# jtag_shift_sequencer

Fig. 1: jtag_shift_sequencer, metal 3
Cells faint in the background.
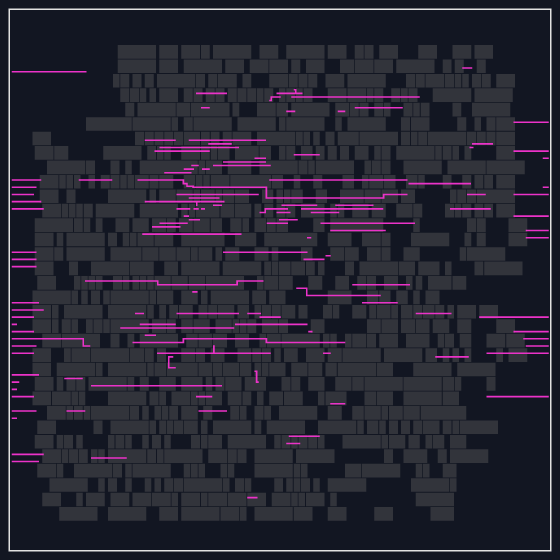

<file path="config.mk">
export PLATFORM = sky130hd
export DESIGN_NAME = jtag_shift_sequencer
export DESIGN_NICKNAME = d
export VERILOG_FILES = /design/src/rtl/jtag_shift_sequencer.sv
export SDC_FILE = /design/constraint.sdc
export NUM_CORES = 1
export LEC_CHECK = 0
export ABC_CLOCK_PERIOD_IN_PS = 3200
export CAP_MARGIN = 20
export CORE_MARGIN = 4
export CORE_UTILIZATION = 55
export CTS_BUF_LIST = sky130_fd_sc_hd__clkbuf_4
export DETAILED_ROUTE_END_ITERATION = 10
export PLACE_DENSITY = 0.9
export SLEW_MARGIN = 30
export SYNTH_ARGS = -nofsm -noshare
export SYNTH_HDL_FRONTEND = slang
export SYNTH_SLANG_ARGS = --single-unit
</file>
<file path="constraint.sdc">
create_clock -name sysclk -period 3.2 [get_ports sysclk]
set_input_delay 0.64 -clock sysclk [delete_from_list [all_inputs] [get_ports sysclk]]
set_output_delay 0.64 -clock sysclk [all_outputs]
set_load 0.03 [all_outputs]
</file>
<file path="src/rtl/jtag_shift_sequencer.sv">
// Purpose : runs one IR or DR scan of 1..32 bits on a JTAG TAP per command and returns the captured TDO bits.
// Latency : (len+5) TCK periods for DR, (len+6) for IR, each 2*TCK_HALF sysclk cycles; rsp_valid the cycle after.
// Backpressure: one scan in flight; cmd_ready stays low until the response has been taken with rsp_ready.
//
// Ports:
//   sysclk, sys_reset          system clock, synchronous active-high reset
//   cmd_valid/cmd_ready        command handshake; cmd_ir (1 = IR scan), cmd_len (0 = 32 bits), cmd_data (LSB first)
//   rsp_valid/rsp_ready        response handshake; rsp_data bit i = i-th TDO bit, unused upper bits zero
//   tck, tms, tdi, tdo         TAP pins
//   busy                       high whenever the sequencer is not idle
// Build option: define JTAG_SEQ_INIT_TLR_EN to walk the TAP through Test-Logic-Reset into
// Run-Test/Idle after every reset; otherwise the TAP is assumed reset externally.
module jtag_shift_sequencer #(
   parameter int unsigned TCK_HALF = 2
) (
   input  logic        sysclk,
   input  logic        sys_reset,
   input  logic        cmd_valid,
   output logic        cmd_ready,
   input  logic        cmd_ir,
   input  logic [4:0]  cmd_len,
   input  logic [31:0] cmd_data,
   output logic        rsp_valid,
   input  logic        rsp_ready,
   output logic [31:0] rsp_data,
   output logic        tck,
   output logic        tms,
   output logic        tdi,
   input  logic        tdo,
   output logic        busy
);

   typedef enum logic [2:0] {
      ST_INIT  = 3'd0,
      ST_IDLE  = 3'd1,
      ST_ENTER = 3'd2,
      ST_SHIFT = 3'd3,
      ST_EXIT  = 3'd4,
      ST_DONE  = 3'd5
   } state_t;

   localparam logic [7:0] HALF_LAST = 8'(TCK_HALF - 1);

   state_t      state, state_nxt;
   logic [5:0]  step_cnt, step_nxt;   // TCK period index within the current state
   logic [7:0]  half_cnt;             // sysclk cycles elapsed in the current TCK half
   logic        tck_active;
   logic        half_end;
   logic        period_end;
   logic        cmd_free;
   logic        accept;
   logic        rst_hold;
   logic        tms_nxt;
   logic        tdi_nxt;

   logic        ir_q;
   logic [5:0]  len_q;                // 1..32, so the last bit is a plain compare
   logic [31:0] data_q;

   // Without the TLR walk there is no INIT state; rst_hold keeps busy high and
   // cmd_ready low for the reset cycles themselves.
`ifdef JTAG_SEQ_INIT_TLR_EN
   assign rst_hold = 1'b0;
`else
   always_ff @(posedge sysclk) begin
      rst_hold <= sys_reset;
   end
`endif

   assign tck_active = (state == ST_INIT) || (state == ST_ENTER) ||
                       (state == ST_SHIFT) || (state == ST_EXIT);
   assign half_end   = tck_active && (half_cnt == HALF_LAST);
   // A period ends as its high half ends; this edge also starts the next low half.
   assign period_end = half_end && tck;
   assign cmd_free   = (state == ST_IDLE) && !rsp_valid && !rst_hold;
   assign accept     = cmd_valid && cmd_free;

   // ---------------------------------------------------------------- state register
   always_ff @(posedge sysclk) begin
      if (sys_reset) begin
`ifdef JTAG_SEQ_INIT_TLR_EN
         state <= ST_INIT;
`else
         state <= ST_IDLE;
`endif
         step_cnt <= '0;
      end else begin
         state    <= state_nxt;
         step_cnt <= step_nxt;
      end
   end

   // ---------------------------------------------------------------- next state
   always_comb begin
      state_nxt = state;
      step_nxt  = step_cnt;
      case (state)
`ifdef JTAG_SEQ_INIT_TLR_EN
         ST_INIT: begin
            if (period_end) begin
               if (step_cnt == 6'd5) begin
                  state_nxt = ST_IDLE;
                  step_nxt  = '0;
               end else begin
                  step_nxt = step_cnt + 6'd1;
               end
            end
         end
`endif
         ST_IDLE: begin
            if (accept) begin
               state_nxt = ST_ENTER;
               step_nxt  = '0;
            end
         end
         ST_ENTER: begin
            if (period_end) begin
               if (step_cnt == (ir_q ? 6'd3 : 6'd2)) begin
                  state_nxt = ST_SHIFT;
                  step_nxt  = '0;
               end else begin
                  step_nxt = step_cnt + 6'd1;
               end
            end
         end
         ST_SHIFT: begin
            if (period_end) begin
               if (step_cnt == len_q - 6'd1) begin
                  state_nxt = ST_EXIT;
                  step_nxt  = '0;
               end else begin
                  step_nxt = step_cnt + 6'd1;
               end
            end
         end
         ST_EXIT: begin
            if (period_end) begin
               if (step_cnt == 6'd1) begin
                  state_nxt = ST_DONE;
                  step_nxt  = '0;
               end else begin
                  step_nxt = step_cnt + 6'd1;
               end
            end
         end
         ST_DONE: begin
            if (rsp_ready) begin
               state_nxt = ST_IDLE;
            end
         end
         default: begin
            state_nxt = ST_IDLE;
            step_nxt  = '0;
         end
      endcase
   end

   // ---------------------------------------------------------------- outputs
   // tms/tdi are looked up for the period about to start and registered, so the
   // TAP pins only move on the first sysclk cycle of a low half.
   always_comb begin
      cmd_ready = cmd_free;
      busy      = (state != ST_IDLE) || rst_hold;
      tms_nxt   = 1'b0;
      tdi_nxt   = 1'b0;
      case (state_nxt)
         ST_INIT:  tms_nxt = (step_nxt < 6'd5);
         ST_ENTER: tms_nxt = ir_q ? (step_nxt < 6'd2) : (step_nxt == 6'd0);
         ST_SHIFT: begin
            tms_nxt = (step_nxt == len_q - 6'd1);
            tdi_nxt = data_q[step_nxt[4:0]];
         end
         ST_EXIT:  tms_nxt = (step_nxt == 6'd0);
         default:  ;
      endcase
   end

   // ---------------------------------------------------------------- datapath
   always_ff @(posedge sysclk) begin
      if (sys_reset) begin
         half_cnt  <= '0;
         tck       <= 1'b0;
         tms       <= 1'b1;
         tdi       <= 1'b0;
         rsp_valid <= 1'b0;
         rsp_data  <= '0;
         ir_q      <= 1'b0;
         len_q     <= '0;
         data_q    <= '0;
      end else begin
         if (half_end) begin
            half_cnt <= '0;
            tck      <= ~tck;
         end else if (tck_active) begin
            half_cnt <= half_cnt + 8'd1;
         end else begin
            half_cnt <= '0;
            tck      <= 1'b0;
         end

         // ENTER step 0 is tms=1 for both scan types, so ir_q not yet being
         // latched on the accept edge does not matter.
         if (period_end || accept) begin
            tms <= tms_nxt;
            tdi <= tdi_nxt;
         end

         if (accept) begin
            ir_q     <= cmd_ir;
            len_q    <= (cmd_len == 5'd0) ? 6'd32 : {1'b0, cmd_len};
            data_q   <= cmd_data;
            rsp_data <= '0;
         end

         // tdo is taken on the last sysclk cycle of the high half.
         if (period_end && (state == ST_SHIFT)) begin
            rsp_data[step_cnt[4:0]] <= tdo;
         end

         if (period_end && (state == ST_EXIT) && (step_cnt == 6'd1)) begin
            rsp_valid <= 1'b1;
         end else if ((state == ST_DONE) && rsp_ready) begin
            rsp_valid <= 1'b0;
         end
      end
   end

endmodule

</file>
# uart_word_tx

==> src/rtl/uart_word_tx.sv <==
// rtl/uart_word_tx.sv - dequeues 32-bit words and sends BYTES_PER_WORD bytes LSB-first as 8N1 UART frames.
// Define UART_WORD_TX_PARITY_EN to insert an even-parity bit before stop (8E1).
module uart_word_tx #(
  parameter int BAUD_DIV       = 100,
  parameter int BYTES_PER_WORD = 4
) (
  input  logic        clk_in,
  input  logic        rst_in,
  input  logic        fifo_empty,
  input  logic [31:0] fifo_data,
  input  logic        fifo_valid,
  output logic        fifo_deq,
  output logic        tx_out,
  output logic        busy,
  output logic        byte_done,
  output logic        word_done
);

  localparam int CNT_W = (BAUD_DIV > 1) ? $clog2(BAUD_DIV) : 1;
  localparam logic [CNT_W-1:0] BAUD_LAST = CNT_W'(BAUD_DIV - 1);
  localparam logic [1:0]       BYTE_LAST = 2'(BYTES_PER_WORD - 1);

  typedef enum logic [2:0] {
    IDLE,
    WAIT,
    START,
    DATA,
`ifdef UART_WORD_TX_PARITY_EN
    PARITY,
`endif
    STOP
  } state_t;

  state_t           state_q, state_d;
  logic [CNT_W-1:0] baud_cnt_q, baud_cnt_d;
  logic [2:0]       bit_idx_q, bit_idx_d;
  logic [1:0]       byte_idx_q, byte_idx_d;
  logic [31:0]      word_q, word_d;
  logic             wait_cnt_q, wait_cnt_d;
  logic             tx_q, tx_d;
  logic             deq_q, deq_d;
  logic             busy_q, busy_d;
  logic             byte_done_q, byte_done_d;
  logic             word_done_q, word_done_d;

  logic             baud_tc;
  logic [7:0]       cur_byte;

  assign baud_tc  = (baud_cnt_q == BAUD_LAST);
  assign cur_byte = word_q[{byte_idx_q, 3'b000} +: 8];

  always_comb begin
    state_d     = state_q;
    baud_cnt_d  = baud_cnt_q;
    bit_idx_d   = bit_idx_q;
    byte_idx_d  = byte_idx_q;
    word_d      = word_q;
    wait_cnt_d  = wait_cnt_q;
    tx_d        = tx_q;
    deq_d       = 1'b0;
    byte_done_d = 1'b0;
    word_done_d = 1'b0;

    if (state_q != IDLE && state_q != WAIT) begin
      baud_cnt_d = baud_tc ? '0 : baud_cnt_q + CNT_W'(1);
    end

    case (state_q)
      IDLE: begin
        // The request is registered, so WAIT is entered the cycle after it is seen.
        if (deq_q) begin
          state_d    = WAIT;
          wait_cnt_d = 1'b0;
        end else if (!fifo_empty) begin
          deq_d = 1'b1;
        end
      end
      WAIT: begin
        if (fifo_valid) begin
          word_d     = fifo_data;
          byte_idx_d = 2'd0;
          bit_idx_d  = 3'd0;
          baud_cnt_d = '0;
          tx_d       = 1'b0;
          state_d    = START;
        end else if (wait_cnt_q) begin
          state_d = IDLE;
        end else begin
          wait_cnt_d = 1'b1;
        end
      end
      START: begin
        if (baud_tc) begin
          state_d   = DATA;
          bit_idx_d = 3'd0;
          tx_d      = cur_byte[0];
        end
      end
      DATA: begin
        if (baud_tc) begin
          if (bit_idx_q == 3'd7) begin
`ifdef UART_WORD_TX_PARITY_EN
            state_d = PARITY;
            tx_d    = ^cur_byte;
`else
            state_d = STOP;
            tx_d    = 1'b1;
`endif
          end else begin
            bit_idx_d = bit_idx_q + 3'd1;
            tx_d      = cur_byte[bit_idx_q + 3'd1];
          end
        end
      end
`ifdef UART_WORD_TX_PARITY_EN
      PARITY: begin
        if (baud_tc) begin
          state_d = STOP;
          tx_d    = 1'b1;
        end
      end
`endif
      STOP: begin
        if (baud_tc) begin
          byte_done_d = 1'b1;
          if (byte_idx_q == BYTE_LAST) begin
            word_done_d = 1'b1;
            state_d     = IDLE;
            tx_d        = 1'b1;
          end else begin
            byte_idx_d = byte_idx_q + 2'd1;
            state_d    = START;
            tx_d       = 1'b0;
          end
        end
      end
      default: begin
        state_d = IDLE;
        tx_d    = 1'b1;
      end
    endcase

    busy_d = (state_d != IDLE);
  end

  always_ff @(posedge clk_in) begin
    if (rst_in) begin
      state_q     <= IDLE;
      baud_cnt_q  <= '0;
      bit_idx_q   <= 3'd0;
      byte_idx_q  <= 2'd0;
      word_q      <= 32'd0;
      wait_cnt_q  <= 1'b0;
      tx_q        <= 1'b1;
      deq_q       <= 1'b0;
      busy_q      <= 1'b0;
      byte_done_q <= 1'b0;
      word_done_q <= 1'b0;
    end else begin
      state_q     <= state_d;
      baud_cnt_q  <= baud_cnt_d;
      bit_idx_q   <= bit_idx_d;
      byte_idx_q  <= byte_idx_d;
      word_q      <= word_d;
      wait_cnt_q  <= wait_cnt_d;
      tx_q        <= tx_d;
      deq_q       <= deq_d;
      busy_q      <= busy_d;
      byte_done_q <= byte_done_d;
      word_done_q <= word_done_d;
    end
  end

  assign fifo_deq  = deq_q;
  assign tx_out    = tx_q;
  assign busy      = busy_q;
  assign byte_done = byte_done_q;
  assign word_done = word_done_q;

endmodule

==> config.mk <==
export PLATFORM = sky130hd
export DESIGN_NAME = uart_word_tx
export DESIGN_NICKNAME = d
export VERILOG_FILES = /design/src/rtl/uart_word_tx.sv
export SDC_FILE = /design/constraint.sdc
export NUM_CORES = 1
export LEC_CHECK = 0
export ABC_AREA = 0
export CAP_MARGIN = 5
export CORE_MARGIN = 2
export CORE_UTILIZATION = 40
export DETAILED_ROUTE_END_ITERATION = 6
export SLEW_MARGIN = 20
export SYNTH_ARGS = -nofsm -noshare
export SYNTH_HDL_FRONTEND = slang
export SYNTH_SLANG_ARGS = --single-unit
==> constraint.sdc <==
create_clock -name clk_in -period 3.1 [get_ports clk_in]
set_input_delay 0.31 -clock clk_in [delete_from_list [all_inputs] [get_ports clk_in]]
set_output_delay 0.31 -clock clk_in [all_outputs]
set_load 0.02 [all_outputs]
# store_write_buffer

`config.mk`:
```
export PLATFORM = sky130hd
export DESIGN_NAME = store_write_buffer
export DESIGN_NICKNAME = d
export VERILOG_FILES = /design/src/rtl/store_write_buffer_pkg.sv /design/src/rtl/store_buffer_fwd.sv /design/src/rtl/store_write_buffer.sv
export SDC_FILE = /design/constraint.sdc
export NUM_CORES = 1
export LEC_CHECK = 0
export CAP_MARGIN = 20
export CORE_AREA = 2 2 175 177
export DETAILED_ROUTE_END_ITERATION = 12
export DIE_AREA = 0 0 177 179
export GPL_TIMING_DRIVEN = 0
export PLACE_DENSITY = 0.77
export SETUP_SLACK_MARGIN = 0.05
export SYNTH_ARGS = -nofsm -noshare
export SYNTH_HDL_FRONTEND = slang
export SYNTH_SLANG_ARGS = --single-unit
```
`constraint.sdc`:
```
create_clock -name clk -period 8.92 [get_ports clk]
set_clock_uncertainty 0.1 [all_clocks]
set_input_delay 1.784 -clock clk [delete_from_list [all_inputs] [get_ports clk]]
set_output_delay 1.784 -clock clk [all_outputs]
set_load 0.05 [all_outputs]
```
`src/rtl/store_write_buffer_pkg.sv`:
```
// Shared types and constants for the store write buffer (package sb_pkg).
// Optional load forwarding is enabled by defining STORE_BUFFER_FWD_EN.
package sb_pkg;

  localparam int SB_DEPTH_DEF = 4;
  localparam int SB_AW        = 32;
  localparam int SB_DW        = 32;

  // One buffered store at the default address/data widths.
  typedef struct packed {
    logic [SB_AW-1:0] addr;
    logic [SB_DW-1:0] data;
  } sb_entry_t;

  // Occupancy classes. They are derived from count and are never stored.
  typedef enum logic [1:0] {
    SB_EMPTY,
    SB_PARTIAL,
    SB_FULL
  } sb_state_t;

  // Pointer width for a power-of-two depth.
  function automatic int sb_ptr_w(input int depth);
    return $clog2(depth);
  endfunction

endpackage

```
`src/rtl/store_buffer_fwd.sv`:
```
// Youngest-match search over the valid store buffer entries.
// This block is only instantiated when STORE_BUFFER_FWD_EN is defined.
module store_buffer_fwd
  import sb_pkg::*;
#(
  parameter int DEPTH = SB_DEPTH_DEF,
  parameter int AW    = 32,
  parameter int DW    = 32
) (
  input  logic [AW-1:0]            ent_addr [DEPTH],
  input  logic [DW-1:0]            ent_data [DEPTH],
  input  logic [$clog2(DEPTH)-1:0] rd_ptr,
  input  logic [$clog2(DEPTH):0]   cnt,
  input  logic [AW-1:0]            rd_addr,
  output logic                     hit,
  output logic [DW-1:0]            data
);

  localparam int PW = sb_ptr_w(DEPTH);
  localparam int CW = PW + 1;

  logic [PW-1:0] idx;

  // Walk the entries from oldest to youngest so that a later match overrides an earlier one.
  always_comb begin
    hit  = 1'b0;
    data = '0;
    idx  = '0;
    for (int unsigned i = 0; i < DEPTH; i++) begin
      idx = rd_ptr + PW'(i);
      if ((CW'(i) < cnt) && (ent_addr[idx] == rd_addr)) begin
        hit  = 1'b1;
        data = ent_data[idx];
      end
    end
  end

endmodule

```
`src/rtl/store_write_buffer.sv`:
```
// Posted-write FIFO between the core data port and a slower data memory.
// Define STORE_BUFFER_FWD_EN to enable load forwarding (fwd_hit/fwd_data);
// otherwise rd_addr is ignored and both forwarding outputs are tied to 0.
module store_write_buffer
  import sb_pkg::*;
#(
  parameter int DEPTH = SB_DEPTH_DEF,
  parameter int AW    = 32,
  parameter int DW    = 32
) (
  input  logic                   clk,
  input  logic                   reset,
  input  logic                   MemWrite,
  input  logic [AW-1:0]          DataAdr,
  input  logic [DW-1:0]          WriteData,
  output logic                   Stall,
  output logic                   mem_valid,
  output logic [AW-1:0]          mem_addr,
  output logic [DW-1:0]          mem_wdata,
  input  logic                   mem_ready,
  output logic [$clog2(DEPTH):0] count,
  output logic                   empty,
  output logic                   overflow,
  input  logic [AW-1:0]          rd_addr,
  output logic                   fwd_hit,
  output logic [DW-1:0]          fwd_data
);

  localparam int PW = sb_ptr_w(DEPTH);
  localparam int CW = PW + 1;

  logic [AW-1:0] ent_addr [DEPTH];
  logic [DW-1:0] ent_data [DEPTH];
  logic [PW-1:0] wr_ptr;
  logic [PW-1:0] rd_ptr;
  logic [PW-1:0] nxt_rd;
  logic [CW-1:0] cnt;
  logic [AW-1:0] head_addr;
  logic [DW-1:0] head_data;
  sb_state_t     state;
  logic          enq;
  logic          deq;

  // Occupancy class and handshakes, decoded from registered count only.
  always_comb begin
    state = SB_PARTIAL;
    if (cnt == '0)
      state = SB_EMPTY;
    else if (cnt == CW'(DEPTH))
      state = SB_FULL;
    empty     = (state == SB_EMPTY);
    Stall     = (state == SB_FULL);
    mem_valid = !empty;
    enq       = MemWrite && !Stall;
    deq       = mem_valid && mem_ready;
    nxt_rd    = rd_ptr + PW'(1);
  end

  // Entry storage; only slots inside the count window are ever read.
  always_ff @(posedge clk) begin
    if (enq) begin
      ent_addr[wr_ptr] <= DataAdr;
      ent_data[wr_ptr] <= WriteData;
    end
  end

  // Pointers, occupancy, sticky overflow and the registered head entry.
  // The head register is loaded with whichever entry becomes oldest after this
  // edge, and keeps its value when the buffer drains empty.
  always_ff @(posedge clk or posedge reset) begin
    if (reset) begin
      wr_ptr    <= '0;
      rd_ptr    <= '0;
      cnt       <= '0;
      overflow  <= 1'b0;
      head_addr <= '0;
      head_data <= '0;
    end else begin
      if (enq)
        wr_ptr <= wr_ptr + PW'(1);
      if (deq)
        rd_ptr <= nxt_rd;
      if (enq && !deq)
        cnt <= cnt + CW'(1);
      else if (deq && !enq)
        cnt <= cnt - CW'(1);
      if (MemWrite && Stall)
        overflow <= 1'b1;
      if (deq) begin
        if (cnt > CW'(1)) begin
          head_addr <= ent_addr[nxt_rd];
          head_data <= ent_data[nxt_rd];
        end else if (enq) begin
          head_addr <= DataAdr;
          head_data <= WriteData;
        end
      end else if (enq && empty) begin
        head_addr <= DataAdr;
        head_data <= WriteData;
      end
    end
  end

  assign count     = cnt;
  assign mem_addr  = head_addr;
  assign mem_wdata = head_data;

`ifdef STORE_BUFFER_FWD_EN
  store_buffer_fwd #(
    .DEPTH (DEPTH),
    .AW    (AW),
    .DW    (DW)
  ) u_fwd (
    .ent_addr (ent_addr),
    .ent_data (ent_data),
    .rd_ptr   (rd_ptr),
    .cnt      (cnt),
    .rd_addr  (rd_addr),
    .hit      (fwd_hit),
    .data     (fwd_data)
  );
`else
  logic unused_rd_addr;
  assign unused_rd_addr = ^rd_addr;
  assign fwd_hit        = 1'b0;
  assign fwd_data       = '0;
`endif

endmodule

```
# ifu_fetch

==> src/rtl/ifu_fetch.sv <==
// Instruction-fetch front end: holds PC, fetches {PC,2'b00} over req/ack,
// and hands the word to decode with valid/ready. Loads NPC on acceptance.
module ifu_fetch #(
    parameter logic [31:0] RESET_PC = 32'h0000_3000,
    parameter int unsigned TIMEOUT  = 16
) (
    input  logic        clk,
    input  logic        rst_n,
    input  logic [29:0] NPC,
    output logic [29:0] PC,
    output logic        im_req,
    output logic [31:0] im_addr,
    input  logic        im_ack,
    input  logic [31:0] im_rdata,
    output logic [31:0] instr,
    output logic        instr_valid,
    input  logic        instr_ready,
    input  logic        halt,
    output logic        bus_err,
    output logic [31:0] fetch_cnt
);

    typedef enum logic [2:0] {
        S_BOOT,
        S_REQ,
        S_HOLD,
        S_HALTED,
        S_ERR
    } state_t;

    localparam logic [29:0] PC_RST   = RESET_PC[31:2];
    localparam logic [15:0] TMO_LAST = 16'(TIMEOUT - 1);

    state_t      state_q, state_d;
    logic [29:0] pc_q, pc_d;
    logic [31:0] instr_q, instr_d;
    logic        valid_q, valid_d;
    logic        req_q, req_d;
    logic        err_q, err_d;
    logic [31:0] cnt_q, cnt_d;
    logic [15:0] tmo_q, tmo_d;

    always_ff @(posedge clk or negedge rst_n) begin
        if (!rst_n) begin
            state_q <= S_BOOT;
            pc_q    <= PC_RST;
            instr_q <= '0;
            valid_q <= 1'b0;
            req_q   <= 1'b0;
            err_q   <= 1'b0;
            cnt_q   <= '0;
            tmo_q   <= '0;
        end else begin
            state_q <= state_d;
            pc_q    <= pc_d;
            instr_q <= instr_d;
            valid_q <= valid_d;
            req_q   <= req_d;
            err_q   <= err_d;
            cnt_q   <= cnt_d;
            tmo_q   <= tmo_d;
        end
    end

    always_comb begin
        state_d = state_q;
        pc_d    = pc_q;
        instr_d = instr_q;
        valid_d = valid_q;
        req_d   = req_q;
        err_d   = err_q;
        cnt_d   = cnt_q;
        tmo_d   = tmo_q;
        case (state_q)
            S_BOOT: begin
                req_d   = 1'b1;
                tmo_d   = '0;
                state_d = S_REQ;
            end
            S_REQ: begin
                // An ack on the expiry cycle still wins over the timeout.
                if (im_ack) begin
                    instr_d = im_rdata;
                    valid_d = 1'b1;
                    req_d   = 1'b0;
                    tmo_d   = '0;
                    state_d = S_HOLD;
                end else if (tmo_q == TMO_LAST) begin
                    err_d   = 1'b1;
                    req_d   = 1'b0;
                    state_d = S_ERR;
                end else begin
                    tmo_d = tmo_q + 16'd1;
                end
            end
            S_HOLD: begin
                if (instr_ready) begin
                    cnt_d   = cnt_q + 32'd1;
                    valid_d = 1'b0;
                    if (halt) begin
                        state_d = S_HALTED;
                    end else begin
                        pc_d    = NPC;
                        req_d   = 1'b1;
                        state_d = S_REQ;
                    end
                end
            end
            S_HALTED: begin
                req_d   = 1'b0;
                valid_d = 1'b0;
            end
            S_ERR: begin
                req_d   = 1'b0;
                valid_d = 1'b0;
                err_d   = 1'b1;
            end
            default: begin
                req_d   = 1'b0;
                valid_d = 1'b0;
                state_d = S_BOOT;
            end
        endcase
    end

    assign PC          = pc_q;
    assign im_addr     = {pc_q, 2'b00};
    assign im_req      = req_q;
    assign instr       = instr_q;
    assign instr_valid = valid_q;
    assign bus_err     = err_q;
    assign fetch_cnt   = cnt_q;

endmodule

==> config.mk <==
export PLATFORM = sky130hd
export DESIGN_NAME = ifu_fetch
export DESIGN_NICKNAME = d
export VERILOG_FILES = /design/src/rtl/ifu_fetch.sv
export SDC_FILE = /design/constraint.sdc
export NUM_CORES = 1
export LEC_CHECK = 0
export ABC_AREA = 1
export CAP_MARGIN = 10
export CORE_MARGIN = 2
export CORE_UTILIZATION = 47
export DETAILED_ROUTE_END_ITERATION = 12
export PLACE_DENSITY_LB_ADDON = 0.25
export RECOVER_POWER = 100
export SLEW_MARGIN = 10
export SYNTH_ARGS = -nofsm -noshare
export SYNTH_HDL_FRONTEND = slang
export SYNTH_SLANG_ARGS = --single-unit
==> constraint.sdc <==
create_clock -name clk -period 1.8 [get_ports clk]
set_clock_uncertainty 0.1 [all_clocks]
set_input_delay 0.36 -clock clk [delete_from_list [all_inputs] [get_ports clk]]
set_output_delay 0.36 -clock clk [all_outputs]
set_load 0.01 [all_outputs]

==> gallery <==
Routing congestion.
Plate I
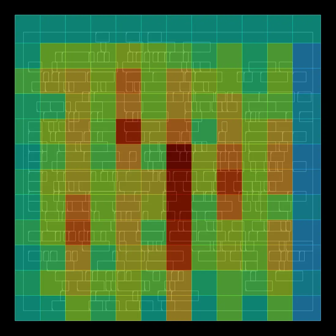
Plate II
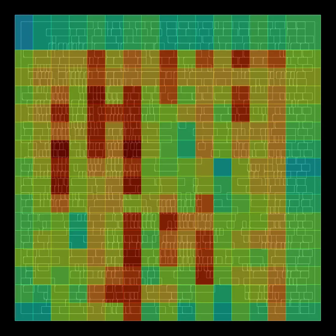
Plate III
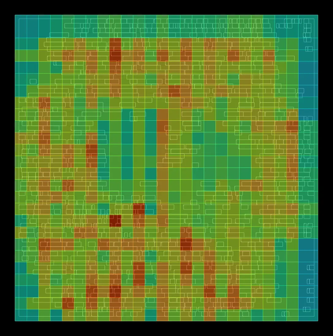
Plate IV
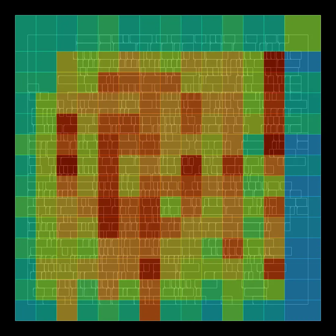
Plate I comes from uart_word_tx.
Plate II comes from ifu_fetch.
Plate IV comes from jtag_shift_sequencer.
Plate III comes from store_write_buffer.
- most wire per cell: Plate III

Fig. 2: uart_word_tx, clock network drawn from the DEF
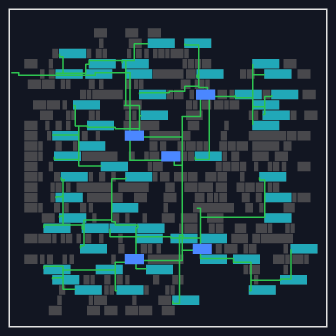
[flip-flops] cyan | count: 53
[clock wires] green | length: 644 um
[cells driving clock nets] blue | count: 5
flops lie: widely spread
clock share of power: 0.365
final clock skew: 6.17 ps
clk latency of the worst-skew pair: 310 ps

Fig. 3: uart_word_tx, cells by drive strength
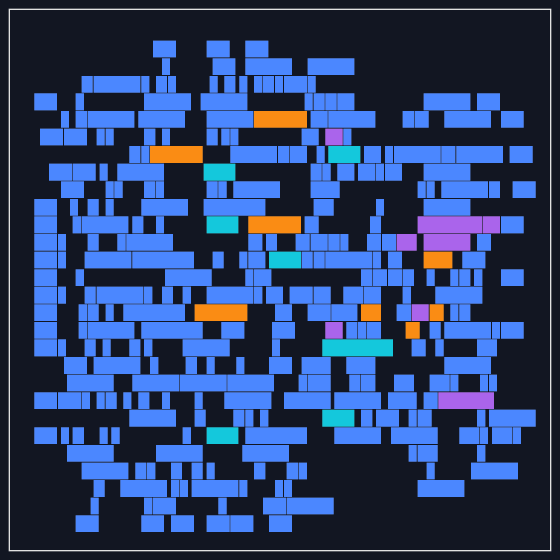
[drive 2] orange | cells: 8
[drive 1 or less] blue | cells: 297
[drive 3 to 4] purple | cells: 8
[drive 6 and up] cyan | cells: 7

==> flow_summary.ini, uart_word_tx <==
; implementation run metrics
[floorplanning]
tap_cells = 75

[yosys]
compound_area_frac = 0.150
edf_count = 0

[pwr]
switching_power_w = 0.000315
switching_share = 0.232

[cts]
path_clk_slew_ps = 90

[setup_path]
worstPathArrival_ps = 2200
cp_cell_sequence = mux4_2 > o211ai_1 > nor2b_1 > nor4_1 > a21oi_1

[global_routing]
antenna_found_initial = 0
track_usage = 0.156

[cells_and_area]
clock_area_frac = 0.0392
largestRegisters = word_q x32, baud_cnt_q x7
final_common_cell = nand2_1

[timing]
maxSlewHeadroom = 0.599

[status]
status = finished, final reports clean

[route]
drt-initial-drc-count = 99
dr.pass1.iters = 4

[hold_path]
hold_end = word_q[10]
Fig. 4: ifu_fetch, clock network drawn from the DEF
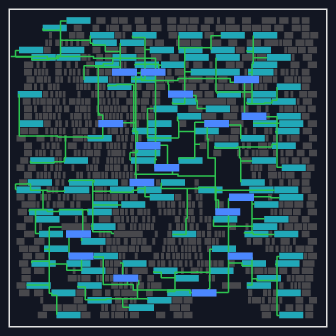
[clock wires] green | length: 1600 um
[cells driving clock nets] blue | count: 17
[flip-flops] cyan | count: 116
flops lie: widely spread
clock-net power: 0.00350 W
clk latency of the worst-skew pair: 420 ps
clock share of power: 0.299

==> flow_summary.ini, ifu_fetch <==
; implementation run metrics
[timing]
setup_slack_ps = 4.36

[setup_path]
crit_end = bus_err
path_buffers = 1
rr_startpoint = tmo_q[1]
critPathKind = flip-flop to primary output

[hold_path]
hp-start = im_req
hold_end = im_req

[status]
status = finished, final reports clean

[placement]
pre_cts_slack_ps = -183
portBuffers = 193
place_area_um2 = 8000

[global_routing]
grt_first_pass_wirelength_mm = 25.0
grt_max_degree = 117

[yosys]
synthCells = 703
syn-cell-area_um2 = 5980

[cts]
post-cts-setup-buffer-count = 12
cts_tree = done
cts_buffer_depth = 2
cts-root-buf = clkbuf_16

[cells_and_area]
diodes = 0
drive_gt1_frac = 0.122
clock_area_frac = 0.0711

[pwr]
seq-power_w = 0.00397
p_int_w = 0.00790

[route]
dr_wl_met3_mm = 1.24
drc_errors = 0
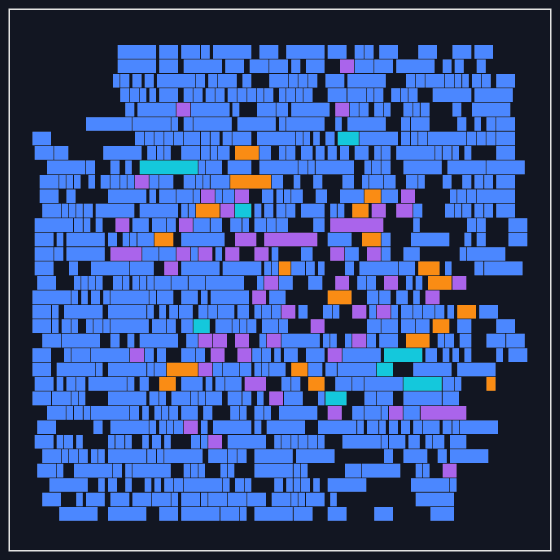
Fig. 5. Cells by drive strength (jtag_shift_sequencer).
[drive 3 to 4] purple | cells: 51
[drive 6 and up] cyan | cells: 8
[drive 2] orange | cells: 19
[drive 1 or less] blue | cells: 649
bufs w/o clock: 117
fin worst setup slack: 147 ps
Area growth syn-to-layout: 25.2%

About Fig. 1:
share of all routed wire: 6.9%
wire length on this layer: 893 um
vias: 4923
met3 Resource Use GR: 0.0510
final WL: 13.0 mm

==> flow_summary.ini, jtag_shift_sequencer <==
; implementation run metrics
[setup_path]
crit_cells = 13
cp_cell_sequence = inv_1 > ha_1 > nor3b_1 > xnor3_1 > a21boi_1 > a2111oi_4 > or2_1 > buf_4 > nand2_1 > nand3_1 > a2111o_1 > nand4_1 > o32ai_2

[yosys]
synth.distinct_cells = 63
yosys_warnings = 0
edf_count = 0
synthArstFlopShare = 0
ys_area_um2 = 4830
synth.most_common_cell = nand2_1

[global_routing]
grt_first_pass_wirelength_mm = 21.1
grt_overflow_total = 0

[cts]
cts_buffer_depth = 2
cts-root-buf = clkbuf_4
post-cts-setup-buffer-count = 0

[cells_and_area]
diodes = 0
seq-cell-share = 0.308
combGateArea_um2 = 2770
final_nets = 772

[route]
drt.antenna.violating_nets = 0
top_layer_used = met4

[pwr]
powerDensity_nw_per_um2 = 370
pwr-share-comb = 0.142
total_power_w = 0.00223

[placement]
portBuffers = 80
place_inst = 813
dp_hpwl_mm = 9.30

[status]
status = finished, final reports clean
Fig. 6: store_write_buffer, cells by drive strength
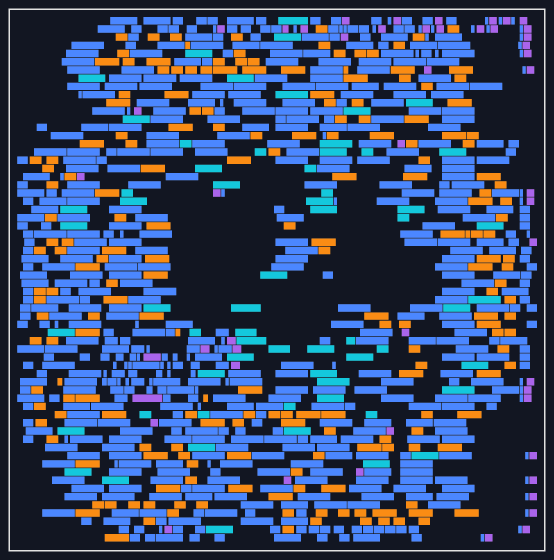
[drive 1 or less] blue | cells: 558
[drive 3 to 4] purple | cells: 49
[drive 6 and up] cyan | cells: 61
[drive 2] orange | cells: 198
Area growth syn-to-layout: 25.1%
bufs w/o clock: 203
Final Cell Area: 16500 um2

Fig. 7: store_write_buffer, metal 3
Cells faint in the background.
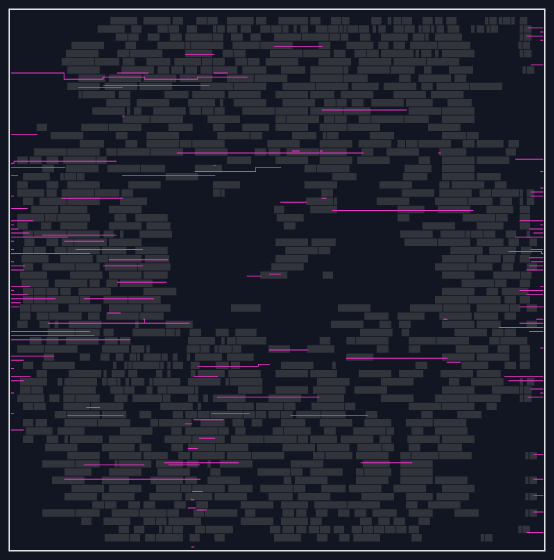
wire length on this layer: 1410 um
longest straight run: 61.6 um

==> flow_summary.ini, store_write_buffer <==
; implementation run metrics
[pwr]
p_seq_frac = 0.358
power.group.top = combinational logic
seq-power_w = 0.00222

[yosys]
avgSynthCellArea_um2 = 21.0
synth.distinct_cells = 26
ff_type = edfxtp_1
synthArstFlopShare = 0.220
top_area_cell = edfxtp_1
yosys_warnings = 0

[global_routing]
grt_overflow_total = 0

[route]
dr_wl_met3_mm = 1.41
drt-initial-drc-count = 338
drc_errors = 0

[cts]
cts_tree = done

[hold_path]
hold_end = overflow
hold_path_class = flip-flop to flip-flop

[floorplanning]
chipArea_um2 = 31700

[cells_and_area]
diodes = 0

[placement]
portBuffers = 138

[timing]
fmax_mhz = 233
slew_viol_final = 0
holdWs_ps = 380
report.final.hold_viol_count = 0
period_needed_ps = 4300

[setup_path]
worstSetupStartpoint = count[0]
reg2reg_to = mem_wdata[3]

[status]
status = finished, final reports clean

# neuron_seq_flat

--- config.mk ---
export PLATFORM = sky130hd
export DESIGN_NAME = neuron_seq_flat
export DESIGN_NICKNAME = d
export VERILOG_FILES = /design/src/rtl/neuron_seq_pkg.sv /design/src/rtl/neuron_seq_if.sv /design/src/rtl/neuron_seq_coef.sv /design/src/rtl/neuron_seq.sv /design/src/flat_wrapper.sv
export SDC_FILE = /design/constraint.sdc
export NUM_CORES = 1
export LEC_CHECK = 0
export ABC_AREA = 1
export CAP_MARGIN = 25
export CELL_PAD_IN_SITES_DETAIL_PLACEMENT = 1
export CELL_PAD_IN_SITES_GLOBAL_PLACEMENT = 1
export CORE_MARGIN = 3
export CORE_UTILIZATION = 44
export CTS_BUF_LIST = sky130_fd_sc_hd__clkbuf_8
export DETAILED_ROUTE_END_ITERATION = 8
export HOLD_SLACK_MARGIN = 0.12
export PLACE_DENSITY = 0.86
export REMOVE_ABC_BUFFERS = 1
export SYNTH_ARGS = -nofsm -noshare
export SYNTH_HDL_FRONTEND = slang
export SYNTH_SLANG_ARGS = --single-unit
--- constraint.sdc ---
create_clock -name clk -period 36.3 [get_ports clk]
set_input_delay 7.26 -clock clk [delete_from_list [all_inputs] [get_ports clk]]
set_output_delay 7.26 -clock clk [all_outputs]
set_load 0.05 [all_outputs]
--- src/rtl/neuron_seq_pkg.sv ---
// Shared types and constants for the neuron sequencer: FSM state encoding and
// coefficient slot layout (four slots per logical neuron).
package neuron_seq_pkg;

  typedef enum logic [2:0] {
    IDLE,
    ISSUE,
    CAPTURE,
    WAIT,
    DONE
  } state_t;

  localparam int SLOT_W1          = 0;
  localparam int SLOT_W2          = 1;
  localparam int SLOT_B1          = 2;
  localparam int SLOT_B2          = 3;
  localparam int SLOTS_PER_NEURON = 4;

  // Index width never collapses to zero bits for a single-neuron layer.
  function automatic int idx_width(input int n);
    return (n > 1) ? $clog2(n) : 1;
  endfunction

endpackage

--- src/rtl/neuron_seq_if.sv ---
// Sequencer bundle: run control, coefficient port, neuron operand bus and result stream.
// master = sequencer side, slave = layer control / neuron / consumer side.
interface neuron_seq_if
  import neuron_seq_pkg::*;
#(
  parameter int WIDTH       = 32,
  parameter int NUM_NEURONS = 4
);

  localparam int AW = $clog2(SLOTS_PER_NEURON * NUM_NEURONS);
  localparam int IW = idx_width(NUM_NEURONS);

  logic             start;
  logic [WIDTH-1:0] x_1;
  logic [WIDTH-1:0] x_2;
  logic             cfg_we;
  logic [AW-1:0]    cfg_addr;
  logic [WIDTH-1:0] cfg_wdata;
  logic             cfg_err;
  logic [WIDTH-1:0] a_1;
  logic [WIDTH-1:0] a_2;
  logic [WIDTH-1:0] w_1;
  logic [WIDTH-1:0] w_2;
  logic [WIDTH-1:0] b_1;
  logic [WIDTH-1:0] b_2;
  logic [WIDTH-1:0] y;
  logic             out_valid;
  logic             out_ready;
  logic [WIDTH-1:0] out_data;
  logic [IW-1:0]    out_idx;
  logic             busy;
  logic             done;

  modport master (
    input  start, x_1, x_2, cfg_we, cfg_addr, cfg_wdata, y, out_ready,
    output cfg_err, a_1, a_2, w_1, w_2, b_1, b_2, out_valid, out_data, out_idx, busy, done
  );

  modport slave (
    output start, x_1, x_2, cfg_we, cfg_addr, cfg_wdata, y, out_ready,
    input  cfg_err, a_1, a_2, w_1, w_2, b_1, b_2, out_valid, out_data, out_idx, busy, done
  );

endinterface

--- src/rtl/neuron_seq_coef.sv ---
// Per-neuron coefficient register file; write takes effect next edge, read is combinational.
// Bias slots exist only with NEURON_SEQ_BIAS_EN; otherwise bias reads are 0 and bias writes vanish.
module neuron_seq_coef
  import neuron_seq_pkg::*;
#(
  parameter  int WIDTH       = 32,
  parameter  int NUM_NEURONS = 4,
  localparam int AW          = $clog2(SLOTS_PER_NEURON * NUM_NEURONS),
  localparam int IW          = idx_width(NUM_NEURONS)
) (
  input  logic             clk,
  input  logic             rst,
  input  logic             we,
  input  logic [AW-1:0]    addr,
  input  logic [WIDTH-1:0] wdata,
  input  logic [IW-1:0]    idx,
  output logic [WIDTH-1:0] w_1,
  output logic [WIDTH-1:0] w_2,
  output logic [WIDTH-1:0] b_1,
  output logic [WIDTH-1:0] b_2
);

  logic [WIDTH-1:0] w1_tab [NUM_NEURONS];
  logic [WIDTH-1:0] w2_tab [NUM_NEURONS];

  always_ff @(posedge clk or posedge rst) begin
    if (rst) begin
      for (int n = 0; n < NUM_NEURONS; n++) begin
        w1_tab[n] <= '0;
        w2_tab[n] <= '0;
      end
    end else if (we) begin
      for (int n = 0; n < NUM_NEURONS; n++) begin
        if (addr == AW'(n * SLOTS_PER_NEURON + SLOT_W1)) w1_tab[n] <= wdata;
        if (addr == AW'(n * SLOTS_PER_NEURON + SLOT_W2)) w2_tab[n] <= wdata;
      end
    end
  end

  assign w_1 = w1_tab[idx];
  assign w_2 = w2_tab[idx];

`ifdef NEURON_SEQ_BIAS_EN
  logic [WIDTH-1:0] b1_tab [NUM_NEURONS];
  logic [WIDTH-1:0] b2_tab [NUM_NEURONS];

  always_ff @(posedge clk or posedge rst) begin
    if (rst) begin
      for (int n = 0; n < NUM_NEURONS; n++) begin
        b1_tab[n] <= '0;
        b2_tab[n] <= '0;
      end
    end else if (we) begin
      for (int n = 0; n < NUM_NEURONS; n++) begin
        if (addr == AW'(n * SLOTS_PER_NEURON + SLOT_B1)) b1_tab[n] <= wdata;
        if (addr == AW'(n * SLOTS_PER_NEURON + SLOT_B2)) b2_tab[n] <= wdata;
      end
    end
  end

  assign b_1 = b1_tab[idx];
  assign b_2 = b2_tab[idx];
`else
  assign b_1 = '0;
  assign b_2 = '0;
`endif

endmodule

--- src/rtl/neuron_seq.sv ---
// Time-multiplexes one combinational neuron over NUM_NEURONS coefficient sets (bias via NEURON_SEQ_BIAS_EN).
// 3 cycles per neuron with out_ready high; result is held while !out_ready, each stalled cycle adds one.
module neuron_seq
  import neuron_seq_pkg::*;
#(
  parameter int WIDTH       = 32,
  parameter int NUM_NEURONS = 4
) (
  input logic          clk,
  input logic          rst,
  neuron_seq_if.master bus
);

  localparam int            IW        = idx_width(NUM_NEURONS);
  localparam int            NUM_SLOTS = SLOTS_PER_NEURON * NUM_NEURONS;
  localparam logic [IW-1:0] LAST_IDX  = IW'(NUM_NEURONS - 1);

  state_t           state;
  state_t           state_nxt;
  logic [IW-1:0]    idx;
  logic [WIDTH-1:0] x1_q;
  logic [WIDTH-1:0] x2_q;
  logic [WIDTH-1:0] coef_w1;
  logic [WIDTH-1:0] coef_w2;
  logic [WIDTH-1:0] coef_b1;
  logic [WIDTH-1:0] coef_b2;
  logic             idle;
  logic             hs;
  logic             cfg_bad;
  logic             cfg_ok;

  assign idle    = (state == IDLE);
  assign hs      = bus.out_valid && bus.out_ready;
  assign cfg_bad = (int'(bus.cfg_addr) >= NUM_SLOTS);
  // A write coinciding with an accepted start lands before ISSUE reads the table.
  assign cfg_ok  = bus.cfg_we && idle && !cfg_bad;

  neuron_seq_coef #(
    .WIDTH       (WIDTH),
    .NUM_NEURONS (NUM_NEURONS)
  ) u_coef (
    .clk   (clk),
    .rst   (rst),
    .we    (cfg_ok),
    .addr  (bus.cfg_addr),
    .wdata (bus.cfg_wdata),
    .idx   (idx),
    .w_1   (coef_w1),
    .w_2   (coef_w2),
    .b_1   (coef_b1),
    .b_2   (coef_b2)
  );

  always_ff @(posedge clk or posedge rst) begin
    if (rst) state <= IDLE;
    else     state <= state_nxt;
  end

  always_comb begin
    state_nxt = state;
    bus.busy  = 1'b1;
    bus.done  = 1'b0;
    case (state)
      IDLE: begin
        bus.busy = 1'b0;
        if (bus.start) state_nxt = ISSUE;
      end
      ISSUE:   state_nxt = CAPTURE;
      CAPTURE: state_nxt = WAIT;
      WAIT: begin
        if (hs) state_nxt = (idx == LAST_IDX) ? DONE : ISSUE;
      end
      DONE: begin
        bus.done  = 1'b1;
        state_nxt = IDLE;
      end
      default: state_nxt = IDLE;
    endcase
  end

  always_ff @(posedge clk or posedge rst) begin
    if (rst) begin
      idx           <= '0;
      x1_q          <= '0;
      x2_q          <= '0;
      bus.a_1       <= '0;
      bus.a_2       <= '0;
      bus.w_1       <= '0;
      bus.w_2       <= '0;
      bus.b_1       <= '0;
      bus.b_2       <= '0;
      bus.out_valid <= 1'b0;
      bus.out_data  <= '0;
      bus.out_idx   <= '0;
      bus.cfg_err   <= 1'b0;
    end else begin
      bus.cfg_err <= bus.cfg_we && (!idle || cfg_bad);
      case (state)
        IDLE: begin
          if (bus.start) begin
            x1_q <= bus.x_1;
            x2_q <= bus.x_2;
            idx  <= '0;
          end
        end
        ISSUE: begin
          bus.a_1 <= x1_q;
          bus.a_2 <= x2_q;
          bus.w_1 <= coef_w1;
          bus.w_2 <= coef_w2;
          bus.b_1 <= coef_b1;
          bus.b_2 <= coef_b2;
        end
        CAPTURE: begin
          bus.out_data  <= bus.y;
          bus.out_idx   <= idx;
          bus.out_valid <= 1'b1;
        end
        WAIT: begin
          if (hs) begin
            bus.out_valid <= 1'b0;
            if (idx != LAST_IDX) idx <= idx + IW'(1);
          end
        end
        default: ;
      endcase
    end
  end

endmodule

--- src/flat_wrapper.sv ---
// flat-port wrapper written by rule: the top's interface ports become plain ports
module neuron_seq_flat import neuron_seq_pkg::*;
#(
  parameter int WIDTH       = 32,
  parameter int NUM_NEURONS = 4
)
  (clk, rst, bus_start, bus_x_1, bus_x_2, bus_cfg_we, bus_cfg_addr, bus_cfg_wdata, bus_y, bus_out_ready, bus_cfg_err, bus_a_1, bus_a_2, bus_w_1, bus_w_2, bus_b_1, bus_b_2, bus_out_valid, bus_out_data, bus_out_idx, bus_busy, bus_done);
  neuron_seq_if #(.WIDTH(WIDTH), .NUM_NEURONS(NUM_NEURONS)) bus_i ();
  input logic clk;
  input logic rst;
  input wire logic [$bits(bus_i.start)-1:0] bus_start;
  input wire logic [$bits(bus_i.x_1)-1:0] bus_x_1;
  input wire logic [$bits(bus_i.x_2)-1:0] bus_x_2;
  input wire logic [$bits(bus_i.cfg_we)-1:0] bus_cfg_we;
  input wire logic [$bits(bus_i.cfg_addr)-1:0] bus_cfg_addr;
  input wire logic [$bits(bus_i.cfg_wdata)-1:0] bus_cfg_wdata;
  input wire logic [$bits(bus_i.y)-1:0] bus_y;
  input wire logic [$bits(bus_i.out_ready)-1:0] bus_out_ready;
  output wire logic [$bits(bus_i.cfg_err)-1:0] bus_cfg_err;
  output wire logic [$bits(bus_i.a_1)-1:0] bus_a_1;
  output wire logic [$bits(bus_i.a_2)-1:0] bus_a_2;
  output wire logic [$bits(bus_i.w_1)-1:0] bus_w_1;
  output wire logic [$bits(bus_i.w_2)-1:0] bus_w_2;
  output wire logic [$bits(bus_i.b_1)-1:0] bus_b_1;
  output wire logic [$bits(bus_i.b_2)-1:0] bus_b_2;
  output wire logic [$bits(bus_i.out_valid)-1:0] bus_out_valid;
  output wire logic [$bits(bus_i.out_data)-1:0] bus_out_data;
  output wire logic [$bits(bus_i.out_idx)-1:0] bus_out_idx;
  output wire logic [$bits(bus_i.busy)-1:0] bus_busy;
  output wire logic [$bits(bus_i.done)-1:0] bus_done;
  assign bus_i.start = bus_start;
  assign bus_i.x_1 = bus_x_1;
  assign bus_i.x_2 = bus_x_2;
  assign bus_i.cfg_we = bus_cfg_we;
  assign bus_i.cfg_addr = bus_cfg_addr;
  assign bus_i.cfg_wdata = bus_cfg_wdata;
  assign bus_i.y = bus_y;
  assign bus_i.out_ready = bus_out_ready;
  assign bus_cfg_err = bus_i.cfg_err;
  assign bus_a_1 = bus_i.a_1;
  assign bus_a_2 = bus_i.a_2;
  assign bus_w_1 = bus_i.w_1;
  assign bus_w_2 = bus_i.w_2;
  assign bus_b_1 = bus_i.b_1;
  assign bus_b_2 = bus_i.b_2;
  assign bus_out_valid = bus_i.out_valid;
  assign bus_out_data = bus_i.out_data;
  assign bus_out_idx = bus_i.out_idx;
  assign bus_busy = bus_i.busy;
  assign bus_done = bus_i.done;
  neuron_seq #(.WIDTH(WIDTH), .NUM_NEURONS(NUM_NEURONS)) u_core (.clk(clk), .rst(rst), .bus(bus_i));
endmodule
# tt_csr_regfile_flat

File: config.mk
export PLATFORM = sky130hd
export DESIGN_NAME = tt_csr_regfile_flat
export DESIGN_NICKNAME = d
export VERILOG_FILES = /design/src/rtl/tt_csr_regfile_if.sv /design/src/rtl/tt_csr_regfile.sv /design/src/flat_wrapper.sv
export SDC_FILE = /design/constraint.sdc
export NUM_CORES = 1
export LEC_CHECK = 0
export CORE_MARGIN = 8
export CORE_UTILIZATION = 35
export CTS_CLUSTER_DIAMETER = 200
export CTS_CLUSTER_SIZE = 28
export DETAILED_ROUTE_END_ITERATION = 6
export PLACE_DENSITY_LB_ADDON = 0.05
export SKIP_CTS_REPAIR_TIMING = 1
export SLEW_MARGIN = 0
export SYNTH_ARGS = -nofsm -noshare
export SYNTH_HDL_FRONTEND = slang
export SYNTH_SLANG_ARGS = --single-unit
File: constraint.sdc
create_clock -name clk -period 4.2 [get_ports clk]
set_clock_uncertainty 0.15 [all_clocks]
set_input_delay 0.84 -clock clk [delete_from_list [all_inputs] [get_ports clk]]
set_output_delay 0.84 -clock clk [all_outputs]
set_load 0.005 [all_outputs]
File: src/rtl/tt_csr_regfile_if.sv
// CSB request/response bundle between the AXI-lite->CSB bridge and the TT CSR bank.
// Request: vld/rdy handshake. Response: single-cycle pulse with no back-pressure.
interface tt_csr_regfile_if #(
  parameter int ADDR_W = 9,
  parameter int DATA_W = 32
);
  logic                     csb2tt_req_vld;
  logic                     csb2tt_req_rdy;
  logic [ADDR_W+DATA_W:0]   csb2tt_req_pd;
  logic                     tt2csb_resp_vld;
  logic [DATA_W-1:0]        tt2csb_resp_pd;

  modport master (
    output csb2tt_req_vld,
    output csb2tt_req_pd,
    input  csb2tt_req_rdy,
    input  tt2csb_resp_vld,
    input  tt2csb_resp_pd
  );

  modport slave (
    input  csb2tt_req_vld,
    input  csb2tt_req_pd,
    output csb2tt_req_rdy,
    output tt2csb_resp_vld,
    output tt2csb_resp_pd
  );
endinterface

File: src/rtl/tt_csr_regfile.sv
// CSR bank for the FC Tensor-Train path: decodes CSB packets, holds layer config,
// sequences the TT core start/done handshake and raises the done interrupt.
//
// state   | meaning
// --------+---------------------------------------------------------------
// ST_IDLE | core idle; OP_EN may launch an operation, cfg writes accepted
// ST_BUSY | operation in flight; cfg writes and OP_EN ignored until done
module tt_csr_regfile #(
  parameter int                ADDR_W   = 9,
  parameter int                DATA_W   = 32,
  parameter logic [DATA_W-1:0] ID_VALUE = 32'h5454_0001
) (
  input  logic                clk,
  input  logic                rst_n,
  tt_csr_regfile_if.slave     csb,
  output logic                tt_op_start,
  input  logic                tt_op_done,
  output logic [DATA_W-1:0]   cfg_in_base,
  output logic [DATA_W-1:0]   cfg_out_base,
  output logic [DATA_W-1:0]   cfg_wt_base,
  output logic [3:0]          cfg_core_num,
  output logic [7:0]          cfg_rank,
  output logic                tt_intr
);

  localparam logic [0:0] ST_IDLE = 1'b0;
  localparam logic [0:0] ST_BUSY = 1'b1;

  localparam logic [ADDR_W-1:0] A_TT_ID    = ADDR_W'(8'h00);
  localparam logic [ADDR_W-1:0] A_OP_EN    = ADDR_W'(8'h01);
  localparam logic [ADDR_W-1:0] A_STATUS   = ADDR_W'(8'h02);
  localparam logic [ADDR_W-1:0] A_INT_CLR  = ADDR_W'(8'h03);
  localparam logic [ADDR_W-1:0] A_IN_BASE  = ADDR_W'(8'h04);
  localparam logic [ADDR_W-1:0] A_OUT_BASE = ADDR_W'(8'h05);
  localparam logic [ADDR_W-1:0] A_WT_BASE  = ADDR_W'(8'h06);
  localparam logic [ADDR_W-1:0] A_CORE_NUM = ADDR_W'(8'h07);
  localparam logic [ADDR_W-1:0] A_RANK     = ADDR_W'(8'h08);
  localparam logic [ADDR_W-1:0] A_INT_EN   = ADDR_W'(8'h09);

  logic [0:0]         op_state;
  logic               busy;
  logic               done;
  logic               int_en;
  logic               req_rdy;

  logic               pd_wr;
  logic [ADDR_W-1:0]  pd_addr;
  logic [DATA_W-1:0]  pd_wdata;
  logic               accept;
  logic               wr_en;
  logic               rd_en;
  logic               start_req;
  logic               cfg_we;
  logic               done_set;
  logic               done_clr;
  logic [DATA_W-1:0]  rd_data;

  assign pd_wr    = csb.csb2tt_req_pd[ADDR_W+DATA_W];
  assign pd_addr  = csb.csb2tt_req_pd[ADDR_W+DATA_W-1:DATA_W];
  assign pd_wdata = csb.csb2tt_req_pd[DATA_W-1:0];

  assign accept = csb.csb2tt_req_vld & req_rdy;
  assign wr_en  = accept & pd_wr;
  assign rd_en  = accept & ~pd_wr;
  assign busy   = (op_state == ST_BUSY);

  assign start_req = wr_en & (pd_addr == A_OP_EN) & pd_wdata[0] & ~busy;
  // Config is frozen while the core runs so it sees one consistent layer setup.
  assign cfg_we    = wr_en & ~busy;
  assign done_set  = tt_op_done & busy;
  assign done_clr  = wr_en & (pd_addr == A_INT_CLR) & pd_wdata[0];

  assign csb.csb2tt_req_rdy = req_rdy;

  always_ff @(posedge clk or negedge rst_n) begin
    if (!rst_n) begin
      req_rdy <= 1'b0;
    end else begin
      req_rdy <= 1'b1;
    end
  end

  always_ff @(posedge clk or negedge rst_n) begin
    if (!rst_n) begin
      op_state <= ST_IDLE;
    end else begin
      case (op_state)
        ST_IDLE: if (start_req)  op_state <= ST_BUSY;
        ST_BUSY: if (tt_op_done) op_state <= ST_IDLE;
        default:                 op_state <= ST_IDLE;
      endcase
    end
  end

  always_ff @(posedge clk or negedge rst_n) begin
    if (!rst_n) begin
      tt_op_start <= 1'b0;
    end else begin
      tt_op_start <= start_req;
    end
  end

  // A completion arriving together with a W1C write must not be lost: set wins.
  always_ff @(posedge clk or negedge rst_n) begin
    if (!rst_n) begin
      done <= 1'b0;
    end else if (done_set) begin
      done <= 1'b1;
    end else if (done_clr) begin
      done <= 1'b0;
    end
  end

  always_ff @(posedge clk or negedge rst_n) begin
    if (!rst_n) begin
      int_en  <= 1'b0;
      tt_intr <= 1'b0;
    end else begin
      if (wr_en && (pd_addr == A_INT_EN)) begin
        int_en <= pd_wdata[0];
      end
      tt_intr <= done & int_en;
    end
  end

  always_ff @(posedge clk or negedge rst_n) begin
    if (!rst_n) begin
      cfg_in_base  <= '0;
      cfg_out_base <= '0;
      cfg_wt_base  <= '0;
      cfg_core_num <= '0;
      cfg_rank     <= '0;
    end else if (cfg_we) begin
      case (pd_addr)
        A_IN_BASE:  cfg_in_base  <= pd_wdata;
        A_OUT_BASE: cfg_out_base <= pd_wdata;
        A_WT_BASE:  cfg_wt_base  <= pd_wdata;
        A_CORE_NUM: cfg_core_num <= pd_wdata[3:0];
        A_RANK:     cfg_rank     <= pd_wdata[7:0];
        default: ;
      endcase
    end
  end

  always_comb begin
    rd_data = '0;
    case (pd_addr)
      A_TT_ID:    rd_data = ID_VALUE;
      A_OP_EN:    rd_data = {{(DATA_W-1){1'b0}}, busy};
      A_STATUS:   rd_data = {{(DATA_W-2){1'b0}}, done, busy};
      A_INT_CLR:  rd_data = '0;
      A_IN_BASE:  rd_data = cfg_in_base;
      A_OUT_BASE: rd_data = cfg_out_base;
      A_WT_BASE:  rd_data = cfg_wt_base;
      A_CORE_NUM: rd_data = {{(DATA_W-4){1'b0}}, cfg_core_num};
      A_RANK:     rd_data = {{(DATA_W-8){1'b0}}, cfg_rank};
      A_INT_EN:   rd_data = {{(DATA_W-1){1'b0}}, int_en};
      default:    rd_data = '0;
    endcase
  end

  // Data is forced to zero outside the valid cycle so the bridge can OR responses.
  always_ff @(posedge clk or negedge rst_n) begin
    if (!rst_n) begin
      csb.tt2csb_resp_vld <= 1'b0;
      csb.tt2csb_resp_pd  <= '0;
    end else begin
      csb.tt2csb_resp_vld <= rd_en;
      csb.tt2csb_resp_pd  <= rd_en ? rd_data : '0;
    end
  end

endmodule

File: src/flat_wrapper.sv
// flat-port wrapper written by rule: the top's interface ports become plain ports
module tt_csr_regfile_flat 
#(
  parameter int                ADDR_W   = 9,
  parameter int                DATA_W   = 32,
  parameter logic [DATA_W-1:0] ID_VALUE = 32'h5454_0001
)
  (clk, rst_n, tt_op_start, tt_op_done, cfg_in_base, cfg_out_base, cfg_wt_base, cfg_core_num, cfg_rank, tt_intr, csb_csb2tt_req_vld, csb_csb2tt_req_pd, csb_csb2tt_req_rdy, csb_tt2csb_resp_vld, csb_tt2csb_resp_pd);
  tt_csr_regfile_if #(.ADDR_W(ADDR_W), .DATA_W(DATA_W)) csb_i ();
  input  logic clk;
  input  logic rst_n;
  output logic tt_op_start;
  input  logic tt_op_done;
  output logic [DATA_W-1:0] cfg_in_base;
  output logic [DATA_W-1:0] cfg_out_base;
  output logic [DATA_W-1:0] cfg_wt_base;
  output logic [3:0] cfg_core_num;
  output logic [7:0] cfg_rank;
  output logic tt_intr;
  input wire logic [$bits(csb_i.csb2tt_req_vld)-1:0] csb_csb2tt_req_vld;
  input wire logic [$bits(csb_i.csb2tt_req_pd)-1:0] csb_csb2tt_req_pd;
  output wire logic [$bits(csb_i.csb2tt_req_rdy)-1:0] csb_csb2tt_req_rdy;
  output wire logic [$bits(csb_i.tt2csb_resp_vld)-1:0] csb_tt2csb_resp_vld;
  output wire logic [$bits(csb_i.tt2csb_resp_pd)-1:0] csb_tt2csb_resp_pd;
  assign csb_i.csb2tt_req_vld = csb_csb2tt_req_vld;
  assign csb_i.csb2tt_req_pd = csb_csb2tt_req_pd;
  assign csb_csb2tt_req_rdy = csb_i.csb2tt_req_rdy;
  assign csb_tt2csb_resp_vld = csb_i.tt2csb_resp_vld;
  assign csb_tt2csb_resp_pd = csb_i.tt2csb_resp_pd;
  tt_csr_regfile #(.ADDR_W(ADDR_W), .DATA_W(DATA_W), .ID_VALUE(ID_VALUE)) u_core (.clk(clk), .rst_n(rst_n), .csb(csb_i), .tt_op_start(tt_op_start), .tt_op_done(tt_op_done), .cfg_in_base(cfg_in_base), .cfg_out_base(cfg_out_base), .cfg_wt_base(cfg_wt_base), .cfg_core_num(cfg_core_num), .cfg_rank(cfg_rank), .tt_intr(tt_intr));
endmodule
# edge_detector_seq_ctrl

## config.mk

```make
export PLATFORM = sky130hd
export DESIGN_NAME = edge_detector_seq_ctrl
export DESIGN_NICKNAME = d
export VERILOG_FILES = /design/src/rtl/edge_detector_seq_ctrl.sv
export SDC_FILE = /design/constraint.sdc
export NUM_CORES = 1
export LEC_CHECK = 0
export ABC_AREA = 1
export CORE_MARGIN = 3
export CORE_UTILIZATION = 54
export DETAILED_ROUTE_END_ITERATION = 10
export HOLD_SLACK_MARGIN = 0.06
export MAX_ROUTING_LAYER = met4
export PLACE_DENSITY = 0.8
export SLEW_MARGIN = 0
export SYNTH_ARGS = -nofsm -noshare
export SYNTH_HDL_FRONTEND = slang
export SYNTH_SLANG_ARGS = --single-unit
```

## constraint.sdc

```tcl
create_clock -name clk_i -period 1.8 [get_ports clk_i]
set_clock_uncertainty 0.1 [all_clocks]
set_input_delay 0.27 -clock clk_i [delete_from_list [all_inputs] [get_ports clk_i]]
set_output_delay 0.27 -clock clk_i [all_outputs]
set_load 0.02 [all_outputs]
```

## src/rtl/edge_detector_seq_ctrl.sv

```systemverilog
// edge_detector_seq_ctrl
//   Sequencing controller for the edge-detection datapath. It owns all the
//   image, window, result and output counters. A run has four phases:
//   load the image, run the 3x3 kernel over every window, stream the
//   results out, then pulse done. abort_i cancels a run and returns the
//   controller to IDLE.
//
// Ports
//   clk_i, rst_i         clock, asynchronous active-low reset
//   start_i              start request; only its rising edge starts a run
//   abort_i              synchronous abort; ignored while idle
//   in_valid_i           input pixel valid
//   in_ready_o           controller is accepting pixels
//   img_wr_o             image RAM write strobe
//   img_waddr_o          image RAM write address
//   kernel_en_o          kernel engine enable
//   win_row_o            top-left row of the current window
//   win_col_o            top-left column of the current window
//   res_wr_o             result RAM write strobe
//   res_addr_o           result RAM write address
//   out_valid_o          output beat valid
//   out_ready_i          downstream ready
//   out_addr_o           result RAM read address of the current beat
//   out_last_o           current beat is the final beat
//   idle_o               controller is in IDLE
//   done_o               one-cycle completion pulse
module edge_detector_seq_ctrl #(
  parameter int IMG_W      = 8,
  parameter int IMG_H      = 8,
  parameter int KERNEL_LAT = 3,
  parameter int ADDR_W     = 6
) (
  input  logic              clk_i,
  input  logic              rst_i,
  input  logic              start_i,
  input  logic              abort_i,
  input  logic              in_valid_i,
  output logic              in_ready_o,
  output logic              img_wr_o,
  output logic [ADDR_W-1:0] img_waddr_o,
  output logic              kernel_en_o,
  output logic [ADDR_W-1:0] win_row_o,
  output logic [ADDR_W-1:0] win_col_o,
  output logic              res_wr_o,
  output logic [ADDR_W-1:0] res_addr_o,
  output logic              out_valid_o,
  input  logic              out_ready_i,
  output logic [ADDR_W-1:0] out_addr_o,
  output logic              out_last_o,
  output logic              idle_o,
  output logic              done_o
);

  localparam int NPIX = IMG_W * IMG_H;
  localparam int NW   = IMG_W - 2;
  localparam int NWIN = (IMG_W - 2) * (IMG_H - 2);

  localparam logic [ADDR_W-1:0] PIX_LAST = ADDR_W'(NPIX - 1);
  localparam logic [ADDR_W-1:0] LAT_LAST = ADDR_W'(KERNEL_LAT - 1);
  localparam logic [ADDR_W-1:0] COL_LAST = ADDR_W'(NW - 1);
  localparam logic [ADDR_W-1:0] WIN_LAST = ADDR_W'(NWIN - 1);

  typedef enum logic [2:0] {
    IDLE,
    LOAD,
    CALC,
    STORE,
    OUTPUT,
    DONE
  } state_t;

  state_t            state;
  logic              start_q;
  logic [ADDR_W-1:0] pix_cnt;
  logic [ADDR_W-1:0] lat_cnt;
  logic [ADDR_W-1:0] win_row;
  logic [ADDR_W-1:0] win_col;
  logic [ADDR_W-1:0] res_cnt;
  logic [ADDR_W-1:0] out_cnt;

  // Main sequencer. start_q is sampled every cycle so that only a rising
  // edge of start_i can start a run. Abort is checked first so that it
  // wins over every other transition, including the final output handshake.
  // Each counter stops at its terminal value and does not wrap. The state
  // change is what moves the run to the next phase. Counters are cleared on
  // abort and on completion, so IDLE always holds zeroed counters.
  always_ff @(posedge clk_i or negedge rst_i) begin
    if (!rst_i) begin
      state   <= IDLE;
      start_q <= 1'b0;
      pix_cnt <= '0;
      lat_cnt <= '0;
      win_row <= '0;
      win_col <= '0;
      res_cnt <= '0;
      out_cnt <= '0;
    end else begin
      start_q <= start_i;
      if (abort_i && (state != IDLE)) begin
        state   <= IDLE;
        pix_cnt <= '0;
        lat_cnt <= '0;
        win_row <= '0;
        win_col <= '0;
        res_cnt <= '0;
        out_cnt <= '0;
      end else begin
        case (state)
          IDLE: begin
            if (start_i && !start_q) begin
              state   <= LOAD;
              pix_cnt <= '0;
              lat_cnt <= '0;
              win_row <= '0;
              win_col <= '0;
              res_cnt <= '0;
              out_cnt <= '0;
            end
          end
          LOAD: begin
            if (in_valid_i) begin
              if (pix_cnt == PIX_LAST) state <= CALC;
              else                     pix_cnt <= pix_cnt + 1'b1;
            end
          end
          CALC: begin
            if (lat_cnt == LAT_LAST) begin
              lat_cnt <= '0;
              state   <= STORE;
            end else begin
              lat_cnt <= lat_cnt + 1'b1;
            end
          end
          STORE: begin
            // On the final window the window position is left where it is,
            // so that the row counter does not step past the last window row.
            if (res_cnt == WIN_LAST) begin
              state <= OUTPUT;
            end else begin
              state   <= CALC;
              res_cnt <= res_cnt + 1'b1;
              if (win_col == COL_LAST) begin
                win_col <= '0;
                win_row <= win_row + 1'b1;
              end else begin
                win_col <= win_col + 1'b1;
              end
            end
          end
          OUTPUT: begin
            if (out_ready_i) begin
              if (out_cnt == WIN_LAST) state <= DONE;
              else                     out_cnt <= out_cnt + 1'b1;
            end
          end
          DONE: begin
            state   <= IDLE;
            pix_cnt <= '0;
            lat_cnt <= '0;
            win_row <= '0;
            win_col <= '0;
            res_cnt <= '0;
            out_cnt <= '0;
          end
          default: state <= IDLE;
        endcase
      end
    end
  end

  // Output decode. The outputs depend only on the state and the counters,
  // except img_wr_o, which must mark the same cycle a pixel is accepted.
  // Address outputs are forced to zero outside the state that uses them,
  // so that stale counter values never appear on the buses.
  assign idle_o      = (state == IDLE);
  assign done_o      = (state == DONE);
  assign in_ready_o  = (state == LOAD);
  assign img_wr_o    = (state == LOAD) && in_valid_i;
  assign img_waddr_o = (state == LOAD) ? pix_cnt : '0;
  assign kernel_en_o = (state == CALC);
  assign win_row_o   = ((state == CALC) || (state == STORE)) ? win_row : '0;
  assign win_col_o   = ((state == CALC) || (state == STORE)) ? win_col : '0;
  assign res_wr_o    = (state == STORE);
  assign res_addr_o  = (state == STORE) ? res_cnt : '0;
  assign out_valid_o = (state == OUTPUT);
  assign out_addr_o  = (state == OUTPUT) ? out_cnt : '0;
  assign out_last_o  = (state == OUTPUT) && (out_cnt == WIN_LAST);

endmodule

```


==> layout pictures side by side <==
Clock network drawn from the DEF.
image #1
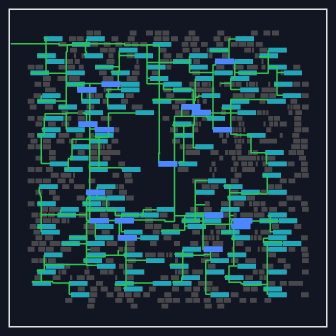
image #2
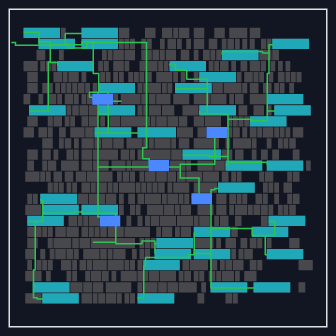
image #3
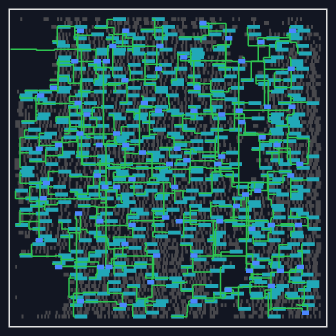
- neuron_seq_flat = image #3
- tt_csr_regfile_flat = image #1
- edge_detector_seq_ctrl = image #2
Of these, most sequential cells: image #3
Of these, fewest sequential cells: image #2

Fig. 8: neuron_seq_flat, cells by drive strength
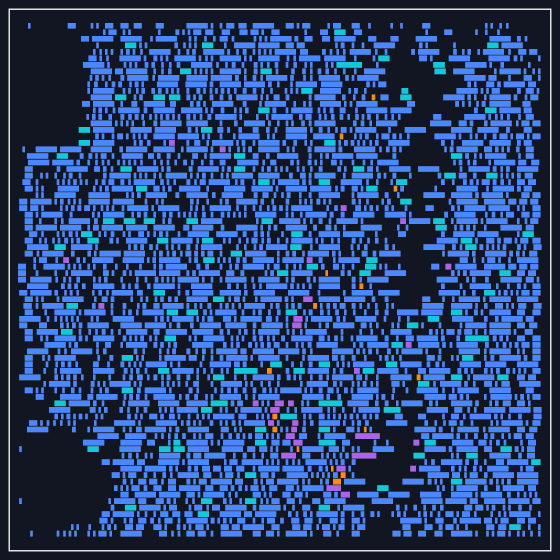
[drive 1 or less] blue | cells: 2628
[drive 3 to 4] purple | cells: 30
[drive 6 and up] cyan | cells: 117
[drive 2] orange | cells: 15

==> flow_summary.ini, neuron_seq_flat <==
; implementation run metrics
[route]
wl_met1_mm = 26.4

[cells_and_area]
buffer_area_frac = 0.126
seq-cell-share = 0.473
largestRegisters = u_core.u_coef.w1_tab x128, u_core.u_coef.w2_tab x128
ff_count = 489
area_growth_pct = 22.1

[setup_path]
cp_cell_sequence = inv_1 > nor3_1 > clkdlybuf4s50_1
critPathKind = flip-flop to primary output
crit_fanout = 5

[timing]
slew_viol_final = 0
period_needed_ps = 9520
tightest_slew_ps = 1010

[yosys]
ys_seq_elements = 489
ys_area_um2 = 21200
synth.distinct_cells = 26
synthTopCellsByCount = 857 x nand2_1, 489 x dfrtp_1, 444 x o21ai_0

[pwr]
switching_power_w = 0.00103
power_frac_clock = 0.211

[status]
status = finished, final reports clean

[floorplanning]
chipArea_um2 = 50900

[cts]
clock_latency_ps = 650

[placement]
place_area_um2 = 24200
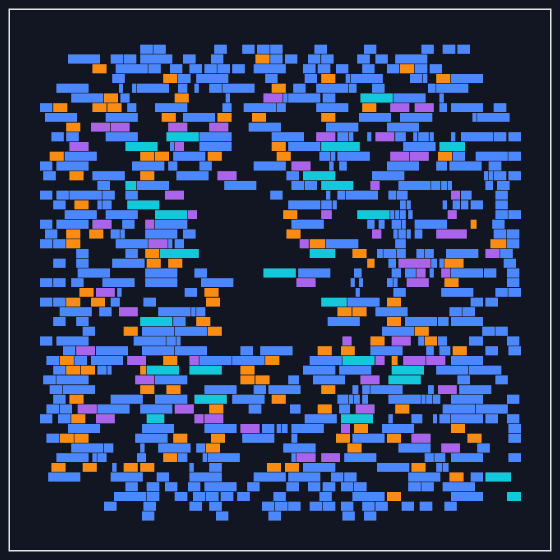
Fig. 9. Cells by drive strength (tt_csr_regfile_flat).
[drive 3 to 4] purple | cells: 58
[drive 2] orange | cells: 101
[drive 1 or less] blue | cells: 470
[drive 6 and up] cyan | cells: 26

==> flow_summary.ini, tt_csr_regfile_flat <==
; implementation run metrics
[setup_path]
crit_end = u_core.csb.tt2csb_resp_pd[10]
critPathKind = primary input to flip-flop
crit_cells = 6
cp_cell_sequence = clkdlybuf4s50_1 > or4b_1 > nor2_2 > buf_4 > a22oi_1 > nor2_1
slowest_stage = clkdlybuf4s50_1
worstPathArrival_ps = 3180
cp.required_ps = 4390

[status]
status = finished, final reports clean

[timing]
maxSlewHeadroom = 0.389
setup_slack_ps = 1210
rsz0062_at_grt = no

[yosys]
synth.most_common_cell = dfrtp_1
synth.distinct_cells = 42

[cells_and_area]
seq-cell-share = 0.404

[floorplanning]
chipArea_um2 = 22800
dieWidth_um = 151

[global_routing]
grt_max_degree = 100
grt_first_pass_wirelength_mm = 30.1
met2_usage = 0.287

[hold_path]
hold_path_class = primary input to async pin

[placement]
place.gp.congestion = 0.761

[pwr]
total_power_w = 0.00308
power_frac_clock = 0.482

[cts]
cts_inserted_buffers = 17
cts_sinks = 147
cts-root-buf = clkbuf_16

[route]
met2_length_mm = 9.49
drc_errors = 0
Fig. 10: edge_detector_seq_ctrl, cells by drive strength
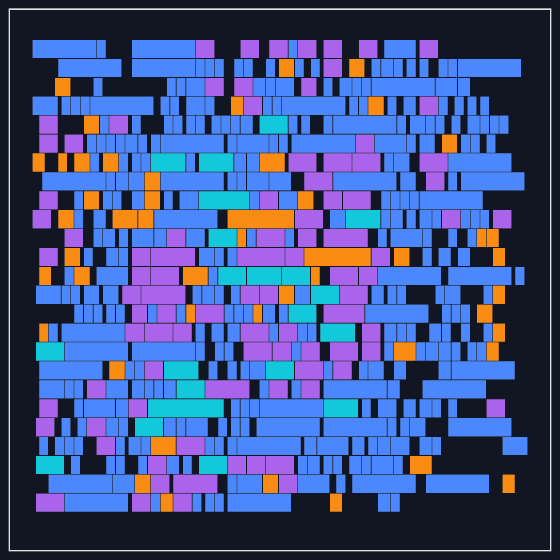
[drive 3 to 4] purple | cells: 91
[drive 6 and up] cyan | cells: 21
[drive 1 or less] blue | cells: 340
[drive 2] orange | cells: 48

==> flow_summary.ini, edge_detector_seq_ctrl <==
; implementation run metrics
[pwr]
total_power_w = 0.00429

[timing]
setup_slack_ps = -29.5
maxSlewHeadroom = 0.734
finalSetupViolCount = 7

[status]
violations = negative setup slack
status = finished with violations

[route]
routed_wl_mm = 8.49
drc_errors = 0
drt-initial-drc-count = 221
vias = 3136

[yosys]
synthCells = 407
synth.top_cell.area_share = 0.361

[hold_path]
hold_path_class = primary input to async pin

[floorplanning]
core-area_um2 = 4850
fp_util = 0.573

[global_routing]
use_met1 = 0.314
grt_pass1_vias = 2786

[placement]
pre_cts_slack_ps = -224

[cells_and_area]
utilization = 0.798


==> gallery <==
Metal 3.
Cells faint in the background.
(a)
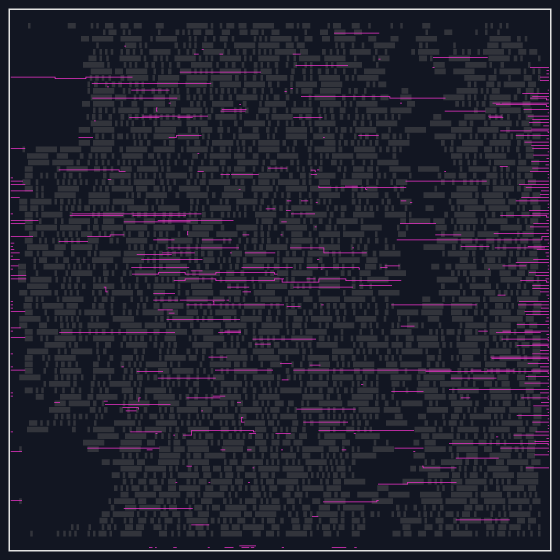
(b)
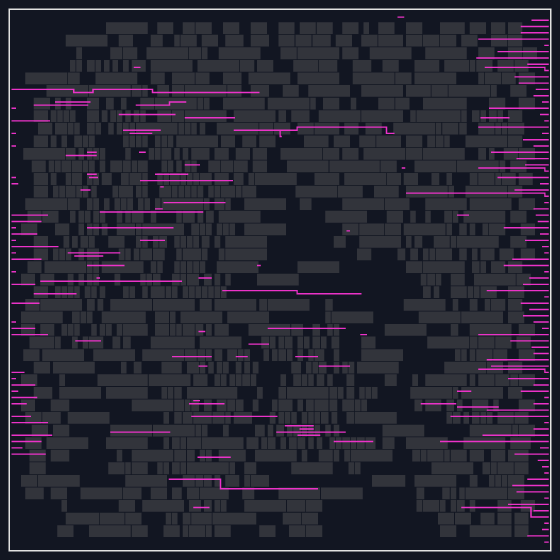
(c)
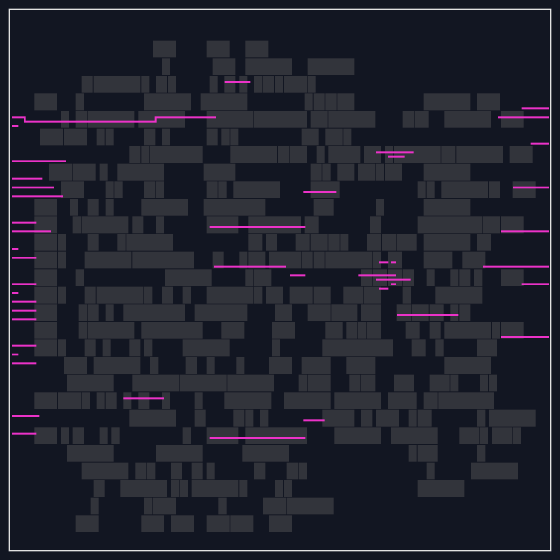
(d)
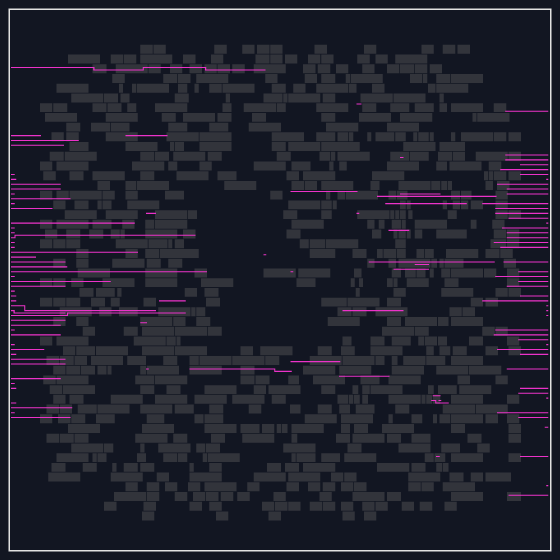
(e)
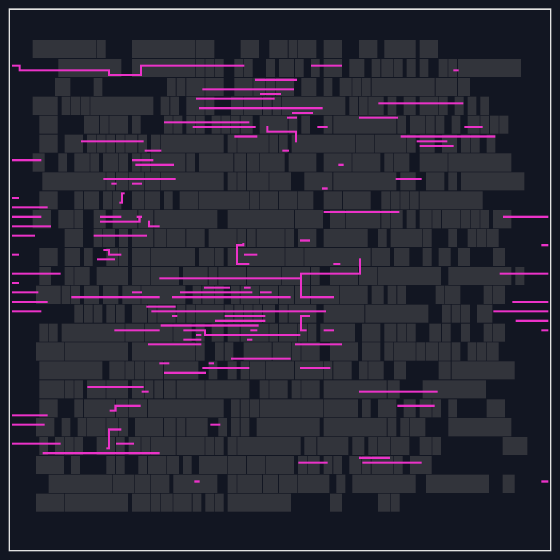
- ifu_fetch = (b)
- neuron_seq_flat = (a)
- uart_word_tx = (c)
- tt_csr_regfile_flat = (d)
- edge_detector_seq_ctrl = (e)

Key to (b):
main direction: horizontal
wire length on this layer: 1240 um
nets with wire on the layer: 158
share of all routed wire: 7.7%
longest straight run: 30.4 um


## Gallery

Logic cells by family.
picture 1
Bar = 20 um.
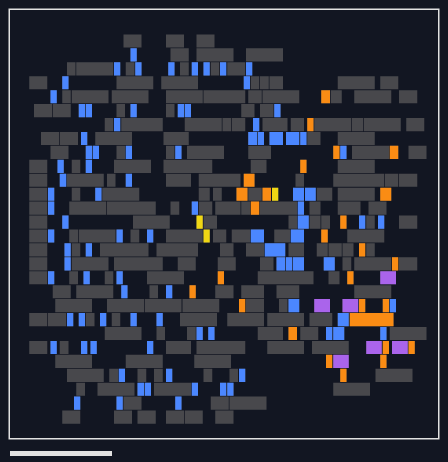
picture 2
Bar = 50 um.
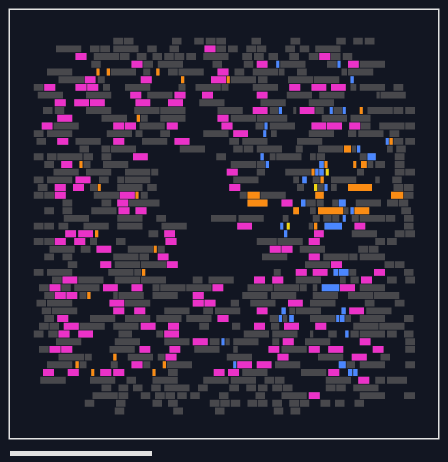
picture 3
Bar = 20 um.
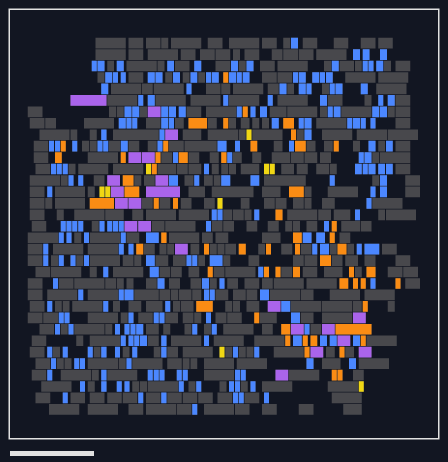
picture 4
Bar = 50 um.
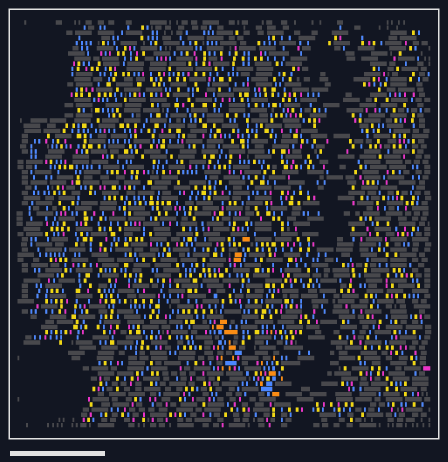
picture 5
Bar = 20 um.
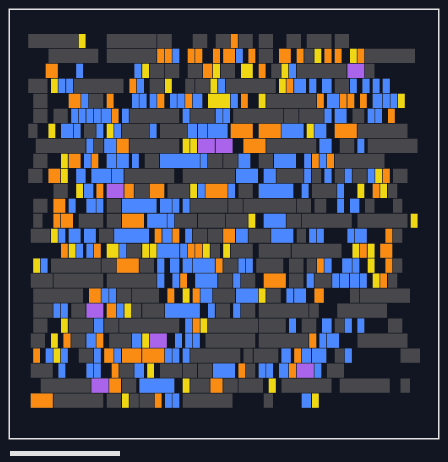
picture 6
Bar = 50 um.
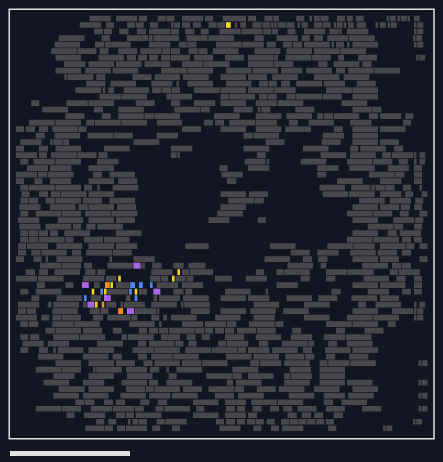
edge_detector_seq_ctrl -> picture 5
store_write_buffer -> picture 6
jtag_shift_sequencer -> picture 3
tt_csr_regfile_flat -> picture 2
neuron_seq_flat -> picture 4
uart_word_tx -> picture 1
- most cells: picture 4
- fewest cells: picture 1

No activity file was given, so power comes from the tool's default toggle rates.
